# ---- mem_bus_ctrl_flat ----
### The clock network, mem_bus_ctrl_flat

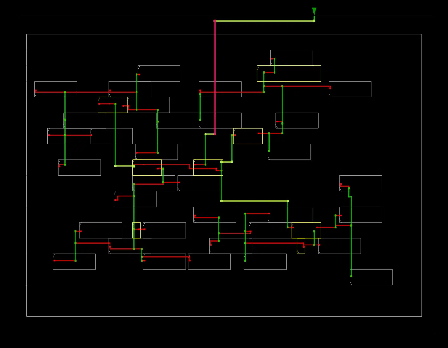
### Wires at chosen ports, followed through buffers, mem_bus_ctrl_flat

Scale bar: 20 um.
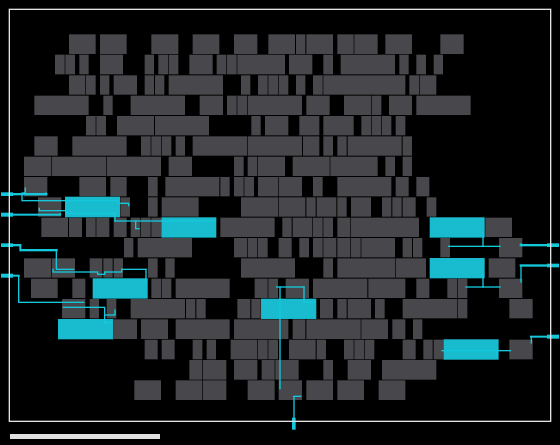
<file path="src/rtl/mem_bus_pkg.sv">
// Shared types and defaults for the memory bus controller.
// Optional feature macro: MEM_BUS_RDBUF_EN adds the one-entry read buffer and the HIT state.
package mem_bus_pkg;

    localparam int DEF_ADDR_W      = 8;
    localparam int DEF_DATA_W      = 8;
    localparam int DEF_WAIT_STATES = 2;
    localparam int WAIT_CNT_W      = 3;
    localparam int MAX_WAIT_STATES = 7;

    // Controller states; HIT only exists when the read buffer is compiled in.
    typedef enum logic [1:0] {
        ST_IDLE   = 2'd0,
        ST_ACCESS = 2'd1
`ifdef MEM_BUS_RDBUF_EN
        ,
        ST_HIT    = 2'd2
`endif
    } mem_bus_state_t;

    // Kind of the transaction currently in flight.
    typedef enum logic {
        REQ_RD = 1'b0,
        REQ_WR = 1'b1
    } req_kind_t;

endpackage

</file>
<file path="src/rtl/mem_bus_if.sv">
// Request/response bus between the CPU control FSM and the memory bus controller.
// Optional feature macro: MEM_BUS_RDBUF_EN (no effect on this interface).
//
// Handshake: the master raises req_rd or req_wr with req_addr/req_wdata and holds
// them until it sees bus_ready high; the request is taken on the first rising edge
// where the controller is idle. bus_ready drops after that edge and rises again
// when the transaction is complete, at which point rdata holds the last read result.
// Requests presented while bus_ready is low are ignored, never queued.
interface mem_bus_if #(
    parameter int ADDR_W = mem_bus_pkg::DEF_ADDR_W,
    parameter int DATA_W = mem_bus_pkg::DEF_DATA_W
);
    logic              req_rd;
    logic              req_wr;
    logic [ADDR_W-1:0] req_addr;
    logic [DATA_W-1:0] req_wdata;
    logic              bus_ready;
    logic [DATA_W-1:0] rdata;
    logic              bus_err;

    modport master (
        output req_rd, req_wr, req_addr, req_wdata,
        input  bus_ready, rdata, bus_err
    );

    modport slave (
        input  req_rd, req_wr, req_addr, req_wdata,
        output bus_ready, rdata, bus_err
    );
endinterface

</file>
<file path="src/rtl/mem_bus_rdbuf.sv">
// One-entry read buffer: remembers address/data of the last completed read.
// Instantiated by mem_bus_ctrl only when MEM_BUS_RDBUF_EN is defined.
module mem_bus_rdbuf #(
    parameter int ADDR_W = 8,
    parameter int DATA_W = 8
) (
    input  logic              clk,
    input  logic              reset_cycle,
    input  logic [ADDR_W-1:0] lookup_addr,
    output logic              hit,
    output logic [DATA_W-1:0] hit_data,
    input  logic              fill_en,
    input  logic [ADDR_W-1:0] fill_addr,
    input  logic [DATA_W-1:0] fill_data,
    input  logic              inval_en,
    input  logic [ADDR_W-1:0] inval_addr
);
    logic              valid_q;
    logic [ADDR_W-1:0] addr_q;
    logic [DATA_W-1:0] data_q;

    assign hit      = valid_q && (addr_q == lookup_addr);
    assign hit_data = data_q;

    // Fill on a completed read; drop the entry when a write targets the same address.
    always_ff @(posedge clk) begin
        if (reset_cycle) begin
            valid_q <= 1'b0;
            addr_q  <= '0;
            data_q  <= '0;
        end else if (fill_en) begin
            valid_q <= 1'b1;
            addr_q  <= fill_addr;
            data_q  <= fill_data;
        end else if (inval_en && (inval_addr == addr_q)) begin
            valid_q <= 1'b0;
        end
    end
endmodule

</file>
<file path="src/rtl/mem_bus_ctrl.sv">
// Memory bus controller: single outstanding read/write, fixed RAM wait states,
// registered RAM strobes and read data.
// Optional feature macro: MEM_BUS_RDBUF_EN compiles in a one-entry read buffer.
module mem_bus_ctrl
    import mem_bus_pkg::*;
#(
    parameter int ADDR_W      = DEF_ADDR_W,
    parameter int DATA_W      = DEF_DATA_W,
    parameter int WAIT_STATES = DEF_WAIT_STATES
) (
    input  logic              clk,
    input  logic              reset_cycle,
    mem_bus_if.slave          bus,
    output logic [ADDR_W-1:0] ram_addr,
    output logic [DATA_W-1:0] ram_wdata,
    output logic              ram_re,
    output logic              ram_we,
    input  logic [DATA_W-1:0] ram_rdata,
    output mem_bus_state_t    state_dbg
);
    // The wait counter is 3 bits wide, so larger values cannot be represented.
    if (WAIT_STATES < 0 || WAIT_STATES > MAX_WAIT_STATES) begin : g_wait_range_check
        $error("mem_bus_ctrl: WAIT_STATES must be within 0..7");
    end

    mem_bus_state_t        state_q;
    mem_bus_state_t        state_d;
    req_kind_t             kind_q;
    req_kind_t             kind_d;
    logic [WAIT_CNT_W-1:0] cnt_q;
    logic                  accept;
    logic                  last_access;
    logic                  bus_ready_d;
    logic                  ram_re_d;
    logic                  ram_we_d;

    // A request is only looked at while idle; a write wins over a simultaneous read.
    assign accept      = (state_q == ST_IDLE) && (bus.req_rd || bus.req_wr);
    assign last_access = (state_q == ST_ACCESS) && (cnt_q == '0);
    assign kind_d      = accept ? (bus.req_wr ? REQ_WR : REQ_RD) : kind_q;
    assign state_dbg   = state_q;

`ifdef MEM_BUS_RDBUF_EN
    logic              rd_hit;
    logic [DATA_W-1:0] hit_data;

    mem_bus_rdbuf #(
        .ADDR_W (ADDR_W),
        .DATA_W (DATA_W)
    ) u_rdbuf (
        .clk         (clk),
        .reset_cycle (reset_cycle),
        .lookup_addr (bus.req_addr),
        .hit         (rd_hit),
        .hit_data    (hit_data),
        .fill_en     (last_access && (kind_q == REQ_RD)),
        .fill_addr   (ram_addr),
        .fill_data   (ram_rdata),
        .inval_en    (accept && bus.req_wr),
        .inval_addr  (bus.req_addr)
    );
`endif

    // State register.
    always_ff @(posedge clk) begin
        if (reset_cycle) begin
            state_q <= ST_IDLE;
        end else begin
            state_q <= state_d;
        end
    end

    // Next-state: IDLE -> ACCESS (or HIT on a buffered read), back to IDLE when done.
    always_comb begin
        state_d = state_q;
        case (state_q)
            ST_IDLE: begin
                if (accept) begin
`ifdef MEM_BUS_RDBUF_EN
                    if (!bus.req_wr && rd_hit) state_d = ST_HIT;
                    else
`endif
                    state_d = ST_ACCESS;
                end
            end
            ST_ACCESS: begin
                if (cnt_q == '0) state_d = ST_IDLE;
            end
`ifdef MEM_BUS_RDBUF_EN
            ST_HIT: state_d = ST_IDLE;
`endif
            default: state_d = ST_IDLE;
        endcase
    end

    // Output decode: next values of the registered ready level and RAM strobes.
    always_comb begin
        bus_ready_d = (state_d == ST_IDLE);
        ram_re_d    = (state_d == ST_ACCESS) && (kind_d == REQ_RD);
        ram_we_d    = (state_d == ST_ACCESS) && (kind_d == REQ_WR);
    end

    // Datapath registers: request latch, wait counter, read data, error flag.
    always_ff @(posedge clk) begin
        if (reset_cycle) begin
            bus.bus_ready <= 1'b1;
            bus.rdata     <= '0;
            bus.bus_err   <= 1'b0;
            ram_addr      <= '0;
            ram_wdata     <= '0;
            ram_re        <= 1'b0;
            ram_we        <= 1'b0;
            kind_q        <= REQ_RD;
            cnt_q         <= '0;
        end else begin
            bus.bus_ready <= bus_ready_d;
            ram_re        <= ram_re_d;
            ram_we        <= ram_we_d;
            kind_q        <= kind_d;
            if (accept) begin
                ram_addr    <= bus.req_addr;
                ram_wdata   <= bus.req_wdata;
                cnt_q       <= WAIT_CNT_W'(WAIT_STATES);
                bus.bus_err <= bus.req_rd && bus.req_wr;
            end else if ((state_q == ST_ACCESS) && (cnt_q != '0)) begin
                cnt_q <= cnt_q - WAIT_CNT_W'(1);
            end
            if (last_access && (kind_q == REQ_RD)) begin
                bus.rdata <= ram_rdata;
            end
`ifdef MEM_BUS_RDBUF_EN
            if (state_q == ST_HIT) begin
                bus.rdata <= hit_data;
            end
`endif
        end
    end
endmodule

</file>
<file path="src/flat_wrapper.sv">
// flat-port wrapper written by rule: the top's interface ports become plain ports
module mem_bus_ctrl_flat import mem_bus_pkg::*;
#(
    parameter int ADDR_W      = DEF_ADDR_W,
    parameter int DATA_W      = DEF_DATA_W,
    parameter int WAIT_STATES = DEF_WAIT_STATES
)
  (clk, reset_cycle, ram_addr, ram_wdata, ram_re, ram_we, ram_rdata, state_dbg, bus_req_rd, bus_req_wr, bus_req_addr, bus_req_wdata, bus_bus_ready, bus_rdata, bus_bus_err);
  mem_bus_if #(.ADDR_W(ADDR_W), .DATA_W(DATA_W)) bus_i ();
  input  logic clk;
  input  logic reset_cycle;
  output logic [ADDR_W-1:0] ram_addr;
  output logic [DATA_W-1:0] ram_wdata;
  output logic ram_re;
  output logic ram_we;
  input  logic [DATA_W-1:0] ram_rdata;
  output mem_bus_state_t state_dbg;
  input wire logic [$bits(bus_i.req_rd)-1:0] bus_req_rd;
  input wire logic [$bits(bus_i.req_wr)-1:0] bus_req_wr;
  input wire logic [$bits(bus_i.req_addr)-1:0] bus_req_addr;
  input wire logic [$bits(bus_i.req_wdata)-1:0] bus_req_wdata;
  output wire logic [$bits(bus_i.bus_ready)-1:0] bus_bus_ready;
  output wire logic [$bits(bus_i.rdata)-1:0] bus_rdata;
  output wire logic [$bits(bus_i.bus_err)-1:0] bus_bus_err;
  assign bus_i.req_rd = bus_req_rd;
  assign bus_i.req_wr = bus_req_wr;
  assign bus_i.req_addr = bus_req_addr;
  assign bus_i.req_wdata = bus_req_wdata;
  assign bus_bus_ready = bus_i.bus_ready;
  assign bus_rdata = bus_i.rdata;
  assign bus_bus_err = bus_i.bus_err;
  mem_bus_ctrl #(.ADDR_W(ADDR_W), .DATA_W(DATA_W), .WAIT_STATES(WAIT_STATES)) u_core (.clk(clk), .reset_cycle(reset_cycle), .bus(bus_i), .ram_addr(ram_addr), .ram_wdata(ram_wdata), .ram_re(ram_re), .ram_we(ram_we), .ram_rdata(ram_rdata), .state_dbg(state_dbg));
endmodule
</file>
<file path="config.mk">
export PLATFORM = sky130hd
export DESIGN_NAME = mem_bus_ctrl_flat
export DESIGN_NICKNAME = d
export VERILOG_FILES = /design/src/rtl/mem_bus_pkg.sv /design/src/rtl/mem_bus_if.sv /design/src/rtl/mem_bus_rdbuf.sv /design/src/rtl/mem_bus_ctrl.sv /design/src/flat_wrapper.sv
export SDC_FILE = /design/constraint.sdc
export NUM_CORES = 1
export LEC_CHECK = 0
export ABC_AREA = 1
export CAP_MARGIN = 20
export CORE_ASPECT_RATIO = 0.75
export CORE_MARGIN = 1.5
export CORE_UTILIZATION = 37
export DETAILED_ROUTE_END_ITERATION = 16
export PLACE_DENSITY = 0.8
export SYNTH_ARGS = -nofsm -noshare
export SYNTH_HDL_FRONTEND = slang
export SYNTH_SLANG_ARGS = --single-unit
</file>
<file path="constraint.sdc">
create_clock -name clk -period 1.3 [get_ports clk]
set_input_delay 0.26 -clock clk [delete_from_list [all_inputs] [get_ports clk]]
set_output_delay 0.26 -clock clk [all_outputs]
set_load 0.02 [all_outputs]
</file>
==> run summary <==
The full implementation flow was run.

The residual DRC count stands at 0. The buffers inserted during post-CTS setup optimization stands at 0. The synthesis report names the predominant flop master as dfxtp_1. The average instance in the mapped netlist occupies 7.47 um2. Recorded from the global router log, the overflow total was 0. The placeable core region stands at 0.00336 mm2. In this run, distinct cell masters in the synthesized netlist total 20. STA classifies the critical path startpoint as a register. The run finished with clean final reports.

The timing report notes that buffer and inverter cells on the critical path total 1. The detailed router reported a total wirelength of 3140 um. Per STA, the highest per-stage delay on the worst path measures 0.36 ns. The power attributed to sequential cells stands at 1140 uW. The worst path in the final design needs a cycle of 1.25 ns, including I/O delays and setup. Pin placement for this block handled 58 I/O pins. The cell area that synthesis handed to floorplanning was 0.00133 mm2. In the hold report, the worst path ends at u_core.cnt_q[0].
About 'The clock network' of mem_bus_ctrl_flat:
clock tree buffer count of the final layout: 7
clock latency on the worst-skew pair: 0.27 ns
cts bufs inserted: 5
Clock Skews: 0.00547 ns

About 'Wires at chosen ports, followed through buffers' of mem_bus_ctrl_flat:
- ram_wdata: cyan (bits 8; direction output; end cells 8; wire 167 um)

-- cells in the mapped netlist (2+ instances only) --
cell type | number | area (um2)
nor2_1 | 51 | 191
nand2_1 | 31 | 116
dfxtp_1 | 34 | 681
inv_1 | 20 | 75.1
o21ai_0 | 17 | 85.1
nand3_1 | 6 | 30.0
buf_2 | 2 | 10.0
clkbuf_1 | 2 | 7.51
nor2_2 | 2 | 12.5
ha_1 | 2 | 25.0
nand2_2 | 2 | 12.5
-- sequential cells by signal (all words and copies together) (netlist names) --
signal / count
u_core.cnt_q: 3
u_core.state_dbg: 2
u_core.ram_we: 1
u_core.kind_q: 1
u_core.bus.rdata: 8
u_core.ram_wdata: 8
u_core.ram_re: 1
u_core.bus.bus_ready: 1
u_core.bus.bus_err: 1
u_core.ram_addr: 8
-- per-stage QoR --
stage                     area [um2]  utilization  total power [uW]  instances
after floorplan                 1330            -              1410        178
after global placement          1960        0.583              1650        274
after detailed placement        1960        0.583              1660        274
after CTS                       2050        0.610              2550        283
after global routing            2070        0.616              2650        283
final                           2070        0.616              2530        283

# ---- id_exe_operand_reg_flat ----
### The clock network, id_exe_operand_reg_flat

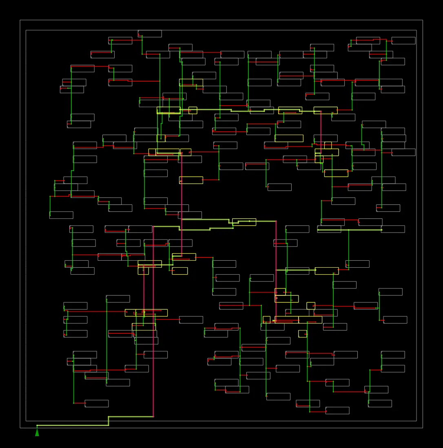
### Zoomed window, id_exe_operand_reg_flat

Window x 19 to 59, y 99 to 139 um. Cells in gray, sequential cells in the stronger gray; small squares are vias.
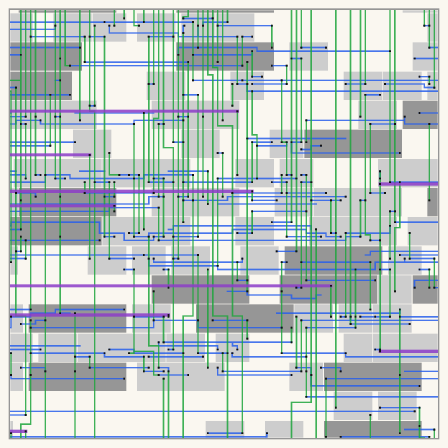
$ cat src/rtl/id_exe_operand_reg_pkg.sv
// Shared constants for the ID/EXE operand stage: forwarding select
// encoding, the bubble instruction and the load opcode.
package id_exe_operand_reg_pkg;

  localparam logic [1:0]  FWD_RF   = 2'd0;
  localparam logic [1:0]  FWD_EXE  = 2'd1;
  localparam logic [1:0]  FWD_MEM  = 2'd2;
  localparam logic [1:0]  FWD_WB   = 2'd3;

  localparam logic [31:0] NOP_INST = 32'h0;
  localparam logic [5:0]  OP_LW    = 6'h23;

endpackage

$ cat src/rtl/id_exe_operand_reg_if.sv
// Bundle of ID-side inputs, forwarding sources and EXE-side outputs of the
// ID/EXE operand stage; slave is the stage, master drives ID and reads EXE.
interface id_exe_operand_reg_if #(
  parameter int unsigned DW = 32,
  parameter int unsigned CW = 16
);
  logic          hold;
  logic          flush;
  logic          ID_valid;
  logic [DW-1:0] ID_inst;
  logic [DW-1:0] ID_pc4;
  logic [1:0]    forwardA;
  logic [1:0]    forwardB;
  logic [DW-1:0] rf_rdata_a;
  logic [DW-1:0] rf_rdata_b;
  logic [DW-1:0] EXE_result;
  logic          EXE_is_load;
  logic [DW-1:0] MEM_result;
  logic [DW-1:0] WB_result;
  logic          cnt_clr;
  logic          stall;
  logic          EXE_valid;
  logic [DW-1:0] EXE_inst;
  logic [DW-1:0] EXE_pc4;
  logic [DW-1:0] EXE_opA;
  logic [DW-1:0] EXE_opB;
  logic [CW-1:0] stall_cnt;
  logic [CW-1:0] flush_cnt;

  modport slave (
    input  hold, flush, ID_valid, ID_inst, ID_pc4, forwardA, forwardB,
           rf_rdata_a, rf_rdata_b, EXE_result, EXE_is_load, MEM_result,
           WB_result, cnt_clr,
    output stall, EXE_valid, EXE_inst, EXE_pc4, EXE_opA, EXE_opB,
           stall_cnt, flush_cnt
  );

  modport master (
    output hold, flush, ID_valid, ID_inst, ID_pc4, forwardA, forwardB,
           rf_rdata_a, rf_rdata_b, EXE_result, EXE_is_load, MEM_result,
           WB_result, cnt_clr,
    input  stall, EXE_valid, EXE_inst, EXE_pc4, EXE_opA, EXE_opB,
           stall_cnt, flush_cnt
  );
endinterface

$ cat src/rtl/id_exe_operand_reg_fwd_operand_mux.sv
// 4:1 operand select between register file and the EXE/MEM/WB results.
module fwd_operand_mux
  import id_exe_operand_reg_pkg::*;
#(
  parameter int unsigned DW = 32
) (
  input  logic [1:0]    sel,
  input  logic [DW-1:0] rf,
  input  logic [DW-1:0] exe,
  input  logic [DW-1:0] mem,
  input  logic [DW-1:0] wb,
  output logic [DW-1:0] op_c
);

  always_comb begin
    op_c = rf;
    case (sel)
      FWD_EXE: op_c = exe;
      FWD_MEM: op_c = mem;
      FWD_WB:  op_c = wb;
      default: op_c = rf;
    endcase
  end

endmodule

$ cat src/rtl/id_exe_operand_reg.sv
// ID/EXE pipeline register: resolves forwarded operands, inserts a bubble on
// load-use hazards or flushes, and keeps saturating stall/flush counters.
module id_exe_operand_reg
  import id_exe_operand_reg_pkg::*;
#(
  parameter int unsigned DW = 32,
  parameter int unsigned CW = 16
) (
  input logic               clk,
  input logic               rst,
  id_exe_operand_reg_if.slave bus
);

  localparam logic [CW-1:0] CNT_MAX = {CW{1'b1}};

  logic [DW-1:0] opa_c;
  logic [DW-1:0] opb_c;
  logic          lu_c;
  logic          bubble_c;

  logic          exe_valid;
  logic [DW-1:0] exe_inst;
  logic [DW-1:0] exe_pc4;
  logic [DW-1:0] exe_opa;
  logic [DW-1:0] exe_opb;
  logic [CW-1:0] stall_cnt;
  logic [CW-1:0] flush_cnt;

  fwd_operand_mux #(.DW(DW)) u_mux_a (
    .sel  (bus.forwardA),
    .rf   (bus.rf_rdata_a),
    .exe  (bus.EXE_result),
    .mem  (bus.MEM_result),
    .wb   (bus.WB_result),
    .op_c (opa_c)
  );

  fwd_operand_mux #(.DW(DW)) u_mux_b (
    .sel  (bus.forwardB),
    .rf   (bus.rf_rdata_b),
    .exe  (bus.EXE_result),
    .mem  (bus.MEM_result),
    .wb   (bus.WB_result),
    .op_c (opb_c)
  );

  // Load data is not ready until MEM, so an EXE-forward from a load must wait.
  assign lu_c = bus.ID_valid & bus.EXE_is_load &
                ((bus.forwardA == FWD_EXE) | (bus.forwardB == FWD_EXE));
  // An empty ID slot is captured exactly like an inserted bubble.
  assign bubble_c  = bus.flush | lu_c | ~bus.ID_valid;
  assign bus.stall = lu_c & ~bus.flush;

  // Pipeline register
  always_ff @(posedge clk or posedge rst) begin
    if (rst) begin
      exe_valid <= 1'b0;
      exe_inst  <= DW'(NOP_INST);
      exe_pc4   <= '0;
      exe_opa   <= '0;
      exe_opb   <= '0;
    end else if (!bus.hold) begin
      if (bubble_c) begin
        exe_valid <= 1'b0;
        exe_inst  <= DW'(NOP_INST);
        exe_pc4   <= '0;
        exe_opa   <= '0;
        exe_opb   <= '0;
      end else begin
        exe_valid <= 1'b1;
        exe_inst  <= bus.ID_inst;
        exe_pc4   <= bus.ID_pc4;
        exe_opa   <= opa_c;
        exe_opb   <= opb_c;
      end
    end
  end

  // Saturating performance counters; clear beats increment
  always_ff @(posedge clk or posedge rst) begin
    if (rst) begin
      stall_cnt <= '0;
      flush_cnt <= '0;
    end else if (!bus.hold) begin
      if (bus.cnt_clr) begin
        stall_cnt <= '0;
        flush_cnt <= '0;
      end else begin
        if (bus.stall && (stall_cnt != CNT_MAX)) stall_cnt <= stall_cnt + CW'(1);
        if (bus.flush && (flush_cnt != CNT_MAX)) flush_cnt <= flush_cnt + CW'(1);
      end
    end
  end

  assign bus.EXE_valid = exe_valid;
  assign bus.EXE_inst  = exe_inst;
  assign bus.EXE_pc4   = exe_pc4;
  assign bus.EXE_opA   = exe_opa;
  assign bus.EXE_opB   = exe_opb;
  assign bus.stall_cnt = stall_cnt;
  assign bus.flush_cnt = flush_cnt;

endmodule

$ cat src/flat_wrapper.sv
// flat-port wrapper written by rule: the top's interface ports become plain ports
module id_exe_operand_reg_flat import id_exe_operand_reg_pkg::*;
#(
  parameter int unsigned DW = 32,
  parameter int unsigned CW = 16
)
  (clk, rst, bus_hold, bus_flush, bus_ID_valid, bus_ID_inst, bus_ID_pc4, bus_forwardA, bus_forwardB, bus_rf_rdata_a, bus_rf_rdata_b, bus_EXE_result, bus_EXE_is_load, bus_MEM_result, bus_WB_result, bus_cnt_clr, bus_stall, bus_EXE_valid, bus_EXE_inst, bus_EXE_pc4, bus_EXE_opA, bus_EXE_opB, bus_stall_cnt, bus_flush_cnt);
  id_exe_operand_reg_if #(.DW(DW), .CW(CW)) bus_i ();
  input logic clk;
  input logic rst;
  input wire logic [$bits(bus_i.hold)-1:0] bus_hold;
  input wire logic [$bits(bus_i.flush)-1:0] bus_flush;
  input wire logic [$bits(bus_i.ID_valid)-1:0] bus_ID_valid;
  input wire logic [$bits(bus_i.ID_inst)-1:0] bus_ID_inst;
  input wire logic [$bits(bus_i.ID_pc4)-1:0] bus_ID_pc4;
  input wire logic [$bits(bus_i.forwardA)-1:0] bus_forwardA;
  input wire logic [$bits(bus_i.forwardB)-1:0] bus_forwardB;
  input wire logic [$bits(bus_i.rf_rdata_a)-1:0] bus_rf_rdata_a;
  input wire logic [$bits(bus_i.rf_rdata_b)-1:0] bus_rf_rdata_b;
  input wire logic [$bits(bus_i.EXE_result)-1:0] bus_EXE_result;
  input wire logic [$bits(bus_i.EXE_is_load)-1:0] bus_EXE_is_load;
  input wire logic [$bits(bus_i.MEM_result)-1:0] bus_MEM_result;
  input wire logic [$bits(bus_i.WB_result)-1:0] bus_WB_result;
  input wire logic [$bits(bus_i.cnt_clr)-1:0] bus_cnt_clr;
  output wire logic [$bits(bus_i.stall)-1:0] bus_stall;
  output wire logic [$bits(bus_i.EXE_valid)-1:0] bus_EXE_valid;
  output wire logic [$bits(bus_i.EXE_inst)-1:0] bus_EXE_inst;
  output wire logic [$bits(bus_i.EXE_pc4)-1:0] bus_EXE_pc4;
  output wire logic [$bits(bus_i.EXE_opA)-1:0] bus_EXE_opA;
  output wire logic [$bits(bus_i.EXE_opB)-1:0] bus_EXE_opB;
  output wire logic [$bits(bus_i.stall_cnt)-1:0] bus_stall_cnt;
  output wire logic [$bits(bus_i.flush_cnt)-1:0] bus_flush_cnt;
  assign bus_i.hold = bus_hold;
  assign bus_i.flush = bus_flush;
  assign bus_i.ID_valid = bus_ID_valid;
  assign bus_i.ID_inst = bus_ID_inst;
  assign bus_i.ID_pc4 = bus_ID_pc4;
  assign bus_i.forwardA = bus_forwardA;
  assign bus_i.forwardB = bus_forwardB;
  assign bus_i.rf_rdata_a = bus_rf_rdata_a;
  assign bus_i.rf_rdata_b = bus_rf_rdata_b;
  assign bus_i.EXE_result = bus_EXE_result;
  assign bus_i.EXE_is_load = bus_EXE_is_load;
  assign bus_i.MEM_result = bus_MEM_result;
  assign bus_i.WB_result = bus_WB_result;
  assign bus_i.cnt_clr = bus_cnt_clr;
  assign bus_stall = bus_i.stall;
  assign bus_EXE_valid = bus_i.EXE_valid;
  assign bus_EXE_inst = bus_i.EXE_inst;
  assign bus_EXE_pc4 = bus_i.EXE_pc4;
  assign bus_EXE_opA = bus_i.EXE_opA;
  assign bus_EXE_opB = bus_i.EXE_opB;
  assign bus_stall_cnt = bus_i.stall_cnt;
  assign bus_flush_cnt = bus_i.flush_cnt;
  id_exe_operand_reg #(.DW(DW), .CW(CW)) u_core (.clk(clk), .rst(rst), .bus(bus_i));
endmodule
$ cat config.mk
export PLATFORM = sky130hd
export DESIGN_NAME = id_exe_operand_reg_flat
export DESIGN_NICKNAME = d
export VERILOG_FILES = /design/src/rtl/id_exe_operand_reg_pkg.sv /design/src/rtl/id_exe_operand_reg_if.sv /design/src/rtl/id_exe_operand_reg_fwd_operand_mux.sv /design/src/rtl/id_exe_operand_reg.sv /design/src/flat_wrapper.sv
export SDC_FILE = /design/constraint.sdc
export NUM_CORES = 1
export LEC_CHECK = 0
export CORE_AREA = 2 2 155 157
export DETAILED_ROUTE_END_ITERATION = 12
export DIE_AREA = 0 0 157 159
export PLACE_DENSITY_LB_ADDON = 0.08
export SYNTH_ARGS = -nofsm -noshare
export SYNTH_HDL_FRONTEND = slang
export SYNTH_SLANG_ARGS = --single-unit
$ cat constraint.sdc
create_clock -name clk -period 7.4 [get_ports clk]
set_input_delay 0.74 -clock clk [delete_from_list [all_inputs] [get_ports clk]]
set_output_delay 0.74 -clock clk [all_outputs]
set_load 0.005 [all_outputs]
==> run summary <==
The full implementation flow was run.

The flow ran to the end, and the final reports show no timing, DRC or antenna violations. The path with the worst hold slack has its endpoint at u_core.bus.EXE_valid. Total global-route track usage over all layers is 0.239. The via count of the first global-routing pass is 7,385. Per the cell usage report, the commonest logic cells after layout are clkdlybuf4s50_1, dfrtp_1, a22o_1. The cell area after synthesis stands at 0.00819 mm2. STA shows the worst reg2reg path with a cell count of 5. The reg-to-reg setup timing slack stands at 4.98 ns. Hold is met by 0.484 ns. The count of cells resized by post-cts repair stands at 0. The worst hold path belongs to the class register to register. The maximum number of pins on one net before global-route repair stands at 104.

The pin closest to its max-slew limit shows a slew of 1.03 ns. The largest part of the power goes to sequential cells. Sorting the Yosys area breakdown by cell type puts at the top dfrtp_1. Data on the critical path arrives at its endpoint at 2.68 ns. Per the timing report, the most critical flop-to-flop path originates at u_core.bus.stall_cnt[0].

Traced cell by cell, the critical path runs through buf_2 -> nor2b_2 -> o21ai_2 -> inv_2 -> clkdlybuf4s50_1. The initial antenna violation count stands at 4. By count the netlist is led by dfrtp_1, a22o_1, mux4_2. On the critical path the largest part of the delay comes from buffers and inverters.

The count of final setup violators stands at 0. The most critical setup path has its endpoint at bus_stall. The buffers inserted during post-CTS setup optimization stands at 0. The reported leakage power stands at 0.00525 uW. The count of filler cells inserted in the layout stands at 1,965. Static timing analysis puts the maximum clock frequency at 0.293 GHz. The synthesized netlist contains 65 unique library cells. The routed length on met2 stands at 15,200 um. The tree is rooted in a clkbuf_16. The routed design shows a wire length per standard cell of 22.8 um. The met1 routed wirelength after detailed routing stands at 11,400 um.

The timing report notes that buffer and inverter cells on the critical path total 3. The starting DRC count in detailed routing stands at 382. The delay of the slowest cell on the worst path stands at 0.64 ns.
## Picture notes: 'The clock network' of id_exe_operand_reg_flat
Clock Skews: 0.00941 ns
clock latency on the worst-skew pair: 0.43 ns
flop count: 161

## Picture notes: 'Zoomed window' of id_exe_operand_reg_flat
- metal 1: blue
- metal 2: green
- metal 3: purple
- most frequent: clkdlybuf4s50_1 (29), dfrtp_1 (14)
- cells with their middle in the window: 67
- netlist names of flops here include: u_core.bus.EXE_opA (8), u_core.bus.EXE_opB (6)
- sequential cells in the window: 14

## layout make-up
type	count	share of cell area
diodes	3	0.000582
inverters	13	0.00417
repair buffers	402	0.309
clock buffers	17	0.0330
well taps	319	0.0309
flip-flops and latches	161	0.312
clock inverters	15	0.0129
multi-input cells	373	0.297
## stage by stage
step / instances / total power [uW] / util / area [um2] / setup slack, ns
floorplan: 607 / 1150 / - / 8190 / 2.31
global placement: 1268 / 1430 / 0.530 / 12300 / 3.79
detailed placement: 1268 / 1430 / 0.530 / 12300 / 3.73
CTS: 1300 / 2340 / 0.556 / 12900 / 3.98
global route: 1302 / 2410 / 0.556 / 12900 / 3.89
finish: 1303 / 2310 / 0.556 / 12900 / 3.98
## registers in the layout, indices dropped and copies added (netlist names)
register / count
u_core.bus.EXE_valid: 1
u_core.bus.EXE_opB: 32
u_core.bus.EXE_inst: 32
u_core.bus.EXE_opA: 32
u_core.bus.flush_cnt: 16
u_core.bus.stall_cnt: 16
u_core.bus.EXE_pc4: 32
## per-layer routing
layer  track usage  vias up
met1         0.279     3497
met2         0.411      286
met5             0        -
li1              -     3211
met3        0.0838       40
met4        0.0713        2

# ---- muldiv_unit ----
**src/rtl/muldiv_unit.sv**
```systemverilog
// Iterative signed/unsigned multiply/divide unit with architectural HI/LO registers.
// Single-cycle ops (MTHI/MTLO, fast multiply, divide-by-zero, reserved) commit one edge after acceptance.
module muldiv_unit #(
  parameter int XLEN     = 32,
  parameter int FAST_MUL = 0
) (
  input  logic            CLK,
  input  logic            RST,
  input  logic            start,
  input  logic [2:0]      op,
  input  logic [XLEN-1:0] rs,
  input  logic [XLEN-1:0] rt,
  output logic            busy,
  output logic            done,
  output logic            div_by_zero,
  output logic [XLEN-1:0] hi,
  output logic [XLEN-1:0] lo
);

  localparam int CW = $clog2(XLEN);
  localparam logic [CW-1:0] CNT_LAST = CW'(XLEN - 1);

  localparam logic [2:0] OP_MULT  = 3'd0;
  localparam logic [2:0] OP_MULTU = 3'd1;
  localparam logic [2:0] OP_DIV   = 3'd2;
  localparam logic [2:0] OP_DIVU  = 3'd3;
  localparam logic [2:0] OP_MTHI  = 3'd4;
  localparam logic [2:0] OP_MTLO  = 3'd5;

  typedef enum logic [1:0] {IDLE, CALC, FIX, FIN} state_e;

  state_e              state_q, state_d;
  logic [CW-1:0]       cnt_q, cnt_d;
  logic [2*XLEN-1:0]   acc_q, acc_d;
  logic [XLEN-1:0]     opb_q, opb_d;
  logic                is_div_q, is_div_d;
  logic                neg_res_q, neg_res_d;
  logic                neg_rem_q, neg_rem_d;
  logic [XLEN-1:0]     hi_q, hi_d;
  logic [XLEN-1:0]     lo_q, lo_d;
  logic                done_q, done_d;
  logic                dbz_q, dbz_d;
  logic                pend_q, pend_d;
  logic [2:0]          pend_op_q, pend_op_d;
  logic [XLEN-1:0]     pend_a_q, pend_a_d;
  logic [XLEN-1:0]     pend_b_q, pend_b_d;

  // Operand decode for a request arriving in IDLE
  logic            is_mul_op, is_div_op, signed_op, rt_zero;
  logic            a_neg, b_neg, launch, single;
  logic [XLEN-1:0] mag_a, mag_b;

  assign is_mul_op = (op == OP_MULT) || (op == OP_MULTU);
  assign is_div_op = (op == OP_DIV) || (op == OP_DIVU);
  assign signed_op = (op == OP_MULT) || (op == OP_DIV);
  assign rt_zero   = (rt == '0);
  assign a_neg     = signed_op & rs[XLEN-1];
  assign b_neg     = signed_op & rt[XLEN-1];
  assign mag_a     = a_neg ? -rs : rs;
  assign mag_b     = b_neg ? -rt : rt;
  assign launch    = start && (state_q == IDLE) &&
                     ((is_mul_op && (FAST_MUL == 0)) || (is_div_op && !rt_zero));
  assign single    = start && (state_q == IDLE) && !launch;

  // One shift-add step: acc holds {partial product, remaining multiplier bits}
  logic [XLEN:0] mul_sum;
  assign mul_sum = {1'b0, acc_q[2*XLEN-1:XLEN]} + (acc_q[0] ? {1'b0, opb_q} : '0);

  // One restoring-divide step: acc holds {remainder, remaining dividend / quotient bits}
  logic [XLEN:0]   trial, diff;
  logic            q_bit;
  logic [XLEN-1:0] rem_new;
  assign trial   = acc_q[2*XLEN-1:XLEN-1];
  assign diff    = trial - {1'b0, opb_q};
  assign q_bit   = ~diff[XLEN];
  assign rem_new = q_bit ? diff[XLEN-1:0] : trial[XLEN-1:0];

  // Sign-extended operands make one modular product correct for both MULT and MULTU
  logic              pend_signed;
  logic [2*XLEN-1:0] ext_a, ext_b, fast_prod;
  assign pend_signed = (pend_op_q == OP_MULT);
  assign ext_a       = {{XLEN{pend_signed & pend_a_q[XLEN-1]}}, pend_a_q};
  assign ext_b       = {{XLEN{pend_signed & pend_b_q[XLEN-1]}}, pend_b_q};
  assign fast_prod   = ext_a * ext_b;

  logic [XLEN-1:0] quo, rem;
  assign quo = acc_q[XLEN-1:0];
  assign rem = acc_q[2*XLEN-1:XLEN];

  always_comb begin
    state_d   = state_q;
    cnt_d     = cnt_q;
    acc_d     = acc_q;
    opb_d     = opb_q;
    is_div_d  = is_div_q;
    neg_res_d = neg_res_q;
    neg_rem_d = neg_rem_q;
    hi_d      = hi_q;
    lo_d      = lo_q;
    done_d    = 1'b0;
    dbz_d     = 1'b0;
    pend_d    = 1'b0;
    pend_op_d = pend_op_q;
    pend_a_d  = pend_a_q;
    pend_b_d  = pend_b_q;

    if (pend_q) begin
      done_d = 1'b1;
      case (pend_op_q)
        OP_MTHI: hi_d = pend_a_q;
        OP_MTLO: lo_d = pend_a_q;
        OP_MULT, OP_MULTU: begin
          if (FAST_MUL != 0) begin
            hi_d = fast_prod[2*XLEN-1:XLEN];
            lo_d = fast_prod[XLEN-1:0];
          end
        end
        OP_DIV, OP_DIVU: dbz_d = 1'b1;
        default: ;
      endcase
    end

    case (state_q)
      IDLE: begin
        if (launch) begin
          cnt_d     = '0;
          is_div_d  = is_div_op;
          neg_res_d = a_neg ^ b_neg;
          neg_rem_d = a_neg;
          if (is_div_op) begin
            acc_d = {{XLEN{1'b0}}, mag_a};
            opb_d = mag_b;
          end else begin
            acc_d = {{XLEN{1'b0}}, mag_b};
            opb_d = mag_a;
          end
          state_d = CALC;
        end else if (single) begin
          pend_d    = 1'b1;
          pend_op_d = op;
          pend_a_d  = rs;
          pend_b_d  = rt;
        end
      end
      CALC: begin
        if (is_div_q) acc_d = {rem_new, acc_q[XLEN-2:0], q_bit};
        else          acc_d = {mul_sum, acc_q[XLEN-1:1]};
        cnt_d = cnt_q + CW'(1);
        if (cnt_q == CNT_LAST) state_d = FIX;
      end
      FIX: begin
        // Quotient truncates toward zero; remainder follows the dividend's sign
        if (is_div_q) acc_d = {neg_rem_q ? -rem : rem, neg_res_q ? -quo : quo};
        else          acc_d = neg_res_q ? -acc_q : acc_q;
        state_d = FIN;
      end
      FIN: begin
        hi_d    = acc_q[2*XLEN-1:XLEN];
        lo_d    = acc_q[XLEN-1:0];
        done_d  = 1'b1;
        state_d = IDLE;
      end
      default: state_d = IDLE;
    endcase
  end

  always_ff @(posedge CLK) begin
    if (!RST) begin
      state_q   <= IDLE;
      cnt_q     <= '0;
      acc_q     <= '0;
      opb_q     <= '0;
      is_div_q  <= 1'b0;
      neg_res_q <= 1'b0;
      neg_rem_q <= 1'b0;
      hi_q      <= '0;
      lo_q      <= '0;
      done_q    <= 1'b0;
      dbz_q     <= 1'b0;
      pend_q    <= 1'b0;
      pend_op_q <= '0;
      pend_a_q  <= '0;
      pend_b_q  <= '0;
    end else begin
      state_q   <= state_d;
      cnt_q     <= cnt_d;
      acc_q     <= acc_d;
      opb_q     <= opb_d;
      is_div_q  <= is_div_d;
      neg_res_q <= neg_res_d;
      neg_rem_q <= neg_rem_d;
      hi_q      <= hi_d;
      lo_q      <= lo_d;
      done_q    <= done_d;
      dbz_q     <= dbz_d;
      pend_q    <= pend_d;
      pend_op_q <= pend_op_d;
      pend_a_q  <= pend_a_d;
      pend_b_q  <= pend_b_d;
    end
  end

  assign busy        = (state_q != IDLE);
  assign done        = done_q;
  assign div_by_zero = dbz_q;
  assign hi          = hi_q;
  assign lo          = lo_q;

endmodule

```
**config.mk**
```make
export PLATFORM = sky130hd
export DESIGN_NAME = muldiv_unit
export DESIGN_NICKNAME = d
export VERILOG_FILES = /design/src/rtl/muldiv_unit.sv
export SDC_FILE = /design/constraint.sdc
export NUM_CORES = 1
export LEC_CHECK = 0
export CAP_MARGIN = 20
export CELL_PAD_IN_SITES_DETAIL_PLACEMENT = 2
export CELL_PAD_IN_SITES_GLOBAL_PLACEMENT = 2
export CORE_ASPECT_RATIO = 1.1
export CORE_MARGIN = 1.5
export CORE_UTILIZATION = 37
export DETAILED_ROUTE_END_ITERATION = 12
export DONT_BUFFER_PORTS = 1
export PLACE_DENSITY = 0.82
export SETUP_SLACK_MARGIN = 0.2
export SYNTH_ARGS = -nofsm -noshare
export SYNTH_HDL_FRONTEND = slang
export SYNTH_SLANG_ARGS = --single-unit
```
**constraint.sdc**
```tcl
create_clock -name CLK -period 4.54 [get_ports CLK]
set_input_delay 0.908 -clock CLK [delete_from_list [all_inputs] [get_ports CLK]]
set_output_delay 0.908 -clock CLK [all_outputs]
set_load 0.01 [all_outputs]
```
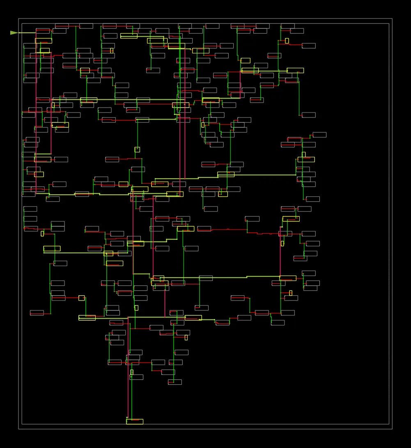
*The clock network, muldiv_unit*
flop count: 208
clock sink total: 208
Clk. pwr: 2140 uW
Clock Skews: 0.0293 ns

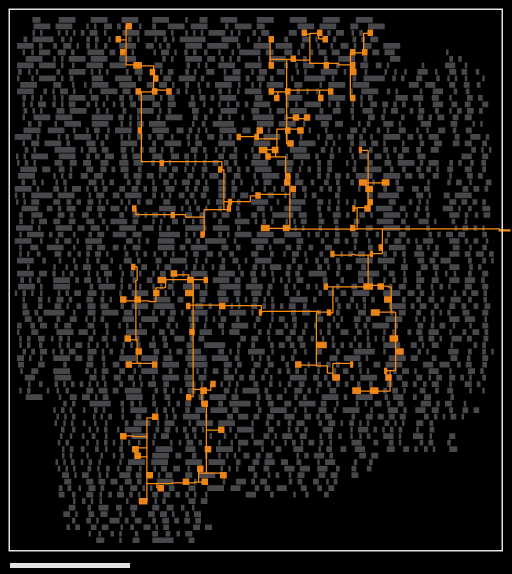
*Wires at chosen ports, followed through buffers, muldiv_unit*
Scale bar: 50 um.
- RST: orange (bits 1; direction input; end cells 113; wire 1,240 um)
io pins: 137
buffers added on ports: 0

==> run summary <==
The full implementation flow was run.

Logged for this run, the post-placement worst setup slack is 0.218 ns. The antenna diode count stands at 0. For met1 alone, demand over resource in global routing was 0.399. The tree is rooted in a clkbuf_16.

The weighted congestion reported at the end of routability-driven placement stands at 0.942. The power attributed to sequential cells stands at 2630 uW. The top cell type in the final layout, fill and taps aside, is nand2_1. Warnings reported by Yosys during synthesis add up to 0. The combinational cell fraction of total power stands at 0.493. The post-synth count of flops with an enable pin is 0. The final layout report lists a non-clock buffer count of 60. The maximum number of pins on one net before global-route repair stands at 114.

Per the synthesis report, the simple-gate share of the synthesized area is 0.244. Using the TritonRoute via totals, the vias-per-cell ratio works out to 6.32. Yosys reported a register bit count of 208. The met3 usage stands at 0.0554. The overall overflow remaining after global route stands at 0.

The deepest clock path buffer count stands at 3. The largest cell class by area is multi-input combinational cells. The reported leakage power stands at 0.00708 uW. The flow ran to the end, and the final reports show no timing, DRC or antenna violations.

The main area contributors are dfxtp_1, nand2_1, a21oi_1. The power drawn by the combinational cells stands at 4640 uW. The region available for standard cell placement spans 0.0445 mm2. Counting I/O delays and the setup requirement, the final critical path takes 4.12 ns. The first-pass iteration count of the detailed router stands at 5. Sorting the Yosys area breakdown by cell type puts at the top dfxtp_1. Per the summary, power density relative to cell area is 518 mW/mm2. The transition time recorded at the tightest slew-check pin is 1.11 ns. Each instance of the synthesized netlist takes up on average 7.13 um2. In the final routing, the length of wire on met1 measures 32,200 um. The area growth from synthesis to final layout stands at 8.91%. After filler insertion, the fill cell instance count of the layout stands at 5,177. Leaving out buffers and inverters, the combinational logic in the layout accounts for 0.0117 mm2. The switching component of the power was reported as 4580 uW. The first global-routing pass estimated 123,000 um of wire. The sequential cell fraction of total power stands at 0.279. The count of inserted tapcells stands at 581.

The highest achievable clock rate stands at 0.243 GHz.
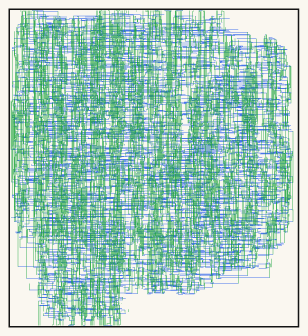
*Metal layers overlaid, muldiv_unit*
Two of the layers only.
- metal 1: blue (wire length 32.2 mm)
- metal 2: green (wire length 40.5 mm)
DRT Wirelength: 82,600 um
GRT Resource Usage Total: 0.349
total vias in the final route: 18,149

==> critical path, stage by stage (launching register included) <==
cell       delay, ns
dfxtp_1         0.33
buf_4           0.16
and2_1          0.13
ha_1            0.19
inv_1           0.08
fa_1            0.41
nor2b_1         0.29
o2111ai_1       0.25
a2111oi_1       0.64
nor2_1          0.26
o22a_1          0.30
a311oi_2        0.33
a31oi_1         0.17
xnor2_1         0.25
nand4_1         0.12
o211ai_1        0.13
==> state kept, by name (all words and copies together) (netlist names) <==
register,count
pend_q,1
cnt_q,5
pend_a_q,32
lo,32
neg_rem_q,1
pend_op_q,3
is_div_q,1
state_q,2
div_by_zero,1
done,1
opb_q,32
hi,32
neg_res_q,1
acc_q,64
==> through the flow <==
step                utilization  hold slack [ns]  cells
floorplan                     -            0.441   2343
global route              0.409            0.470   2870
detailed placement        0.389            0.459   2821
CTS                       0.408            0.458   2869
global placement          0.388            0.451   2820
finish                    0.409            0.465   2870
==> path summary, 6_finish.rpt <==
path / startpoint / end / cells past startpoint
min reg2reg: opb_q[21] / opb_q[21] / 2
min: opb_q[21] / opb_q[21] / 2
max: acc_q[0] / acc_q[61] / 15
max reg2reg: acc_q[0] / acc_q[61] / 15

# ---- wb_stage_buffered ----
===== config.mk =====
export PLATFORM = sky130hd
export DESIGN_NAME = wb_stage_buffered
export DESIGN_NICKNAME = d
export VERILOG_FILES = /design/src/rtl/wb_pkg.sv /design/src/rtl/wb_stage_buffered_extract.sv /design/src/rtl/wb_stage_buffered.sv
export SDC_FILE = /design/constraint.sdc
export NUM_CORES = 1
export LEC_CHECK = 0
export ABC_AREA = 1
export CORE_UTILIZATION = 30
export CTS_CLUSTER_DIAMETER = 150
export DETAILED_ROUTE_END_ITERATION = 8
export SLEW_MARGIN = 20
export SYNTH_ARGS = -nofsm -noshare
export SYNTH_HDL_FRONTEND = slang
export SYNTH_SLANG_ARGS = --single-unit

===== constraint.sdc =====
create_clock -name clk -period 1.8 [get_ports clk]
set_clock_uncertainty 0.2 [all_clocks]
set_input_delay 0.36 -clock clk [delete_from_list [all_inputs] [get_ports clk]]
set_output_delay 0.36 -clock clk [all_outputs]
set_load 0.01 [all_outputs]

===== src/rtl/wb_pkg.sv =====
// Shared encodings for the write-back stage: result-source select,
// load funct3 codes and the buffer state machine.
package wb_pkg;

   localparam logic [1:0] WB_SEL_ALU = 2'd0;
   localparam logic [1:0] WB_SEL_MEM = 2'd1;
   localparam logic [1:0] WB_SEL_PC4 = 2'd2;
   localparam logic [1:0] WB_SEL_CSR = 2'd3;

   localparam logic [2:0] F3_LB  = 3'b000;
   localparam logic [2:0] F3_LH  = 3'b001;
   localparam logic [2:0] F3_LW  = 3'b010;
   localparam logic [2:0] F3_LD  = 3'b011;
   localparam logic [2:0] F3_LBU = 3'b100;
   localparam logic [2:0] F3_LHU = 3'b101;
   localparam logic [2:0] F3_LWU = 3'b110;

   typedef enum logic [1:0] {
      IDLE,
      WRITE,
      WAIT_LOAD
   } wb_state_e;

   function automatic logic is_load(input logic [1:0] sel);
      return sel == WB_SEL_MEM;
   endfunction

endpackage


===== src/rtl/wb_stage_buffered_extract.sv =====
// Load data extraction: picks byte/half/word at the byte offset of the
// raw memory word and sign- or zero-extends it to XLEN.
module wb_load_extract
   import wb_pkg::*;
#(
   parameter int XLEN = 32
)
(
   input  logic [2:0]                 funct3,
   input  logic [$clog2(XLEN/8)-1:0]  offset,
   input  logic [XLEN-1:0]            rdata,
   output logic [XLEN-1:0]            value
);

   localparam int OW = $clog2(XLEN/8);

   logic [OW-1:0]   h_off;
   logic [OW-1:0]   w_off;
   logic [7:0]      b;
   logic [15:0]     h;
   logic [31:0]     w;
   logic [XLEN-1:0] w_sx;
   logic [XLEN-1:0] w_zx;

   // halfword ignores bit0, word ignores bits [1:0] of the offset
   assign h_off = offset & ~OW'(1);
   assign w_off = offset & ~OW'(3);

   assign b = 8'(rdata >> {offset, 3'b000});
   assign h = 16'(rdata >> {h_off, 3'b000});
   assign w = 32'(rdata >> {w_off, 3'b000});

   generate
      if (XLEN == 64) begin : g_rv64
         assign w_sx = {{32{w[31]}}, w};
         assign w_zx = {32'b0, w};
      end else begin : g_rv32
         assign w_sx = w;
         assign w_zx = w;
      end
   endgenerate

   // size/sign decode; unknown codes return the full word
   always_comb begin
      value = rdata;
      unique case (funct3)
         F3_LB:   value = {{(XLEN-8){b[7]}}, b};
         F3_LBU:  value = {{(XLEN-8){1'b0}}, b};
         F3_LH:   value = {{(XLEN-16){h[15]}}, h};
         F3_LHU:  value = {{(XLEN-16){1'b0}}, h};
         F3_LW:   value = w_sx;
         F3_LWU:  value = w_zx;
         F3_LD:   value = rdata;
         default: value = rdata;
      endcase
   end

endmodule


===== src/rtl/wb_stage_buffered.sv =====
// Buffered write-back stage: single-entry buffer, load wait, result mux.
// Optional WB_INSTRET_EN adds a 64-bit retired-instruction counter.
module wb_stage_buffered
   import wb_pkg::*;
#(
   parameter int XLEN   = 32,
   parameter int REG_AW = 5
)
(
   input  logic              clk,
   input  logic              rst_n,
   input  logic              in_valid,
   output logic              in_ready,
   input  logic [1:0]        in_wb_sel,
   input  logic              in_reg_write,
   input  logic [REG_AW-1:0] in_rd,
   input  logic [2:0]        in_funct3,
   input  logic [XLEN-1:0]   in_alu_out,
   input  logic [XLEN-1:0]   in_pc_plus4,
   input  logic [XLEN-1:0]   in_csr_rdata,
   input  logic              dmem_rsp_valid,
   input  logic [XLEN-1:0]   dmem_rdata,
   output logic              rf_we,
   output logic [REG_AW-1:0] rf_waddr,
   output logic [XLEN-1:0]   rf_wdata,
   output logic              load_pending,
`ifdef WB_INSTRET_EN
   output logic [63:0]       instret,
`endif
   output logic [REG_AW-1:0] load_rd
);

   localparam int OW = $clog2(XLEN/8);

   wb_state_e state;
   wb_state_e state_nx;

   logic [1:0]        b_sel;
   logic              b_rw;
   logic [REG_AW-1:0] b_rd;
   logic [2:0]        b_f3;
   logic [XLEN-1:0]   b_alu;
   logic [XLEN-1:0]   b_pc4;
   logic [XLEN-1:0]   b_csr;

   logic              accept;
   logic              retire;
   logic [XLEN-1:0]   ld_val;

   // state register
   always_ff @(posedge clk or negedge rst_n) begin
      if (!rst_n) begin
         state <= IDLE;
      end else begin
         state <= state_nx;
      end
   end

   // single-entry buffer, loaded on every accepted handshake
   always_ff @(posedge clk or negedge rst_n) begin
      if (!rst_n) begin
         b_sel <= WB_SEL_ALU;
         b_rw  <= 1'b0;
         b_rd  <= '0;
         b_f3  <= '0;
         b_alu <= '0;
         b_pc4 <= '0;
         b_csr <= '0;
      end else if (accept) begin
         b_sel <= in_wb_sel;
         b_rw  <= in_reg_write;
         b_rd  <= in_rd;
         b_f3  <= in_funct3;
         b_alu <= in_alu_out;
         b_pc4 <= in_pc_plus4;
         b_csr <= in_csr_rdata;
      end
   end

   // handshake, retirement and next state; a response in WAIT_LOAD
   // frees the buffer in the same cycle for a zero-bubble hand-off
   always_comb begin
      state_nx     = state;
      in_ready     = 1'b1;
      retire       = 1'b0;
      load_pending = 1'b0;
      accept       = 1'b0;
      unique case (state)
         IDLE: begin
            retire = 1'b0;
         end
         WRITE: begin
            retire = 1'b1;
         end
         WAIT_LOAD: begin
            in_ready     = dmem_rsp_valid;
            retire       = dmem_rsp_valid;
            load_pending = 1'b1;
         end
         default: begin
            retire = 1'b0;
         end
      endcase
      accept = in_valid && in_ready;
      if (accept) begin
         state_nx = is_load(in_wb_sel) ? WAIT_LOAD : WRITE;
      end else if (state == WAIT_LOAD && !dmem_rsp_valid) begin
         state_nx = WAIT_LOAD;
      end else begin
         state_nx = IDLE;
      end
   end

   wb_load_extract #(
      .XLEN (XLEN)
   ) u_extract (
      .funct3 (b_f3),
      .offset (b_alu[OW-1:0]),
      .rdata  (dmem_rdata),
      .value  (ld_val)
   );

   // register-file port and hazard outputs straight from the buffer
   always_comb begin
      rf_we    = retire && b_rw && (b_rd != '0);
      rf_waddr = b_rd;
      load_rd  = load_pending ? b_rd : '0;
      rf_wdata = b_alu;
      unique case (b_sel)
         WB_SEL_ALU: rf_wdata = b_alu;
         WB_SEL_MEM: rf_wdata = ld_val;
         WB_SEL_PC4: rf_wdata = b_pc4;
         WB_SEL_CSR: rf_wdata = b_csr;
         default:    rf_wdata = b_alu;
      endcase
   end

`ifdef WB_INSTRET_EN
   // count every retirement, including ones that do not write
   always_ff @(posedge clk or negedge rst_n) begin
      if (!rst_n) begin
         instret <= '0;
      end else if (retire) begin
         instret <= instret + 64'd1;
      end
   end
`endif

endmodule


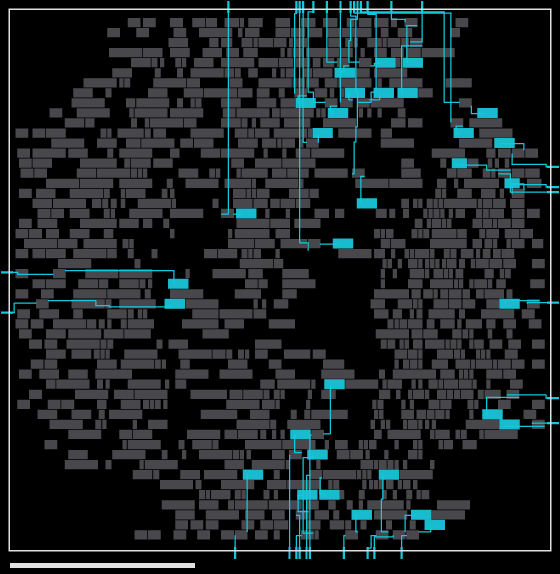
*Wires at chosen ports, followed through buffers, wb_stage_buffered*
Scale bar: 50 um.
- in_alu_out: cyan (bits 32; direction input; end cells 32; wire 1,020 um)

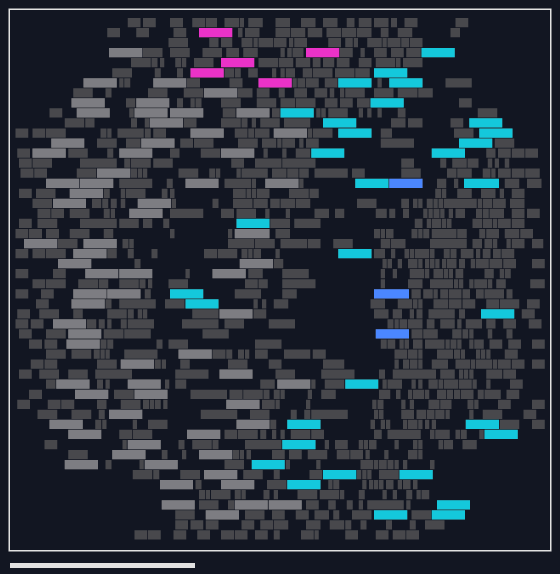
*Register map, names as in the netlist, wb_stage_buffered*
Scale bar: 50 um. Other sequential cells in the stronger gray, the rest of the logic in the fainter gray.
- b_alu: cyan (placed flops 32)
- b_f3: blue (placed flops 3)
- rf_waddr: magenta (placed flops 5; where north)
- not colored: 69

==> run summary <==
The full implementation flow was run.

The run finished, with violations left. The total via count after detailed routing stands at 5,795. The top cell type in the final layout, fill and taps aside, is clkdlybuf4s50_1. The clock transition at the registers of the reported paths stands at 0.08 ns. The layout report lists the combined flip-flop and latch area as 0.00273 mm2. The top cell types in the final layout, fill and taps aside, are clkdlybuf4s50_1, nand2_1, dfrtp_1. The width of the die stands at 146 um. The area fraction of the dominant cell type after synthesis stands at 0.437. Endpoints with negative setup slack in the final report add up to 142. The total CTS buffers stands at 9. The slack of the critical path stands at -0.593 ns. The XOR/XNOR share of the synthesized area stands at 0. The total I/O pin count stands at 188. The number of hold buffers added after CTS was 1.

The layout report lists the non-clock buffer share of cell area as 0.312. The final reports fail on negative setup slack.
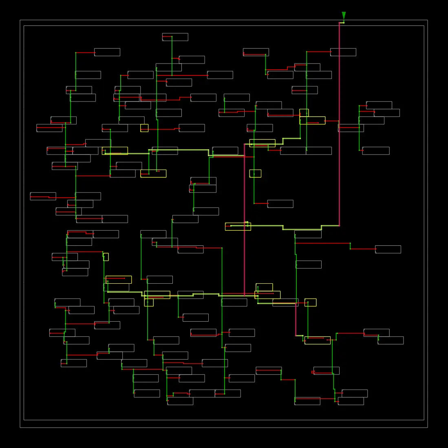
*The clock network, wb_stage_buffered*
flop count: 109
clock tree buffer count of the final layout: 9
clock latency on the worst-skew pair: 0.35 ns

## where the power goes
part | internal [uW] | switching, uW | leakage [uW] | total (uW)
Clock | 979 | 1050 | 0.000143 | 2030
Combinational | 1750 | 1440 | 0.00373 | 3200
Sequential | 2730 | 182 | 0.00127 | 2910
## worst max-delay path, delay by kind of cell, from the launching register on
family | cells | cell delay (ns)
simple gates | 7 | 0.60
flops | 1 | 0.48
buf+inv | 3 | 0.38
## registers in the layout (all words and copies together) (netlist names)
signal and count:
b_alu 32, b_csr 32, b_pc4 32, rf_waddr 5, b_f3 3, b_sel 2, state 2, b_rw 1
## through the flow
stage               total power (uW)  cells   util
global route                    8520   1221  0.518
detailed placement              5460   1161  0.434
CTS                             7920   1217  0.496
floorplan                       4150    672      -
finish                          8140   1221  0.518
global placement                5450   1161  0.434
## routing by layer
| metal | global-route usage | wire [um] | up-vias |
|---|---|---|---|
| li1 | - | - | 2755 |
| met1 | 0.298 | 10400 | 2823 |
| met2 | 0.360 | 11300 | 187 |
| met3 | 0.0378 | 1290 | 28 |
| met4 | 0.0620 | 471 | 2 |
| met5 | 0 | 13 | - |

# ---- sd_card_cmd_responder ----
### Metal layers overlaid, sd_card_cmd_responder

Two of the layers only.
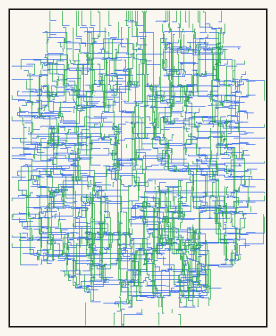
### Register map, names as in the netlist, sd_card_cmd_responder

Scale bar: 50 um. Other sequential cells in the stronger gray, the rest of the logic in the fainter gray.
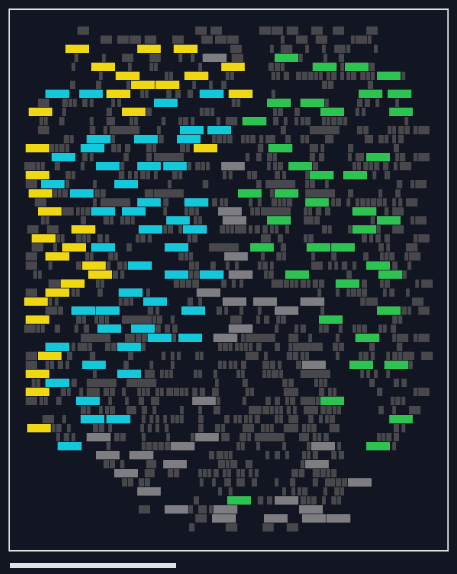
### The clock network, sd_card_cmd_responder

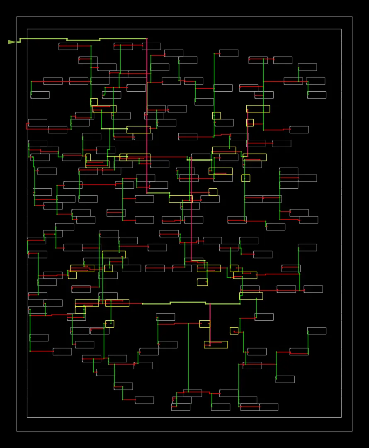
## config.mk

```make
export PLATFORM = sky130hd
export DESIGN_NAME = sd_card_cmd_responder
export DESIGN_NICKNAME = d
export VERILOG_FILES = /design/src/rtl/sd_card_cmd_responder_pkg.sv /design/src/rtl/sd_card_cmd_responder_crc7_serial.sv /design/src/rtl/sd_card_cmd_responder.sv
export SDC_FILE = /design/constraint.sdc
export NUM_CORES = 1
export LEC_CHECK = 0
export ABC_AREA = 1
export CAP_MARGIN = 20
export CELL_PAD_IN_SITES_DETAIL_PLACEMENT = 0
export CELL_PAD_IN_SITES_GLOBAL_PLACEMENT = 1
export CORE_ASPECT_RATIO = 1.25
export CORE_MARGIN = 4
export CORE_UTILIZATION = 35
export CTS_CLUSTER_SIZE = 12
export DETAILED_ROUTE_END_ITERATION = 16
export PLACE_DENSITY = 0.69
export SLEW_MARGIN = 20
export SYNTH_ARGS = -nofsm -noshare
export SYNTH_HDL_FRONTEND = slang
export SYNTH_SLANG_ARGS = --single-unit
```

## constraint.sdc

```tcl
create_clock -name CLK -period 5.1 [get_ports CLK]
set_input_delay 1.02 -clock CLK [delete_from_list [all_inputs] [get_ports CLK]]
set_output_delay 1.02 -clock CLK [all_outputs]
set_load 0.02 [all_outputs]
```

## src/rtl/sd_card_cmd_responder_pkg.sv

```systemverilog
// Shared constants, FSM state type and the CRC7 step function for the
// card-side CMD line responder.
package sd_card_cmd_responder_pkg;

   localparam int         SD_CMD_LEN   = 48;
   localparam logic [6:0] SD_CRC7_POLY = 7'h09;

   typedef enum logic [2:0] {
      CRSP_IDLE,
      CRSP_RECV,
      CRSP_CHECK,
      CRSP_WAIT,
      CRSP_SEND
   } crsp_state_e;

   // One bit of the x^7 + x^3 + 1 shift-register CRC, MSB-first data.
   function automatic logic [6:0] crc7_step(input logic [6:0] crc, input logic din);
      logic fb;
      fb = din ^ crc[6];
      return {crc[5:0], 1'b0} ^ (fb ? SD_CRC7_POLY : 7'h00);
   endfunction

endpackage

```

## src/rtl/sd_card_cmd_responder_crc7_serial.sv

```systemverilog
// Bit-serial CRC7 accumulator: clear wins over enable, value held otherwise.
module crc7_serial
   import sd_card_cmd_responder_pkg::*;
(
   input  logic       clk_i,
   input  logic       srst_i,
   input  logic       clr_i,
   input  logic       en_i,
   input  logic       din_i,
   output logic [6:0] crc_o
);

   logic [6:0] crc_q;
   logic [6:0] crc_d;

   always_comb begin
      crc_d = crc_q;
      if (clr_i) begin
         crc_d = '0;
      end else if (en_i) begin
         crc_d = crc7_step(crc_q, din_i);
      end
   end

   always_ff @(posedge clk_i) begin
      if (srst_i) begin
         crc_q <= '0;
      end else begin
         crc_q <= crc_d;
      end
   end

   assign crc_o = crc_q;

endmodule

```

## src/rtl/sd_card_cmd_responder.sv

```systemverilog
// Card-side SD CMD line: receives 48-bit host commands, checks framing/CRC7,
// and answers non-CMD0 commands with an index/status/CRC7 response after NCR.
module sd_card_cmd_responder
   import sd_card_cmd_responder_pkg::*;
#(
   parameter int NCR = 2
)
(
   input  logic        CLK,
   input  logic        RESET,
   input  logic        cmd_from_host,
   input  logic [31:0] card_status,
   output logic        cmd_to_host,
   output logic        cmd_to_host_oe,
   output logic        cmd_valid,
   output logic [5:0]  cmd_index_out,
   output logic [31:0] cmd_arg_out,
   output logic        crc_error,
   output logic        busy
);

   localparam logic [5:0] RX_LOAD   = 6'(SD_CMD_LEN - 2);
   localparam logic [5:0] TX_LOAD   = 6'(SD_CMD_LEN - 1);
   localparam logic [5:0] WAIT_LOAD = 6'(NCR - 2);

   crsp_state_e state_q, state_d;
   logic [5:0]  cnt_q, cnt_d;
   logic [46:0] rx_sr_q, rx_sr_d;
   logic [39:0] tx_sr_q, tx_sr_d;
   logic [5:0]  index_q, index_d;
   logic [31:0] arg_q, arg_d;
   logic        valid_q, valid_d;
   logic        crc_err_q, crc_err_d;
   logic        busy_q, busy_d;
   logic        out_q, out_d;
   logic        oe_q, oe_d;

   logic        rx_crc_clr, rx_crc_en;
   logic        tx_crc_clr, tx_crc_en;
   logic [6:0]  rx_crc, tx_crc;
   logic        frame_good;
   logic [5:0]  nxt_bit;
   logic [2:0]  crc_sel;

   crc7_serial u_rx_crc (
      .clk_i  (CLK),
      .srst_i (RESET),
      .clr_i  (rx_crc_clr),
      .en_i   (rx_crc_en),
      .din_i  (cmd_from_host),
      .crc_o  (rx_crc)
   );

   crc7_serial u_tx_crc (
      .clk_i  (CLK),
      .srst_i (RESET),
      .clr_i  (tx_crc_clr),
      .en_i   (tx_crc_en),
      .din_i  (tx_sr_q[39]),
      .crc_o  (tx_crc)
   );

   // rx_sr holds bits 46..0: [46] dir, [45:40] index, [39:8] arg, [7:1] crc, [0] end.
   assign frame_good = rx_sr_q[46] & rx_sr_q[0] & (rx_sr_q[7:1] == rx_crc);
   // In SEND cnt_q is the bit currently on the wire; nxt_bit is the one to drive next.
   assign nxt_bit    = cnt_q - 6'd1;
   assign crc_sel    = nxt_bit[2:0] - 3'd1;

   always_comb begin
      state_d    = state_q;
      cnt_d      = cnt_q;
      rx_sr_d    = rx_sr_q;
      tx_sr_d    = tx_sr_q;
      index_d    = index_q;
      arg_d      = arg_q;
      valid_d    = 1'b0;
      crc_err_d  = 1'b0;
      out_d      = 1'b1;
      oe_d       = 1'b0;
      rx_crc_clr = 1'b0;
      rx_crc_en  = 1'b0;
      tx_crc_clr = 1'b0;
      tx_crc_en  = 1'b0;

      case (state_q)
         CRSP_IDLE: begin
            rx_crc_clr = 1'b1;
            tx_crc_clr = 1'b1;
            if (!cmd_from_host) begin
               state_d = CRSP_RECV;
               cnt_d   = RX_LOAD;
            end
         end
         CRSP_RECV: begin
            rx_sr_d   = {rx_sr_q[45:0], cmd_from_host};
            // Start bit is zero so skipping it leaves the CRC unchanged.
            rx_crc_en = (cnt_q >= 6'd8);
            if (cnt_q == 6'd0) begin
               state_d = CRSP_CHECK;
            end else begin
               cnt_d = cnt_q - 6'd1;
            end
         end
         CRSP_CHECK: begin
            tx_crc_clr = 1'b1;
            if (frame_good) begin
               valid_d = 1'b1;
               index_d = rx_sr_q[45:40];
               arg_d   = rx_sr_q[39:8];
               if (rx_sr_q[45:40] == 6'd0) begin
                  state_d = CRSP_IDLE;
               end else begin
                  state_d = CRSP_WAIT;
                  cnt_d   = WAIT_LOAD;
               end
            end else begin
               crc_err_d = 1'b1;
               state_d   = CRSP_IDLE;
            end
         end
         CRSP_WAIT: begin
            tx_crc_clr = 1'b1;
            if (cnt_q == 6'd0) begin
               state_d = CRSP_SEND;
               cnt_d   = TX_LOAD;
               tx_sr_d = {1'b0, index_q, card_status, 1'b0};
               out_d   = 1'b0;
               oe_d    = 1'b1;
            end else begin
               cnt_d = cnt_q - 6'd1;
            end
         end
         CRSP_SEND: begin
            if (cnt_q == 6'd0) begin
               state_d = CRSP_IDLE;
            end else begin
               oe_d  = 1'b1;
               cnt_d = nxt_bit;
               if (nxt_bit >= 6'd8) begin
                  out_d     = tx_sr_q[39];
                  tx_sr_d   = {tx_sr_q[38:0], 1'b0};
                  tx_crc_en = 1'b1;
               end else if (nxt_bit != 6'd0) begin
                  out_d = tx_crc[crc_sel];
               end
            end
         end
         default: begin
            state_d = CRSP_IDLE;
         end
      endcase

      busy_d = (state_d != CRSP_IDLE);
   end

   always_ff @(posedge CLK) begin
      if (RESET) begin
         state_q   <= CRSP_IDLE;
         cnt_q     <= '0;
         rx_sr_q   <= '0;
         tx_sr_q   <= '0;
         index_q   <= '0;
         arg_q     <= '0;
         valid_q   <= 1'b0;
         crc_err_q <= 1'b0;
         busy_q    <= 1'b0;
         out_q     <= 1'b1;
         oe_q      <= 1'b0;
      end else begin
         state_q   <= state_d;
         cnt_q     <= cnt_d;
         rx_sr_q   <= rx_sr_d;
         tx_sr_q   <= tx_sr_d;
         index_q   <= index_d;
         arg_q     <= arg_d;
         valid_q   <= valid_d;
         crc_err_q <= crc_err_d;
         busy_q    <= busy_d;
         out_q     <= out_d;
         oe_q      <= oe_d;
      end
   end

   assign cmd_to_host    = out_q;
   assign cmd_to_host_oe = oe_q;
   assign cmd_valid      = valid_q;
   assign cmd_index_out  = index_q;
   assign cmd_arg_out    = arg_q;
   assign crc_error      = crc_err_q;
   assign busy           = busy_q;

endmodule

```

==> run summary <==
The full implementation flow was run.

STA lists the endpoint of the worst register-to-register path as tx_sr_q[3]. The width of the die stands at 132 um. The Yosys step of the flow raised 0 warnings. In this run the number of cells on the critical path is 11.

The reg-to-reg setup timing slack stands at 2.02 ns. The report lists the cells along the critical path as inv_1 -> ha_1 -> nand4_1 -> nand2_1 -> nor2_1 -> nand2_1 -> nand2_2 -> buf_4 -> nand3_1 -> nand2_1 -> nor2_1. The critical path required time stands at 5.40 ns. The initial antenna violation count stands at 0. The die boundary height stands at 163 um. The flow ran to the end, and the final reports show no timing, DRC or antenna violations. The number of cells on the worst hold path is listed as 2. The placement row count stands at 56. The number of OpenROAD warnings stands at 29. The area of the die stands at 0.0214 mm2. Per the synthesis report, the dominant area consumer among library cells is dfxtp_1. The synthesis run identifies the leading combinational cell family as simple AND/OR/NAND/NOR gates.

After synthesis the cells add up to 0.00670 mm2. In the final layout, the share of cells above drive strength 1 is 0.0605. The CTS H-tree depth stands at 4.

In this run, power in combinational logic comes to 268 uW. The fraction of power consumed by the clock network stands at 0.444. The XOR/XNOR share of the synthesized area stands at 0.00785. After clock tree synthesis, the flow added hold-fix buffers numbering 0.

In the setup report, the worst path falls into the class register to register. The average cell area after synthesis stands at 6.89 um2. The detailed-placement wirelength estimate stands at 10,000 um.
## Picture notes: 'Metal layers overlaid' of sd_card_cmd_responder
- metal 1: blue (wire length 7,620 um)
- metal 2: green (wire length 7,830 um)
DRT Wirelength: 16,100 um
GRT Resource Usage Total: 0.155
total vias in the final route: 5,915
routed wirelength normalized by instance count: 12.8 um

## Picture notes: 'Register map, names as in the netlist' of sd_card_cmd_responder
- cmd_arg_out: yellow (placed flops 32)
- rx_sr_q: cyan (placed flops 47)
- tx_sr_q: green (placed flops 39)
utilization after layout: 0.426
power dissipated in sequential cells: 1230 uW
flip-flop and latch share of the layout cell area: 0.380
area taken by flip-flops and latches: 0.00304 mm2

## Picture notes: 'The clock network' of sd_card_cmd_responder
cts bufs inserted: 17
clock latency on the worst-skew pair: 0.42 ns
flop count: 152
Clk. pwr: 1200 uW

==> stage by stage <==
step	cell area [um2]	total power [uW]	utilization	hold slack [ns]	worst slack, ns
after floorplan	6700	1450	-	0.439	3.05
after global placement	7450	1530	0.397	0.462	2.16
after CTS	8000	2740	0.426	0.474	2.05
after global routing	8000	2830	0.426	0.497	1.71
after detailed placement	7450	1530	0.397	0.463	2.08
final	8000	2700	0.426	0.468	2.02
==> layer usage <==
layer  global-route usage  share of wire  vias up
met4               0.0430         0.0083        0
met2                0.264           0.49       72
li1                     -              -     3159
met1                0.196           0.47     2675
met5                    0              0        -
met3               0.0365          0.032        9
==> worst reg2reg max path: stages, from the launching register on <==
cell     delay [ns]
dfxtp_1        0.49
inv_1          0.19
ha_1           0.27
nand4_1        0.10
nand2_1        0.07
nor2_1         0.10
nand2_1        0.23
nand2_2        0.75
buf_4          0.49
nand3_1        0.13
nand2_1        0.09
nor2_1         0.06
==> final cells by class <==
cell class / instances / area share
clock buffers: 17 / 0.0531
clock inverters: 15 / 0.0164
inverters: 90 / 0.0427
multi-input cells: 668 / 0.370
flip-flops and latches: 152 / 0.380
well taps: 232 / 0.0363
repair buffers: 83 / 0.101

# ---- axil_bram_master_flat ----
### Metal layers overlaid, axil_bram_master_flat

Two of the layers only.
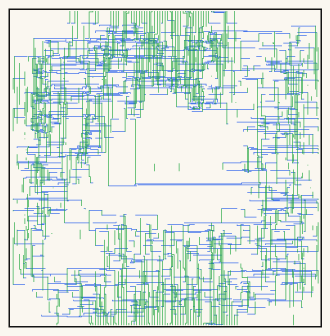
## src/rtl/axil_bram_pkg.sv

```systemverilog
// Shared types and constants for the AXI4-Lite to BRAM bridge.
package axil_bram_pkg;

    typedef enum logic [2:0] {
        StIdle,
        StWrite,
        StWresp,
        StRead,
        StRwait,
        StRresp
    } state_e;

    localparam logic [1:0] RespOkay = 2'b00;

endpackage

```

## src/rtl/axil_bram_master_if.sv

```systemverilog
// AXI4-Lite slave channels plus the BRAM port driven by the bridge.
interface axil_bram_master_if #(
    parameter int unsigned ADDR_WIDTH = 22,
    parameter int unsigned DATA_WIDTH = 32
);
    // AXI4-Lite
    logic [ADDR_WIDTH-1:0]   s_awaddr;
    logic                    s_awvalid;
    logic                    s_awready;
    logic [DATA_WIDTH-1:0]   s_wdata;
    logic [DATA_WIDTH/8-1:0] s_wstrb;
    logic                    s_wvalid;
    logic                    s_wready;
    logic [1:0]              s_bresp;
    logic                    s_bvalid;
    logic                    s_bready;
    logic [ADDR_WIDTH-1:0]   s_araddr;
    logic                    s_arvalid;
    logic                    s_arready;
    logic [DATA_WIDTH-1:0]   s_rdata;
    logic [1:0]              s_rresp;
    logic                    s_rvalid;
    logic                    s_rready;
    // BRAM
    logic [ADDR_WIDTH-1:0]   bram_addr;
    logic                    bram_en;
    logic [DATA_WIDTH/8-1:0] bram_we;
    logic [DATA_WIDTH-1:0]   bram_wrdata;
    logic [DATA_WIDTH-1:0]   bram_rddata;

    // Bridge side: accepts AXI requests, drives the BRAM.
    modport slave (
        input  s_awaddr, s_awvalid, s_wdata, s_wstrb, s_wvalid, s_bready,
        input  s_araddr, s_arvalid, s_rready, bram_rddata,
        output s_awready, s_wready, s_bresp, s_bvalid,
        output s_arready, s_rdata, s_rresp, s_rvalid,
        output bram_addr, bram_en, bram_we, bram_wrdata
    );

    // Requester side: issues AXI requests, models the BRAM.
    modport master (
        output s_awaddr, s_awvalid, s_wdata, s_wstrb, s_wvalid, s_bready,
        output s_araddr, s_arvalid, s_rready, bram_rddata,
        input  s_awready, s_wready, s_bresp, s_bvalid,
        input  s_arready, s_rdata, s_rresp, s_rvalid,
        input  bram_addr, bram_en, bram_we, bram_wrdata
    );

endinterface

```

## src/rtl/axil_bram_master.sv

```systemverilog
// AXI4-Lite slave to single-port BRAM bridge, one transaction in flight.
// Write: handshake -> WRITE (BRAM access) -> WRESP (bvalid).
// Read:  handshake -> READ (BRAM access) -> RWAIT (capture) -> RRESP (rvalid).
module axil_bram_master
    import axil_bram_pkg::*;
#(
    parameter int unsigned ADDR_WIDTH = 22,
    parameter int unsigned DATA_WIDTH = 32
) (
    input  logic              clk,
    input  logic              rst,
    axil_bram_master_if.slave bus
);

    localparam int unsigned StrbWidth = DATA_WIDTH / 8;
    // Word alignment: byte-lane bits are always driven as zero.
    localparam logic [ADDR_WIDTH-1:0] AddrMask = ~(ADDR_WIDTH'(3));

    state_e                  state_q;
    logic                    last_was_write_q;
    logic [ADDR_WIDTH-1:0]   bram_addr_q;
    logic                    bram_en_q;
    logic [StrbWidth-1:0]    bram_we_q;
    logic [DATA_WIDTH-1:0]   bram_wrdata_q;
    logic                    bvalid_q;
    logic                    rvalid_q;
    logic [DATA_WIDTH-1:0]   rdata_q;

    logic wr_cand;
    logic rd_cand;
    logic grant_wr;
    logic grant_rd;

    // Arbitration in IDLE; on a tie, alternate using the last granted direction.
    always_comb begin
        wr_cand  = bus.s_awvalid && bus.s_wvalid;
        rd_cand  = bus.s_arvalid;
        grant_wr = 1'b0;
        grant_rd = 1'b0;
        // Readies are also held low while reset is asserted.
        if (state_q == StIdle && !rst) begin
            if (wr_cand && rd_cand) begin
                grant_wr = !last_was_write_q;
                grant_rd = last_was_write_q;
            end else begin
                grant_wr = wr_cand;
                grant_rd = rd_cand;
            end
        end
    end

    assign bus.s_awready   = grant_wr;
    assign bus.s_wready    = grant_wr;
    assign bus.s_arready   = grant_rd;
    assign bus.s_bresp     = RespOkay;
    assign bus.s_rresp     = RespOkay;
    assign bus.s_bvalid    = bvalid_q;
    assign bus.s_rvalid    = rvalid_q;
    assign bus.s_rdata     = rdata_q;
    assign bus.bram_addr   = bram_addr_q;
    assign bus.bram_en     = bram_en_q;
    assign bus.bram_we     = bram_we_q;
    assign bus.bram_wrdata = bram_wrdata_q;

    // Transaction FSM with registered BRAM and response outputs.
    always_ff @(posedge clk or posedge rst) begin
        if (rst) begin
            state_q          <= StIdle;
            last_was_write_q <= 1'b0;
            bram_addr_q      <= '0;
            bram_en_q        <= 1'b0;
            bram_we_q        <= '0;
            bram_wrdata_q    <= '0;
            bvalid_q         <= 1'b0;
            rvalid_q         <= 1'b0;
            rdata_q          <= '0;
        end else begin
            // BRAM strobes are single-cycle pulses.
            bram_en_q <= 1'b0;
            bram_we_q <= '0;
            unique case (state_q)
                StIdle: begin
                    if (grant_wr) begin
                        state_q          <= StWrite;
                        last_was_write_q <= 1'b1;
                        bram_en_q        <= 1'b1;
                        bram_we_q        <= bus.s_wstrb;
                        bram_addr_q      <= bus.s_awaddr & AddrMask;
                        bram_wrdata_q    <= bus.s_wdata;
                    end else if (grant_rd) begin
                        state_q          <= StRead;
                        last_was_write_q <= 1'b0;
                        bram_en_q        <= 1'b1;
                        bram_addr_q      <= bus.s_araddr & AddrMask;
                    end
                end
                StWrite: begin
                    state_q  <= StWresp;
                    bvalid_q <= 1'b1;
                end
                StWresp: begin
                    if (bus.s_bready) begin
                        state_q  <= StIdle;
                        bvalid_q <= 1'b0;
                    end
                end
                StRead: begin
                    state_q <= StRwait;
                end
                StRwait: begin
                    state_q  <= StRresp;
                    rdata_q  <= bus.bram_rddata;
                    rvalid_q <= 1'b1;
                end
                StRresp: begin
                    if (bus.s_rready) begin
                        state_q  <= StIdle;
                        rvalid_q <= 1'b0;
                    end
                end
                default: state_q <= StIdle;
            endcase
        end
    end

endmodule

```

## src/flat_wrapper.sv

```systemverilog
// flat-port wrapper written by rule: the top's interface ports become plain ports
module axil_bram_master_flat import axil_bram_pkg::*;
#(
    parameter int unsigned ADDR_WIDTH = 22,
    parameter int unsigned DATA_WIDTH = 32
)
  (clk, rst, bus_s_awaddr, bus_s_awvalid, bus_s_wdata, bus_s_wstrb, bus_s_wvalid, bus_s_bready, bus_s_araddr, bus_s_arvalid, bus_s_rready, bus_bram_rddata, bus_s_awready, bus_s_wready, bus_s_bresp, bus_s_bvalid, bus_s_arready, bus_s_rdata, bus_s_rresp, bus_s_rvalid, bus_bram_addr, bus_bram_en, bus_bram_we, bus_bram_wrdata);
  axil_bram_master_if #(.ADDR_WIDTH(ADDR_WIDTH), .DATA_WIDTH(DATA_WIDTH)) bus_i ();
  input  logic clk;
  input  logic rst;
  input wire logic [$bits(bus_i.s_awaddr)-1:0] bus_s_awaddr;
  input wire logic [$bits(bus_i.s_awvalid)-1:0] bus_s_awvalid;
  input wire logic [$bits(bus_i.s_wdata)-1:0] bus_s_wdata;
  input wire logic [$bits(bus_i.s_wstrb)-1:0] bus_s_wstrb;
  input wire logic [$bits(bus_i.s_wvalid)-1:0] bus_s_wvalid;
  input wire logic [$bits(bus_i.s_bready)-1:0] bus_s_bready;
  input wire logic [$bits(bus_i.s_araddr)-1:0] bus_s_araddr;
  input wire logic [$bits(bus_i.s_arvalid)-1:0] bus_s_arvalid;
  input wire logic [$bits(bus_i.s_rready)-1:0] bus_s_rready;
  input wire logic [$bits(bus_i.bram_rddata)-1:0] bus_bram_rddata;
  output wire logic [$bits(bus_i.s_awready)-1:0] bus_s_awready;
  output wire logic [$bits(bus_i.s_wready)-1:0] bus_s_wready;
  output wire logic [$bits(bus_i.s_bresp)-1:0] bus_s_bresp;
  output wire logic [$bits(bus_i.s_bvalid)-1:0] bus_s_bvalid;
  output wire logic [$bits(bus_i.s_arready)-1:0] bus_s_arready;
  output wire logic [$bits(bus_i.s_rdata)-1:0] bus_s_rdata;
  output wire logic [$bits(bus_i.s_rresp)-1:0] bus_s_rresp;
  output wire logic [$bits(bus_i.s_rvalid)-1:0] bus_s_rvalid;
  output wire logic [$bits(bus_i.bram_addr)-1:0] bus_bram_addr;
  output wire logic [$bits(bus_i.bram_en)-1:0] bus_bram_en;
  output wire logic [$bits(bus_i.bram_we)-1:0] bus_bram_we;
  output wire logic [$bits(bus_i.bram_wrdata)-1:0] bus_bram_wrdata;
  assign bus_i.s_awaddr = bus_s_awaddr;
  assign bus_i.s_awvalid = bus_s_awvalid;
  assign bus_i.s_wdata = bus_s_wdata;
  assign bus_i.s_wstrb = bus_s_wstrb;
  assign bus_i.s_wvalid = bus_s_wvalid;
  assign bus_i.s_bready = bus_s_bready;
  assign bus_i.s_araddr = bus_s_araddr;
  assign bus_i.s_arvalid = bus_s_arvalid;
  assign bus_i.s_rready = bus_s_rready;
  assign bus_i.bram_rddata = bus_bram_rddata;
  assign bus_s_awready = bus_i.s_awready;
  assign bus_s_wready = bus_i.s_wready;
  assign bus_s_bresp = bus_i.s_bresp;
  assign bus_s_bvalid = bus_i.s_bvalid;
  assign bus_s_arready = bus_i.s_arready;
  assign bus_s_rdata = bus_i.s_rdata;
  assign bus_s_rresp = bus_i.s_rresp;
  assign bus_s_rvalid = bus_i.s_rvalid;
  assign bus_bram_addr = bus_i.bram_addr;
  assign bus_bram_en = bus_i.bram_en;
  assign bus_bram_we = bus_i.bram_we;
  assign bus_bram_wrdata = bus_i.bram_wrdata;
  axil_bram_master #(.ADDR_WIDTH(ADDR_WIDTH), .DATA_WIDTH(DATA_WIDTH)) u_core (.clk(clk), .rst(rst), .bus(bus_i));
endmodule
```

## config.mk

```make
export PLATFORM = sky130hd
export DESIGN_NAME = axil_bram_master_flat
export DESIGN_NICKNAME = d
export VERILOG_FILES = /design/src/rtl/axil_bram_pkg.sv /design/src/rtl/axil_bram_master_if.sv /design/src/rtl/axil_bram_master.sv /design/src/flat_wrapper.sv
export SDC_FILE = /design/constraint.sdc
export NUM_CORES = 1
export LEC_CHECK = 0
export CORE_AREA = 2 2 109 111
export CTS_CLUSTER_SIZE = 40
export DETAILED_ROUTE_END_ITERATION = 8
export DIE_AREA = 0 0 111 113
export PLACE_DENSITY = 0.81
export SLEW_MARGIN = 20
export SYNTH_ARGS = -nofsm -noshare
export SYNTH_HDL_FRONTEND = slang
export SYNTH_SLANG_ARGS = --single-unit
```

## constraint.sdc

```tcl
create_clock -name clk -period 3.5 [get_ports clk]
set_input_delay 1.05 -clock clk [delete_from_list [all_inputs] [get_ports clk]]
set_output_delay 1.05 -clock clk [all_outputs]
set_load 0.05 [all_outputs]
```

==> run summary <==
The full implementation flow was run.

The run finished with clean final reports. The max-cap violation count stands at 0. The portion of synthesized area spent on multiplexers is 0.184. Per the OpenROAD timing report, the critical path contains 4 cells. Per the synth stats, the proportion of register bits with asynchronous set or reset is 1.00. The cell-mix breakdown from Yosys lists the simple-gate area share as 0.0601. The met3 usage stands at 0.0439.

The via count normalized by instance count stands at 4.93. The vertical die dimension reported for this design is 113 um. The worst hold slack after final layout stands at 0.484 ns.

Detailed routing placed a total of 688 um of wire on met3. The initial antenna violation count came to 0. The total CTS buffers stands at 9. The residual DRC count stands at 0. The most critical min-delay path falls under register to register.

The placeable core region stands at 0.0113 mm2. The final timing report lists a hold violation count of 0. The startpoint identified for the worst register-to-register timing path is u_core.state_q[1]. The highest achievable clock rate stands at 0.294 GHz. Per the synth stats, the flop cell with the highest instance count is dfrtp_1. The post-synth count of flops with an enable pin is 0. In this run the full chip footprint comes out at 0.0125 mm2. For this run, global-route usage on met1 was measured as 0.197. The worst-path maximum fanout stands at 3. The placement row count stands at 39. The number of max-slew violations in the final report stands at 0.

In the CTS report, the clock slew at the register clock pins of the worst setup and hold paths is listed as 0.06 ns. The power density over cell area stands at 1060 mW/mm2. The reported leakage power stands at 0.00263 uW. For reference, the critical path is launched at rst. The finished layout cell area stands at 0.00643 mm2. 219 I/O pins were placed. The critical path's slowest stage uses the library cell clkdlybuf4s50_1. The placed instances occupy a cell area of 0.00614 mm2. In this run the clock root is driven by a clkbuf_16. The post-route fraction of the period consumed by the critical path stands at 0.970. The most critical setup path has its endpoint at bus_s_awready. The met1 routed wirelength after detailed routing stands at 4360 um.

The endpoint of the worst hold path is reported as u_core.bus.s_rvalid. In the hold timing report, the worst path depth is 1. STA classifies the critical path endpoint as a primary output.

For this block, the initial DRC count from the detailed router was 124. The quantity of I/O buffers inserted on ports stands at 208. The clock tree skew after final layout stands at 0.00751 ns. The largest vdd supply drop stands at 0.000530 V. Per Yosys stat, the portion of area used by sequential elements is 0.608. The final report gives the core utilization as 0.571. Once the clock tree was built, the setup fixing pass inserted 0 buffers. STA lists the endpoint of the worst register-to-register path as u_core.bus.bram_addr[21]. The routed wire length per instance stands at 16.3 um.

Per the synthesis report, the XOR/XNOR share of the synthesized area is 0. The count of placed standard cells including taps stands at 639. In the global route stage, met2 resource usage came out at 0.288.

The clock reaches the later pin of the worst-skew pair after 0.33 ns.
Notes on 'Metal layers overlaid' of axil_bram_master_flat above:
- metal 1: blue (wire length 4,360 um)
- metal 2: green (wire length 5,440 um)
GRT Resource Usage Total: 0.166
total vias in the final route: 3,224

-- synthesized netlist by cell type, drive strengths merged, types with 3 or more instances --
cell type	count	area [um2]
a21oi	24	120
a21o	3	22.5
nor2	3	11.3
buf	17	124
mux2	64	721
a31oi	20	125
o21ai	21	105
dfrtp	95	2380
inv	3	11.3
clkbuf	13	48.8
and2	6	37.5
nand2	5	18.8
nand3	21	105
-- report_power, final --
part / internal, uW / switching [uW]
registers: 1630 / 298
clock network: 555 / 387
logic: 1430 / 2500
-- flip-flops by register name, indices dropped and copies added (netlist names) --
name                     flops
u_core.bus.bram_addr        20
u_core.bus.s_bvalid          1
u_core.bus.bram_en           1
u_core.state_q               3
u_core.bus.s_rvalid          1
u_core.last_was_write_q      1
u_core.bus.s_rdata          32
u_core.bus.bram_wrdata      32
u_core.bus.bram_we           4
-- final cells by class --
class,count,area [um2],share of cell area
inverters,3,15.0,0.00233
clock inverters,2,13.8,0.00214
well taps,143,179,0.0278
repair buffers,217,2190,0.341
multi-input cells,181,1380,0.214
flip-flops and latches,95,2380,0.369
clock buffers,13,280,0.0436

# ---- typed_burst_accum ----
**config.mk**
```make
export PLATFORM = sky130hd
export DESIGN_NAME = typed_burst_accum
export DESIGN_NICKNAME = d
export VERILOG_FILES = /design/src/rtl/typed_burst_accum.sv
export SDC_FILE = /design/constraint.sdc
export NUM_CORES = 1
export LEC_CHECK = 0
export CAP_MARGIN = 20
export CORE_MARGIN = 1
export CORE_UTILIZATION = 55
export CTS_CLUSTER_DIAMETER = 60
export DETAILED_ROUTE_END_ITERATION = 8
export GPL_TIMING_DRIVEN = 0
export PLACE_DENSITY = 0.85
export SYNTH_ARGS = -nofsm -noshare
export SYNTH_HDL_FRONTEND = slang
export SYNTH_SLANG_ARGS = --single-unit
```
**constraint.sdc**
```tcl
create_clock -name clk -period 4.1 [get_ports clk]
set_input_delay 0.82 -clock clk [delete_from_list [all_inputs] [get_ports clk]]
set_output_delay 0.82 -clock clk [all_outputs]
set_load 0.05 [all_outputs]
```
**src/rtl/typed_burst_accum.sv**
```systemverilog
// Burst accumulator: sums BURST_LEN typed beats and XOR-folds a checksum word,
// then holds the result on an output handshake until it is consumed.
module typed_burst_accum #(
  parameter int DATA_W    = 32,
  parameter int WORD_W    = 16,
  parameter int BURST_LEN = 4
) (
  input  logic              clk,
  input  logic              rst,
  input  logic              abort,
  input  logic              in_valid,
  output logic              in_ready,
  input  logic [DATA_W-1:0] in_val,
  input  logic [7:0]        packed_data,
  output logic              out_valid,
  input  logic              out_ready,
  output logic [DATA_W-1:0] out_val,
  output logic [WORD_W-1:0] unpacked_data_out,
  output logic [1:0]        state_o
);

  typedef enum logic [1:0] {
    IDLE    = 2'd0,
    RUNNING = 2'd1,
    DONE    = 2'd2
  } state_t;

  localparam int CNT_W = $clog2(BURST_LEN + 1);
  localparam logic [CNT_W-1:0] LAST = CNT_W'(BURST_LEN);

  // Tag word is {(payload+1) low byte, tag}, resized to WORD_W (zero-extend or keep low bits).
  function automatic logic [WORD_W-1:0] fold_word(input logic [DATA_W-1:0] v,
                                                  input logic [7:0]        tag);
    logic [DATA_W-1:0]   inc;
    logic [WORD_W+15:0]  ext;
    inc = v + DATA_W'(1);
    ext = {{WORD_W{1'b0}}, inc[7:0], tag};
    return ext[WORD_W-1:0] ^ v[WORD_W-1:0];
  endfunction

  state_t            state, state_nxt;
  logic [CNT_W-1:0]  count;
  logic [DATA_W-1:0] acc;
  logic [WORD_W-1:0] xsum;

  logic              accept;
  logic              first;
  logic [CNT_W-1:0]  cnt_next;
  logic [DATA_W-1:0] acc_next;
  logic [WORD_W-1:0] xsum_next;
  logic              last_beat;

  assign accept    = in_valid && in_ready;
  assign first     = (state == IDLE);
  assign cnt_next  = (first ? '0 : count) + CNT_W'(1);
  assign acc_next  = (first ? '0 : acc) + in_val;
  assign xsum_next = (first ? '0 : xsum) ^ fold_word(in_val, packed_data);
  assign last_beat = (cnt_next == LAST);

  always_ff @(posedge clk or posedge rst) begin
    if (rst) state <= IDLE;
    else     state <= state_nxt;
  end

  always_comb begin
    state_nxt = state;
    if (abort) begin
      state_nxt = IDLE;
    end else begin
      case (state)
        IDLE:    if (accept) state_nxt = last_beat ? DONE : RUNNING;
        RUNNING: if (accept && last_beat) state_nxt = DONE;
        DONE:    if (out_ready) state_nxt = IDLE;
        default: state_nxt = IDLE;
      endcase
    end
  end

  always_comb begin
    in_ready  = (state != DONE);
    out_valid = (state == DONE);
  end

  // Accumulation and result capture; the result registers load only on entry to DONE.
  always_ff @(posedge clk or posedge rst) begin
    if (rst) begin
      count             <= '0;
      acc               <= '0;
      xsum              <= '0;
      out_val           <= '0;
      unpacked_data_out <= '0;
    end else if (abort) begin
      count <= '0;
      acc   <= '0;
      xsum  <= '0;
    end else if (accept) begin
      count <= cnt_next;
      acc   <= acc_next;
      xsum  <= xsum_next;
      if (last_beat) begin
        out_val           <= acc_next;
        unpacked_data_out <= xsum_next;
      end
    end else if (state == DONE && out_ready) begin
      count <= '0;
      acc   <= '0;
      xsum  <= '0;
    end
  end

  assign state_o = state;

endmodule

```
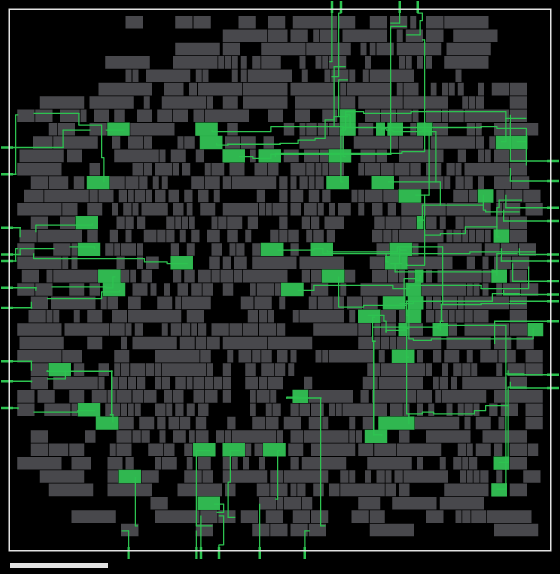
*Wires at chosen ports, followed through buffers, typed_burst_accum*
Scale bar: 20 um.
- in_val: green (bits 32; direction input; end cells 56; wire 1,460 um)

==> run summary <==
The full implementation flow was run.

The flow ran to the end, and the final reports show no timing, DRC or antenna violations. In the final layout, excluding clock buffers the buffer count is 137. Of the synthesized area, sequential elements account for 0.394. The floorplan has 39 rows. The setup path with the least slack is of type register to register. The routed length on met2 stands at 8680 um. The worst setup path is launched from a register. According to the dpl log, the detail-placed design has an HPWL of 13,500 um. Once routing completed, OpenROAD measured the worst setup slack at 0.169 ns. The die boundary height stands at 110 um. The area fraction of the dominant cell type after synthesis stands at 0.394. Ranking logic cells in the layout by count gives the top entries nand2_1, dfrtp_1, clkdlybuf4s50_1.

The worst path in the final design needs a cycle of 3.93 ns, including I/O delays and setup. The CTS H-tree depth stands at 3. Per the Yosys statistics, synthesis produced 723 cells.
-- state kept, by name (all words and copies together) (netlist names) --
| name | flops |
|---|---|
| acc | 32 |
| unpacked_data_out | 16 |
| xsum | 16 |
| state_o | 2 |
| out_val | 32 |
| count | 3 |
-- report_power, final --
group	internal [uW]	switching, uW	leakage, uW
Sequential	1040	26.0	0.00137
Combinational	198	303	0.00210
Clock	544	375	0.000154
Total	1790	704	0.00363
-- through the flow --
| stage | TNS [ns] | hold WS [ns] | util | cell area (um2) |
|---|---|---|---|---|
| after floorplan | 0 | 0.441 | - | 6410 |
| after global placement | -83.63 | 0.455 | 0.664 | 7550 |
| after detailed placement | -1.60 | 0.462 | 0.667 | 7580 |
| after CTS | 0 | 0.478 | 0.694 | 7890 |
| after global routing | 0 | 0.495 | 0.694 | 7890 |
| final | 0 | 0.474 | 0.694 | 7890 |
-- critical path, stage by stage, from the launching register on --
cell and delay [ns]:
dfrtp_1 0.42, or2_2 0.47, clkbuf_2 0.26, and2_1 0.20, ha_1 0.20, fa_1 0.43
a21o_1 0.21, a221o_1 0.38, a211oi_4 0.32, a2bb2oi_2 0.29, o2111ai_1 0.18, xor2_1 0.18
mux2_4 0.27

# ---- nco_chk_monitor ----
===== src/rtl/nco_chk_monitor.sv =====
// nco_chk_monitor: multi-channel protocol monitor for NCO outputs.
// Checks per channel: wave is zero right after reset, the select is held
// for a minimum window after each change, and the wave responds to each
// select change RESP_LATENCY cycles later. Violations become sticky flags,
// a saturating counter and a first-error record.
// Optional macro NCO_CHK_TIMESTAMP_EN adds a 32-bit cycle stamp to the
// first-error record; without it first_err_time reads 0.
// Per-channel FSM state is held in state_q[] so checkers can bind to it.
module nco_chk_monitor #(
  parameter int NUM_CH       = 4,
  parameter int SELECT_WIDTH = 2,
  parameter int WAVE_WIDTH   = 8,
  parameter int HOLD_CYCLES  = 31,
  parameter int RESP_LATENCY = 1,
  parameter int CNT_WIDTH    = 16,
  localparam int CHW = (NUM_CH > 1) ? $clog2(NUM_CH) : 1
) (
  input  logic                           clk,
  input  logic                           reset,
  input  logic [NUM_CH-1:0]              chan_en,
  input  logic [NUM_CH*SELECT_WIDTH-1:0] signal_out,
  input  logic [NUM_CH*WAVE_WIDTH-1:0]   wave_out,
  input  logic                           clr_err,
  output logic [NUM_CH-1:0]              err_rst,
  output logic [NUM_CH-1:0]              err_hold,
  output logic [NUM_CH-1:0]              err_resp,
  output logic [CNT_WIDTH-1:0]           err_count,
  output logic                           first_err_valid,
  output logic [CHW-1:0]                 first_err_ch,
  output logic [1:0]                     first_err_code,
  output logic [31:0]                    first_err_time
);

  localparam logic [1:0] ST_IDLE  = 2'd0;
  localparam logic [1:0] ST_ARMED = 2'd1;
  localparam logic [1:0] ST_HOLD  = 2'd2;
  localparam logic [7:0] HOLD_LD  = HOLD_CYCLES[7:0];

  logic [1:0]              state_q     [NUM_CH];
  logic [7:0]              cnt_q       [NUM_CH];
  logic [SELECT_WIDTH-1:0] prev_sel_q  [NUM_CH];
  logic [WAVE_WIDTH-1:0]   prev_wave_q [NUM_CH];
  logic [RESP_LATENCY-1:0] dl_q        [NUM_CH];
  logic                    post_rst_q;

  logic [1:0]              state_n [NUM_CH];
  logic [7:0]              cnt_n   [NUM_CH];
  logic [RESP_LATENCY-1:0] dl_n    [NUM_CH];
  logic [NUM_CH-1:0]       v_rst, v_hold, v_resp;
  logic                    any_v;
  logic [CHW-1:0]          fe_ch;
  logic [1:0]              fe_code;

  // Per-channel change detection, violation decode and FSM next state.
  always_comb begin
    v_rst  = '0;
    v_hold = '0;
    v_resp = '0;
    for (int i = 0; i < NUM_CH; i++) begin
      logic [SELECT_WIDTH-1:0] sel;
      logic [WAVE_WIDTH-1:0]   wav;
      logic                    active;
      logic                    chg;
      sel    = signal_out[i*SELECT_WIDTH +: SELECT_WIDTH];
      wav    = wave_out[i*WAVE_WIDTH +: WAVE_WIDTH];
      active = chan_en[i] && (state_q[i] != ST_IDLE);
      chg    = active && (sel != prev_sel_q[i]);
      v_rst[i]  = post_rst_q && chan_en[i] && (wav != '0);
      v_hold[i] = (state_q[i] == ST_HOLD) && chg;
      v_resp[i] = active && dl_q[i][RESP_LATENCY-1] && (wav == prev_wave_q[i]);
      dl_n[i]    = dl_q[i] << 1;
      dl_n[i][0] = chg;
      state_n[i] = state_q[i];
      cnt_n[i]   = cnt_q[i];
      if (!chan_en[i]) begin
        state_n[i] = ST_IDLE;
        cnt_n[i]   = '0;
        dl_n[i]    = '0;
      end else begin
        case (state_q[i])
          ST_IDLE: state_n[i] = ST_ARMED;
          ST_ARMED: begin
            if (chg) begin
              state_n[i] = ST_HOLD;
              cnt_n[i]   = HOLD_LD;
            end
          end
          ST_HOLD: begin
            if (chg) begin
              cnt_n[i] = HOLD_LD;
            end else if (cnt_q[i] <= 8'd1) begin
              state_n[i] = ST_ARMED;
              cnt_n[i]   = '0;
            end else begin
              cnt_n[i] = cnt_q[i] - 8'd1;
            end
          end
          default: begin
            state_n[i] = ST_IDLE;
            cnt_n[i]   = '0;
          end
        endcase
      end
    end
  end

  // First-error selection: scan high to low so the lowest channel wins,
  // and within a channel reset overrides hold overrides response.
  always_comb begin
    fe_ch   = '0;
    fe_code = 2'b00;
    any_v   = |(v_rst | v_hold | v_resp);
    for (int i = NUM_CH - 1; i >= 0; i--) begin
      if (v_resp[i]) begin fe_ch = i[CHW-1:0]; fe_code = 2'b11; end
      if (v_hold[i]) begin fe_ch = i[CHW-1:0]; fe_code = 2'b10; end
      if (v_rst[i])  begin fe_ch = i[CHW-1:0]; fe_code = 2'b01; end
    end
  end

  // Channel state, hold counters, delay lines and previous-sample registers.
  always_ff @(posedge clk) begin
    if (reset) begin
      post_rst_q <= 1'b1;
      for (int i = 0; i < NUM_CH; i++) begin
        state_q[i]     <= ST_IDLE;
        cnt_q[i]       <= '0;
        dl_q[i]        <= '0;
        prev_sel_q[i]  <= '0;
        prev_wave_q[i] <= '0;
      end
    end else begin
      post_rst_q <= 1'b0;
      for (int i = 0; i < NUM_CH; i++) begin
        state_q[i]     <= state_n[i];
        cnt_q[i]       <= cnt_n[i];
        dl_q[i]        <= dl_n[i];
        prev_sel_q[i]  <= signal_out[i*SELECT_WIDTH +: SELECT_WIDTH];
        prev_wave_q[i] <= wave_out[i*WAVE_WIDTH +: WAVE_WIDTH];
      end
    end
  end

`ifdef NCO_CHK_TIMESTAMP_EN
  logic [31:0] ts_q;
  logic [31:0] time_q;

  // Free-running cycle stamp and its first-error capture.
  always_ff @(posedge clk) begin
    if (reset) begin
      ts_q   <= '0;
      time_q <= '0;
    end else begin
      ts_q <= ts_q + 32'd1;
      if (any_v && (clr_err || !first_err_valid)) time_q <= ts_q;
      else if (clr_err)                           time_q <= '0;
    end
  end

  assign first_err_time = time_q;
`else
  assign first_err_time = 32'd0;
`endif

  // Error reporting: clear applies first, then this cycle's violations.
  always_ff @(posedge clk) begin
    if (reset) begin
      err_rst         <= '0;
      err_hold        <= '0;
      err_resp        <= '0;
      err_count       <= '0;
      first_err_valid <= 1'b0;
      first_err_ch    <= '0;
      first_err_code  <= 2'b00;
    end else begin
      err_rst  <= (clr_err ? '0 : err_rst)  | v_rst;
      err_hold <= (clr_err ? '0 : err_hold) | v_hold;
      err_resp <= (clr_err ? '0 : err_resp) | v_resp;
      if (clr_err) begin
        err_count <= any_v ? {{(CNT_WIDTH-1){1'b0}}, 1'b1} : '0;
      end else if (any_v && (err_count != {CNT_WIDTH{1'b1}})) begin
        err_count <= err_count + 1'b1;
      end
      if (any_v && (clr_err || !first_err_valid)) begin
        first_err_valid <= 1'b1;
        first_err_ch    <= fe_ch;
        first_err_code  <= fe_code;
      end else if (clr_err) begin
        first_err_valid <= 1'b0;
        first_err_ch    <= '0;
        first_err_code  <= 2'b00;
      end
    end
  end

endmodule

===== config.mk =====
export PLATFORM = sky130hd
export DESIGN_NAME = nco_chk_monitor
export DESIGN_NICKNAME = d
export VERILOG_FILES = /design/src/rtl/nco_chk_monitor.sv
export SDC_FILE = /design/constraint.sdc
export NUM_CORES = 1
export LEC_CHECK = 0
export CAP_MARGIN = 20
export CORE_MARGIN = 2
export CORE_UTILIZATION = 39
export CTS_CLUSTER_SIZE = 16
export DETAILED_ROUTE_END_ITERATION = 8
export PLACE_DENSITY = 0.67
export RECOVER_POWER = 100
export SLEW_MARGIN = 5
export SYNTH_ARGS = -nofsm -noshare
export SYNTH_HDL_FRONTEND = slang
export SYNTH_SLANG_ARGS = --single-unit

===== constraint.sdc =====
create_clock -name clk -period 4.3 [get_ports clk]
set_clock_uncertainty 0.05 [all_clocks]
set_input_delay 0.43 -clock clk [delete_from_list [all_inputs] [get_ports clk]]
set_output_delay 0.43 -clock clk [all_outputs]
set_load 0.02 [all_outputs]

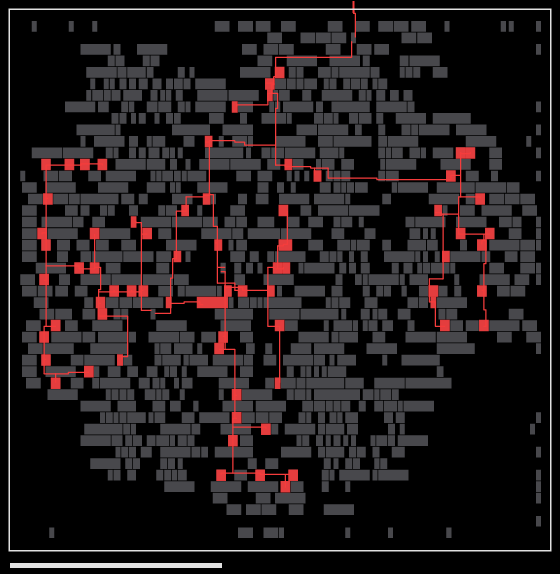
*Wires at chosen ports, followed through buffers, nco_chk_monitor*
Scale bar: 50 um.
- reset: red (bits 1; direction input; end cells 70; wire 647 um)
io pins: 112
buffers added on ports: 79

==> run summary <==
The full implementation flow was run.

At the floorplan stage, the core utilization is reported as 0.395. At the worst endpoint, the required time is 4.54 ns. The worst setup path is captured at a register. CTS placed an instance of clkbuf_16 at the clock tree root. The weighted congestion reported at the end of routability-driven placement stands at 0.830. Post-route period utilization is reported as 0.812. The via count normalized by instance count stands at 5.04. Looking at the cell usage after synthesis, the top flip-flop cell is dfxtp_1. In the layout the commonest cells are dfxtp_1, a21oi_1, nor2_1. The placeable core region stands at 0.0151 mm2. Yosys attributes the largest share of cell area to dfxtp_1, a21oi_1, nor2b_1. The detailed router finished its first iteration with 179 violations. The endpoint identified for the worst register-to-register timing path is cnt_q[3][3]. The post-layout instance count excluding filler cells stands at 978. The maximum number of pins on one net before global-route repair stands at 31. After detailed routing, the number of remaining DRC violations is 0. In the final layout, the registers with the most flip-flops are cnt_q x32, prev_wave_q x32, err_count x16. Ranked by total area, the top cell class in this layout is multi-input combinational cells.

The count of inserted tapcells stands at 188. The run finished with clean final reports. After layout, the inverter instance count without clock inverters stands at 25. The combinational cell fraction of total power stands at 0.103. The global routing report lists combined usage of all routing layers as 0.167. The remaining antenna violation count stands at 0. For this run, the post-layout net count is 848. The layout report lists the clock-cell share of area as 0.0772. The first-pass iteration count of the detailed router stands at 4.

The count of placed standard cells including taps stands at 949. The final layout reports a setup TNS of 0 ns. The worst max-slew margin expressed relative to the limit stands at 0.0862.

The share of flip-flops with an asynchronous set or reset after synthesis stands at 0. TritonRoute output was used to compute an average wire per cell of 13.4 um. The most common cell in the synthesized netlist is dfxtp_1. At the pin with the least slew margin, the transition time is 1.37 ns. The simple-gate portion of the synthesized area stands at 0.239. Of the total synthesized cell area, the portion taken by XOR and XNOR cells is 0.0747.

For this run, the register share of the synthesized area comes to 0.396. The power drawn by the combinational cells stands at 289 uW. The deepest clock path buffer count stands at 2. The power density over cell area stands at 383 mW/mm2.

The OpenROAD report gives the critical path a data arrival time of 3.73 ns. The yosys synthesis warning count stands at 0. Per the TritonCTS log, the buffer count is 17. The layout clock buffer count stands at 25. Per the synthesis report, the adder-cell share of the synthesized area is 0.0441. The via count of the first global-routing pass stands at 4,593. The reg-to-reg setup timing slack stands at 1.25 ns.

The sequential share of cell area stands at 0.322. The placement row count stands at 45. The net switching fraction of the power stands at 0.231. The detailed-placement wirelength estimate stands at 9710 um. Per the timing report, the most critical flop-to-flop path originates at cnt_q[3][4].

The report puts the hold buffer count at CTS at 0.
==> metal layers <==
metal	share of wire	vias up	global-route usage
li1	-	2521	-
met1	0.46	2286	0.205
met4	0.020	0	0.0795
met2	0.46	106	0.264
met3	0.058	17	0.0561
met5	0	-	0
==> worst min path at each step <==
stage / end / from / slack, ns / depth (start not counted)
global placement: err_hold[1] / err_hold[1] / 0.40 / 2
global route: err_rst[3] / err_rst[3] / 0.42 / 2
detailed placement: err_resp[2] / err_resp[2] / 0.41 / 2
finish: err_resp[2] / err_resp[2] / 0.41 / 2
CTS: post_rst_q / reset / 0.39 / 1
floorplan: cnt_q[3][7] / cnt_q[3][7] / 0.40 / 2
==> metrics by stage <==
step	setup slack, ns	hold WS (ns)	instance area [um2]	total power [uW]
finish	0.808	0.410	7330	2800
global route	0.612	0.421	7330	2920
CTS	1.40	0.388	7380	2840
detailed placement	0.978	0.406	6810	1470
global placement	1.00	0.401	6810	1470
floorplan	1.80	0.400	6080	1380
==> worst max-delay path, cell delays in order <==
cell and delay [ns]:
dlygate4sd3_1 0.58, or4_1 0.55, o211ai_1 0.45, nand2_2 0.09, nor4b_1 0.91, a211o_1 0.49
or3_1 0.17, a21oi_1 0.06

# ---- eaglesong_absorb_feeder ----
`src/rtl/eaglesong_absorb_feeder.sv`:
```
// Packs a byte stream into 32-byte Eaglesong absorb chunks (length, round index, last flag).
// Optional macro EAGLESONG_FEEDER_ZERO_FILL_EN: clear the chunk buffer after every chunk transfer.
module eaglesong_absorb_feeder (
  input  logic         clk,
  input  logic         reset_n,
  input  logic         in_valid,
  output logic         in_ready,
  input  logic [7:0]   in_byte,
  input  logic         in_last,
  output logic         out_valid,
  input  logic         out_ready,
  output logic [255:0] out_input_val,
  output logic [6:0]   out_input_length_bytes,
  output logic [7:0]   out_absorb_round_num,
  output logic         out_last,
  output logic         err_round_overflow
);

  localparam logic [0:0] FILL = 1'b0;
  localparam logic [0:0] HOLD = 1'b1;

  logic [0:0]   state;
  logic [4:0]   byte_cnt;
  logic [255:0] chunk;
  logic [6:0]   len;
  logic [7:0]   round;
  logic         last;
  logic         err;

  logic byte_xfer;
  logic chunk_xfer;
  logic chunk_done;

  assign in_ready   = (state == FILL);
  assign out_valid  = (state == HOLD);
  assign byte_xfer  = in_valid & in_ready;
  assign chunk_xfer = out_valid & out_ready;
  // A full chunk and a final byte close the chunk the same way, so no empty chunk is ever emitted.
  assign chunk_done = byte_xfer & ((byte_cnt == 5'd31) | in_last);

  assign out_input_val          = chunk;
  assign out_input_length_bytes = len;
  assign out_absorb_round_num   = round;
  assign out_last               = last;
  assign err_round_overflow     = err;

  always_ff @(posedge clk) begin
    if (!reset_n) begin
      state    <= FILL;
      byte_cnt <= 5'd0;
      chunk    <= '0;
      len      <= 7'd0;
      round    <= 8'd0;
      last     <= 1'b0;
      err      <= 1'b0;
    end else begin
      if (byte_xfer) begin
        chunk[{byte_cnt, 3'b000} +: 8] <= in_byte;
        byte_cnt                       <= byte_cnt + 5'd1;
      end
      if (chunk_done) begin
        state <= HOLD;
        len   <= {2'b00, byte_cnt} + 7'd1;
        last  <= in_last;
      end
      if (chunk_xfer) begin
        state    <= FILL;
        byte_cnt <= 5'd0;
`ifdef EAGLESONG_FEEDER_ZERO_FILL_EN
        chunk    <= '0;
`else
        chunk    <= chunk;
`endif
        // Round index restarts per message; a 257th chunk saturates and flags overflow.
        if (last) begin
          round <= 8'd0;
        end else if (round == 8'hFF) begin
          err <= 1'b1;
        end else begin
          round <= round + 8'd1;
        end
      end
    end
  end

endmodule

```
`config.mk`:
```
export PLATFORM = sky130hd
export DESIGN_NAME = eaglesong_absorb_feeder
export DESIGN_NICKNAME = d
export VERILOG_FILES = /design/src/rtl/eaglesong_absorb_feeder.sv
export SDC_FILE = /design/constraint.sdc
export NUM_CORES = 1
export LEC_CHECK = 0
export CAP_MARGIN = 5
export CORE_MARGIN = 2
export CORE_UTILIZATION = 51
export CTS_BUF_LIST = sky130_fd_sc_hd__clkbuf_2
export DETAILED_ROUTE_END_ITERATION = 16
export PLACE_DENSITY = 0.81
export RECOVER_POWER = 50
export SLEW_MARGIN = 20
export SYNTH_ARGS = -nofsm -noshare
export SYNTH_HDL_FRONTEND = slang
export SYNTH_SLANG_ARGS = --single-unit
```
`constraint.sdc`:
```
create_clock -name clk -period 3.71 [get_ports clk]
set_input_delay 0.371 -clock clk [delete_from_list [all_inputs] [get_ports clk]]
set_output_delay 0.371 -clock clk [all_outputs]
set_load 0.02 [all_outputs]
```
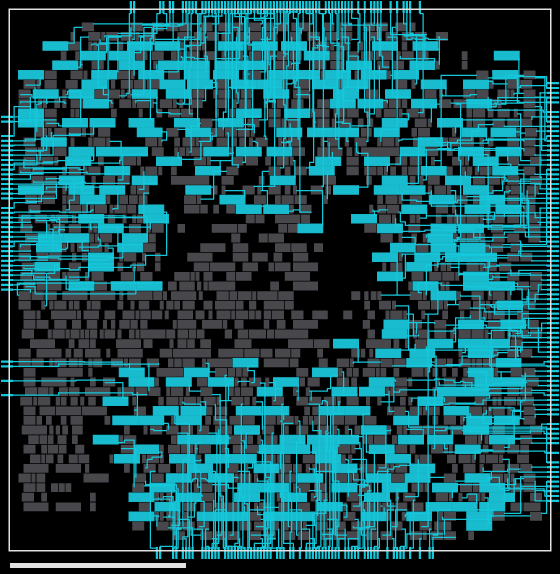
*Wires at chosen ports, followed through buffers, eaglesong_absorb_feeder*
Scale bar: 50 um.
- out_input_val: cyan (bits 256; direction output; end cells 256; wire 9,100 um)

==> run summary <==
The full implementation flow was run.

The flow ran to the end, and the final reports show no timing, DRC or antenna violations. In the power breakdown, the internal column shows 4030 uW. Timing would allow up to 0.321 GHz.

The core region is 0.0218 mm2. The repair_antennas step left the layout with diodes totalling 1. The yosys synthesis warning count stands at 0. In this run, the synthesized area fraction spent on AND-OR/OR-AND gates is recorded as 0.0675. The largest vdd supply drop stands at 0.000206 V. Looking at the clock tree report, the H-tree level count equals 3.

The cell-mix breakdown from Yosys lists the simple-gate area share as 0.167. The worst setup path is launched from a register. The script computed a power per unit cell area of 367 mW/mm2. The synth_stat.txt file lists the number of cells as 1,127. STA puts the critical path data arrival time at 3.82 ns. Total global-route track usage over all layers is 0.269. The data-path buffer share of cell area in the final layout stands at 0.207. The net switching power in the latest report is 1540 uW.

By area, flip-flops and latches come first. The worst setup path is of the register to register kind. Once detailed placement completed, the half-perimeter wirelength came to 22,600 um. The quantity of I/O buffers inserted on ports stands at 286. The register with the most flip-flops in the layout has 256 of them. The multi-input combinational cell count stands at 777. The residual DRC count stands at 0. After clock tree synthesis, the clock-pin slew on the worst setup and hold paths is 0.10 ns. At the floorplan stage, the core utilization is reported as 0.519.

In the final report, the number of hold violations comes to 0. The final layout contains routed wiring with a total length of 32,500 um. Following the worst setup path forward leads to its endpoint at out_input_val[37]. Among all flip-flop cells after synthesis, the most frequent one is dfxtp_1. Once the clock tree was built, the setup fixing pass inserted 0 buffers. Per the hold report, the tightest min-delay path originates at in_last. Routing resource usage on met2 recorded by global route was 0.439. The routed design could run at a clock period as short as 3.12 ns.
-- routing by layer --
metal | up-vias | wire [um]
met5 | - | 0
met4 | 0 | 839
met3 | 56 | 2390
met2 | 369 | 15200
met1 | 4558 | 14100
li1 | 4545 | -
-- through the flow --
stage,cell area (um2),setup slack [ns]
after floorplan,11300,1.13
after global placement,14500,0.772
after detailed placement,14500,0.647
after CTS,15200,0.600
after global routing,15200,0.463
final,15200,0.595
-- critical path, stage by stage (launching register included) --
cell and delay (ns):
dfxtp_1 0.56, inv_1 0.17, ha_1 0.34, or4b_1 0.81, a211oi_2 0.88, mux2i_1 0.29
-- power groups by stage --
| stage | Combinational (uW) | Sequential [uW] | Clock, uW |
|---|---|---|---|
| floorplan | 324 | 3090 | 0 |
| global placement | 480 | 3080 | 0 |
| detailed placement | 484 | 3080 | 0 |
| CTS | 487 | 3010 | 2130 |
| global route | 512 | 3020 | 2270 |
| finish | 480 | 3010 | 2080 |
-- what timing repair did --
action                     4_1_cts  5_1_grt
hold buffers                     1        0
hold endpoints to repair        27        0
setup endpoints to repair        0        0

# ---- operand_conditioner ----
### Wires at chosen ports, followed through buffers, operand_conditioner

Scale bar: 20 um.
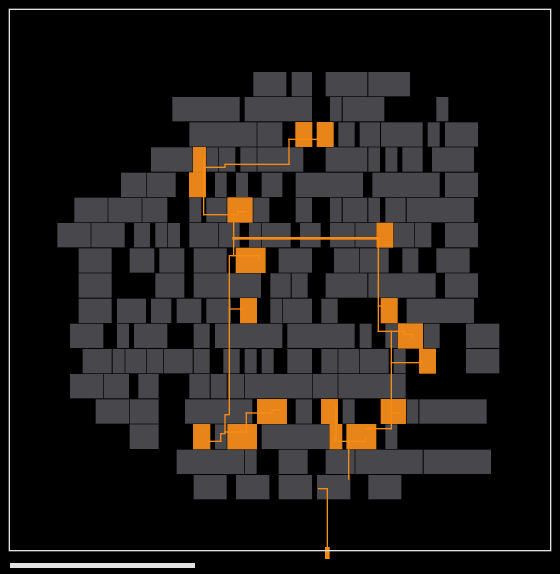
## src/rtl/operand_conditioner.sv

```systemverilog
// operand_conditioner: registered operand conditioner placed in front of the ALU adder.
// Supported modes are pass, one's complement, two's-complement negate and force-zero.
// Alongside the data it emits a carry-in hint (CIN) and a negate-overflow flag (OVF).
// A valid/ready handshake feeds a 2-entry skid buffer, so back-pressure never drops or
// duplicates an operand.
// Optional feature: define OPERAND_CONDITIONER_SAT_EN to saturate the negate of the
// most-negative value to the maximum positive value. Without it the negate wraps.
module operand_conditioner #(
    parameter int WIDTH = 6
) (
    input  logic             CLK,
    input  logic             RST,
    input  logic             IN_VALID,
    output logic             IN_READY,
    input  logic [1:0]       MODE,
    input  logic [WIDTH-1:0] Dato,
    output logic             OUT_VALID,
    input  logic             OUT_READY,
    output logic [WIDTH-1:0] Y,
    output logic             CIN,
    output logic             OVF
);

    typedef enum logic [1:0] {
        EMPTY = 2'd0,
        ONE   = 2'd1,
        FULL  = 2'd2
    } state_t;

    typedef struct packed {
        logic [WIDTH-1:0] y;
        logic             cin;
        logic             ovf;
    } entry_t;

    localparam logic [WIDTH-1:0] MOST_NEG = {1'b1, {(WIDTH-1){1'b0}}};
    localparam logic [WIDTH-1:0] ONE_LSB  = {{(WIDTH-1){1'b0}}, 1'b1};
`ifdef OPERAND_CONDITIONER_SAT_EN
    localparam logic [WIDTH-1:0] MAX_POS  = {1'b0, {(WIDTH-1){1'b1}}};
`endif

    state_t state_q, state_d;
    entry_t main_q, main_d;
    entry_t skid_q, skid_d;
    entry_t condEntry;

    logic inXfer;
    logic outXfer;
    logic outValid;
    logic inReady;

    // Conditioning function applied to the incoming operand; the result is stored with the entry
    always_comb begin
        condEntry     = '0;
        condEntry.y   = '0;
        condEntry.cin = 1'b0;
        condEntry.ovf = 1'b0;
        case (MODE)
            2'b00: begin
                condEntry.y = Dato;
            end
            2'b01: begin
                condEntry.y   = ~Dato;
                condEntry.cin = 1'b1;
            end
            2'b10: begin
                condEntry.y   = ~Dato + ONE_LSB;
                condEntry.ovf = (Dato == MOST_NEG);
`ifdef OPERAND_CONDITIONER_SAT_EN
                if (Dato == MOST_NEG) begin
                    condEntry.y = MAX_POS;
                end
`endif
            end
            default: begin
                condEntry.y   = '0;
                condEntry.cin = 1'b0;
                condEntry.ovf = 1'b0;
            end
        endcase
    end

    assign inXfer  = IN_VALID & inReady;
    assign outXfer = outValid & OUT_READY;

    // State register: the buffer occupancy; reset discards every buffered entry
    always_ff @(posedge CLK) begin
        if (RST) begin
            state_q <= EMPTY;
        end else begin
            state_q <= state_d;
        end
    end

    // Next-state logic: move between empty, one-entry and full occupancy on transfers
    always_comb begin
        state_d = state_q;
        case (state_q)
            EMPTY: begin
                if (inXfer) begin
                    state_d = ONE;
                end
            end
            ONE: begin
                if (inXfer && !outXfer) begin
                    state_d = FULL;
                end else if (!inXfer && outXfer) begin
                    state_d = EMPTY;
                end
            end
            FULL: begin
                if (outXfer) begin
                    state_d = ONE;
                end
            end
            default: begin
                state_d = EMPTY;
            end
        endcase
    end

    // Output decode: handshake flags depend on the registered state only
    always_comb begin
        outValid = 1'b0;
        inReady  = 1'b1;
        case (state_q)
            EMPTY: begin
                outValid = 1'b0;
                inReady  = 1'b1;
            end
            ONE: begin
                outValid = 1'b1;
                inReady  = 1'b1;
            end
            FULL: begin
                outValid = 1'b1;
                inReady  = 1'b0;
            end
            default: begin
                outValid = 1'b0;
                inReady  = 1'b1;
            end
        endcase
    end

    // Entry steering: new operand to main or skid, skid promoted to main when main drains
    always_comb begin
        main_d = main_q;
        skid_d = skid_q;
        case (state_q)
            EMPTY: begin
                if (inXfer) begin
                    main_d = condEntry;
                end
            end
            ONE: begin
                if (inXfer && outXfer) begin
                    main_d = condEntry;
                end else if (inXfer) begin
                    skid_d = condEntry;
                end
            end
            FULL: begin
                if (outXfer) begin
                    main_d = skid_q;
                end
            end
            default: begin
                main_d = main_q;
                skid_d = skid_q;
            end
        endcase
    end

    // Entry registers: main drives the outputs, skid holds the one extra operand
    always_ff @(posedge CLK) begin
        if (RST) begin
            main_q <= '0;
            skid_q <= '0;
        end else begin
            main_q <= main_d;
            skid_q <= skid_d;
        end
    end

    assign OUT_VALID = outValid;
    assign IN_READY  = inReady;
    assign Y         = main_q.y;
    assign CIN       = main_q.cin;
    assign OVF       = main_q.ovf;

endmodule
```

## config.mk

```make
export PLATFORM = sky130hd
export DESIGN_NAME = operand_conditioner
export DESIGN_NICKNAME = d
export VERILOG_FILES = /design/src/rtl/operand_conditioner.sv
export SDC_FILE = /design/constraint.sdc
export NUM_CORES = 1
export LEC_CHECK = 0
export CAP_MARGIN = 30
export CORE_MARGIN = 5
export CORE_UTILIZATION = 50
export DETAILED_ROUTE_END_ITERATION = 16
export HOLD_SLACK_MARGIN = 0.06
export PLACE_DENSITY = 0.86
export SETUP_SLACK_MARGIN = 0.1
export SLEW_MARGIN = 20
export SYNTH_ARGS = -nofsm -noshare
export SYNTH_HDL_FRONTEND = slang
export SYNTH_SLANG_ARGS = --single-unit
```

## constraint.sdc

```tcl
create_clock -name CLK -period 4.2 [get_ports CLK]
set_input_delay 1.05 -clock CLK [delete_from_list [all_inputs] [get_ports CLK]]
set_output_delay 1.05 -clock CLK [all_outputs]
set_load 0.01 [all_outputs]
```

==> run summary <==
The full implementation flow was run.

The first global-routing pass estimated 4630 um of wire. The floorplan step set the die width to 58.3 um. Post-route period utilization is reported as 0.774. The arrival time reported for the critical path endpoint stands at 2.20 ns. Per the post-route antenna check, the number of violating nets is 0. Per the post-place timing report, worst setup slack is 1.29 ns. The cell area after synthesis stands at 0.00117 mm2. The flow reported a cell area power density of 521 mW/mm2. The number of nets handed over by synthesis was 162. The report lists the number of cells resized after CTS as 0.

The maximum number of pins on one net before global-route repair stands at 19. The buffering stage count on the worst path with inverters included stands at 3. The total negative slack stands at 0 ns. The report puts the hold buffer count at CTS at 0. The launch point of the worst register-to-register path is recorded as state_q[0]. The final reports fail on design-rule violations.

TritonCTS built the clock tree. In the final layout, the share of cells above drive strength 1 is 0.0497. The worst setup path is launched from a register. The average cell area after synthesis stands at 8.16 um2. Yosys mapped a number of flops with a built-in enable equal to 0. The final timing report derives a shortest allowable period of 3.25 ns. The residual DRC count stands at 2. TritonCTS created 3 clock buffers. The worst setup path is captured at a primary output. The sequential cell area fraction in the yosys report stands at 0.309. For this design, Yosys synthesis ends with a cell count of 143.

The number of cells traversed by the worst hold path stands at 2. By count the netlist is led by dfxtp_1, a21oi_1, nor2_1. The run finished, with violations left. The number of OpenROAD warnings stands at 30.
## Picture notes: 'Wires at chosen ports, followed through buffers' of operand_conditioner
- RST: orange (bits 1; direction input; end cells 18; wire 134 um)
io pins: 22
buffers added on ports: 21

layout make-up:
| class | instances | area [um2] | area share |
|---|---|---|---|
| clock buffers | 4 | 36.3 | 0.0256 |
| inverters | 10 | 37.5 | 0.0265 |
| multi-input cells | 108 | 737 | 0.520 |
| flip-flops and latches | 18 | 360 | 0.254 |
| well taps | 28 | 35.0 | 0.0247 |
| repair buffers | 21 | 210 | 0.148 |
through the flow:
stage          area [um2]  utilization  instances
2_1_floorplan        1170            -        143
4_1_cts              1420        0.640        189
3_5_place_dp         1380        0.624        185
6_report             1420        0.640        189
5_1_grt              1420        0.640        189
3_3_place_gp         1380        0.624        185
routing by layer:
| layer | global-route usage | wire length, um | vias to the layer above |
|---|---|---|---|
| met5 | 0 | 0 | - |
| met4 | 0.0596 | 36 | 0 |
| met3 | 0.0263 | 151 | 6 |
| met2 | 0.282 | 1310 | 37 |
| met1 | 0.226 | 1220 | 531 |
| li1 | - | - | 560 |
flip-flops by register name, indices dropped and copies added (netlist names):
name,cells
state_q,2
skid_q,8
OVF,1
CIN,1
Y,6
where the power goes:
group	internal, uW	switching (uW)
Combinational	172	212
Sequential	217	26.5
Clock	52.9	57.2


## Gallery

Metal layers overlaid.
Two of the layers only.
(a)
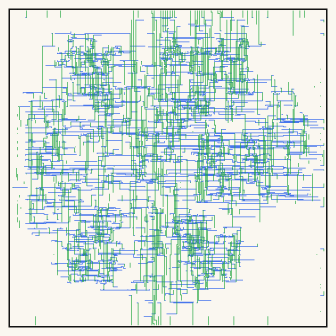
(b)
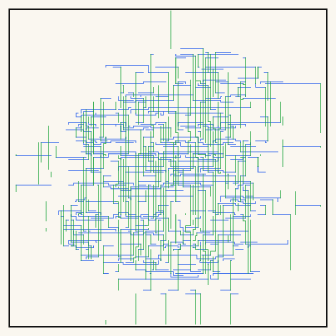
(c)
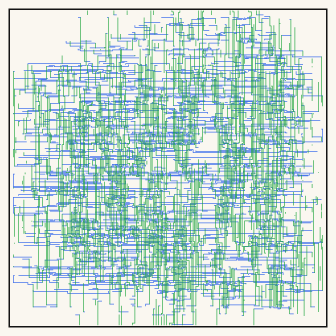
(d)
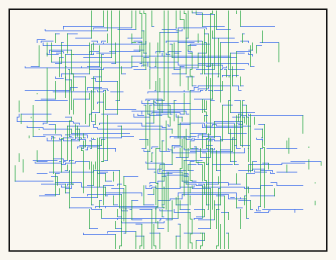
(e)
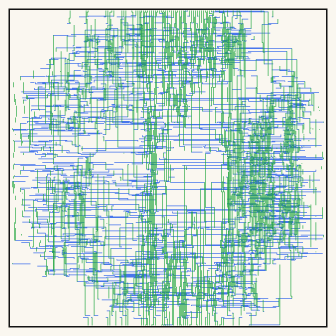
(f)
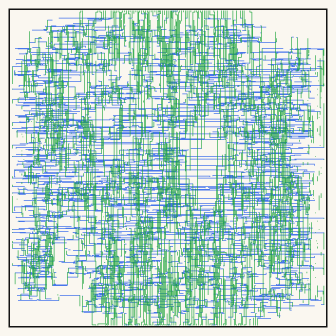
- wb_stage_buffered = (e)
- eaglesong_absorb_feeder = (f)
- operand_conditioner = (b)
- mem_bus_ctrl_flat = (d)
- nco_chk_monitor = (a)
- typed_burst_accum = (c)
The one with the most wire is (f).
The one with the least wire is (b).


==> notes/layouts.md <==
Pictures saved along the way, in no particular order.

Wires at chosen ports, followed through buffers.
Plate I
Scale bar: 20 um.
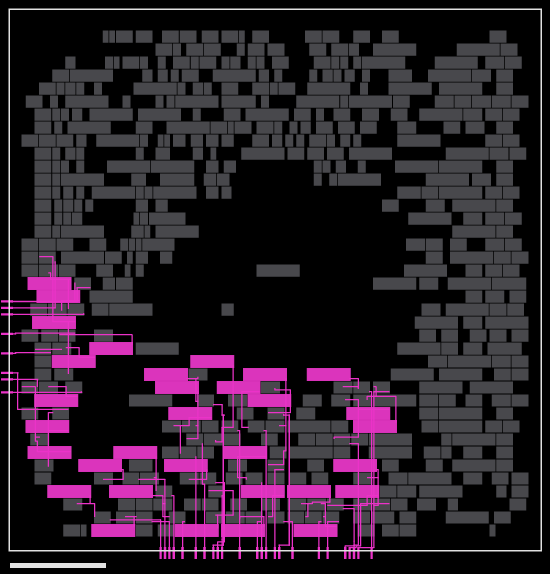
Plate II
Scale bar: 50 um.
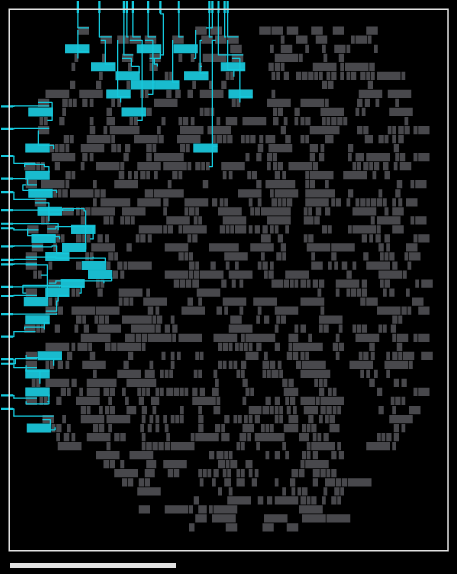
Plate III
Scale bar: 50 um.
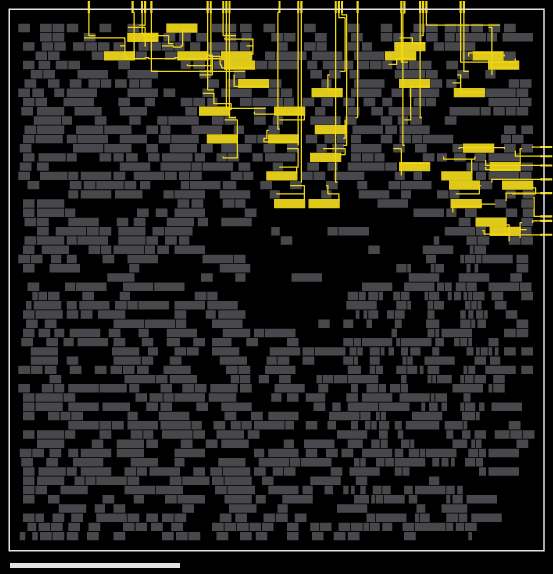
Plate II: sd_card_cmd_responder
Plate III: id_exe_operand_reg_flat
Plate I: axil_bram_master_flat
Of these, smallest die: Plate I
Of these, largest die: Plate III

Key to Plate III:
- bus_EXE_inst: yellow (bits 32; direction output; end cells 32; wire 1,230 um)

Power is estimated from default activity; no workload was simulated.
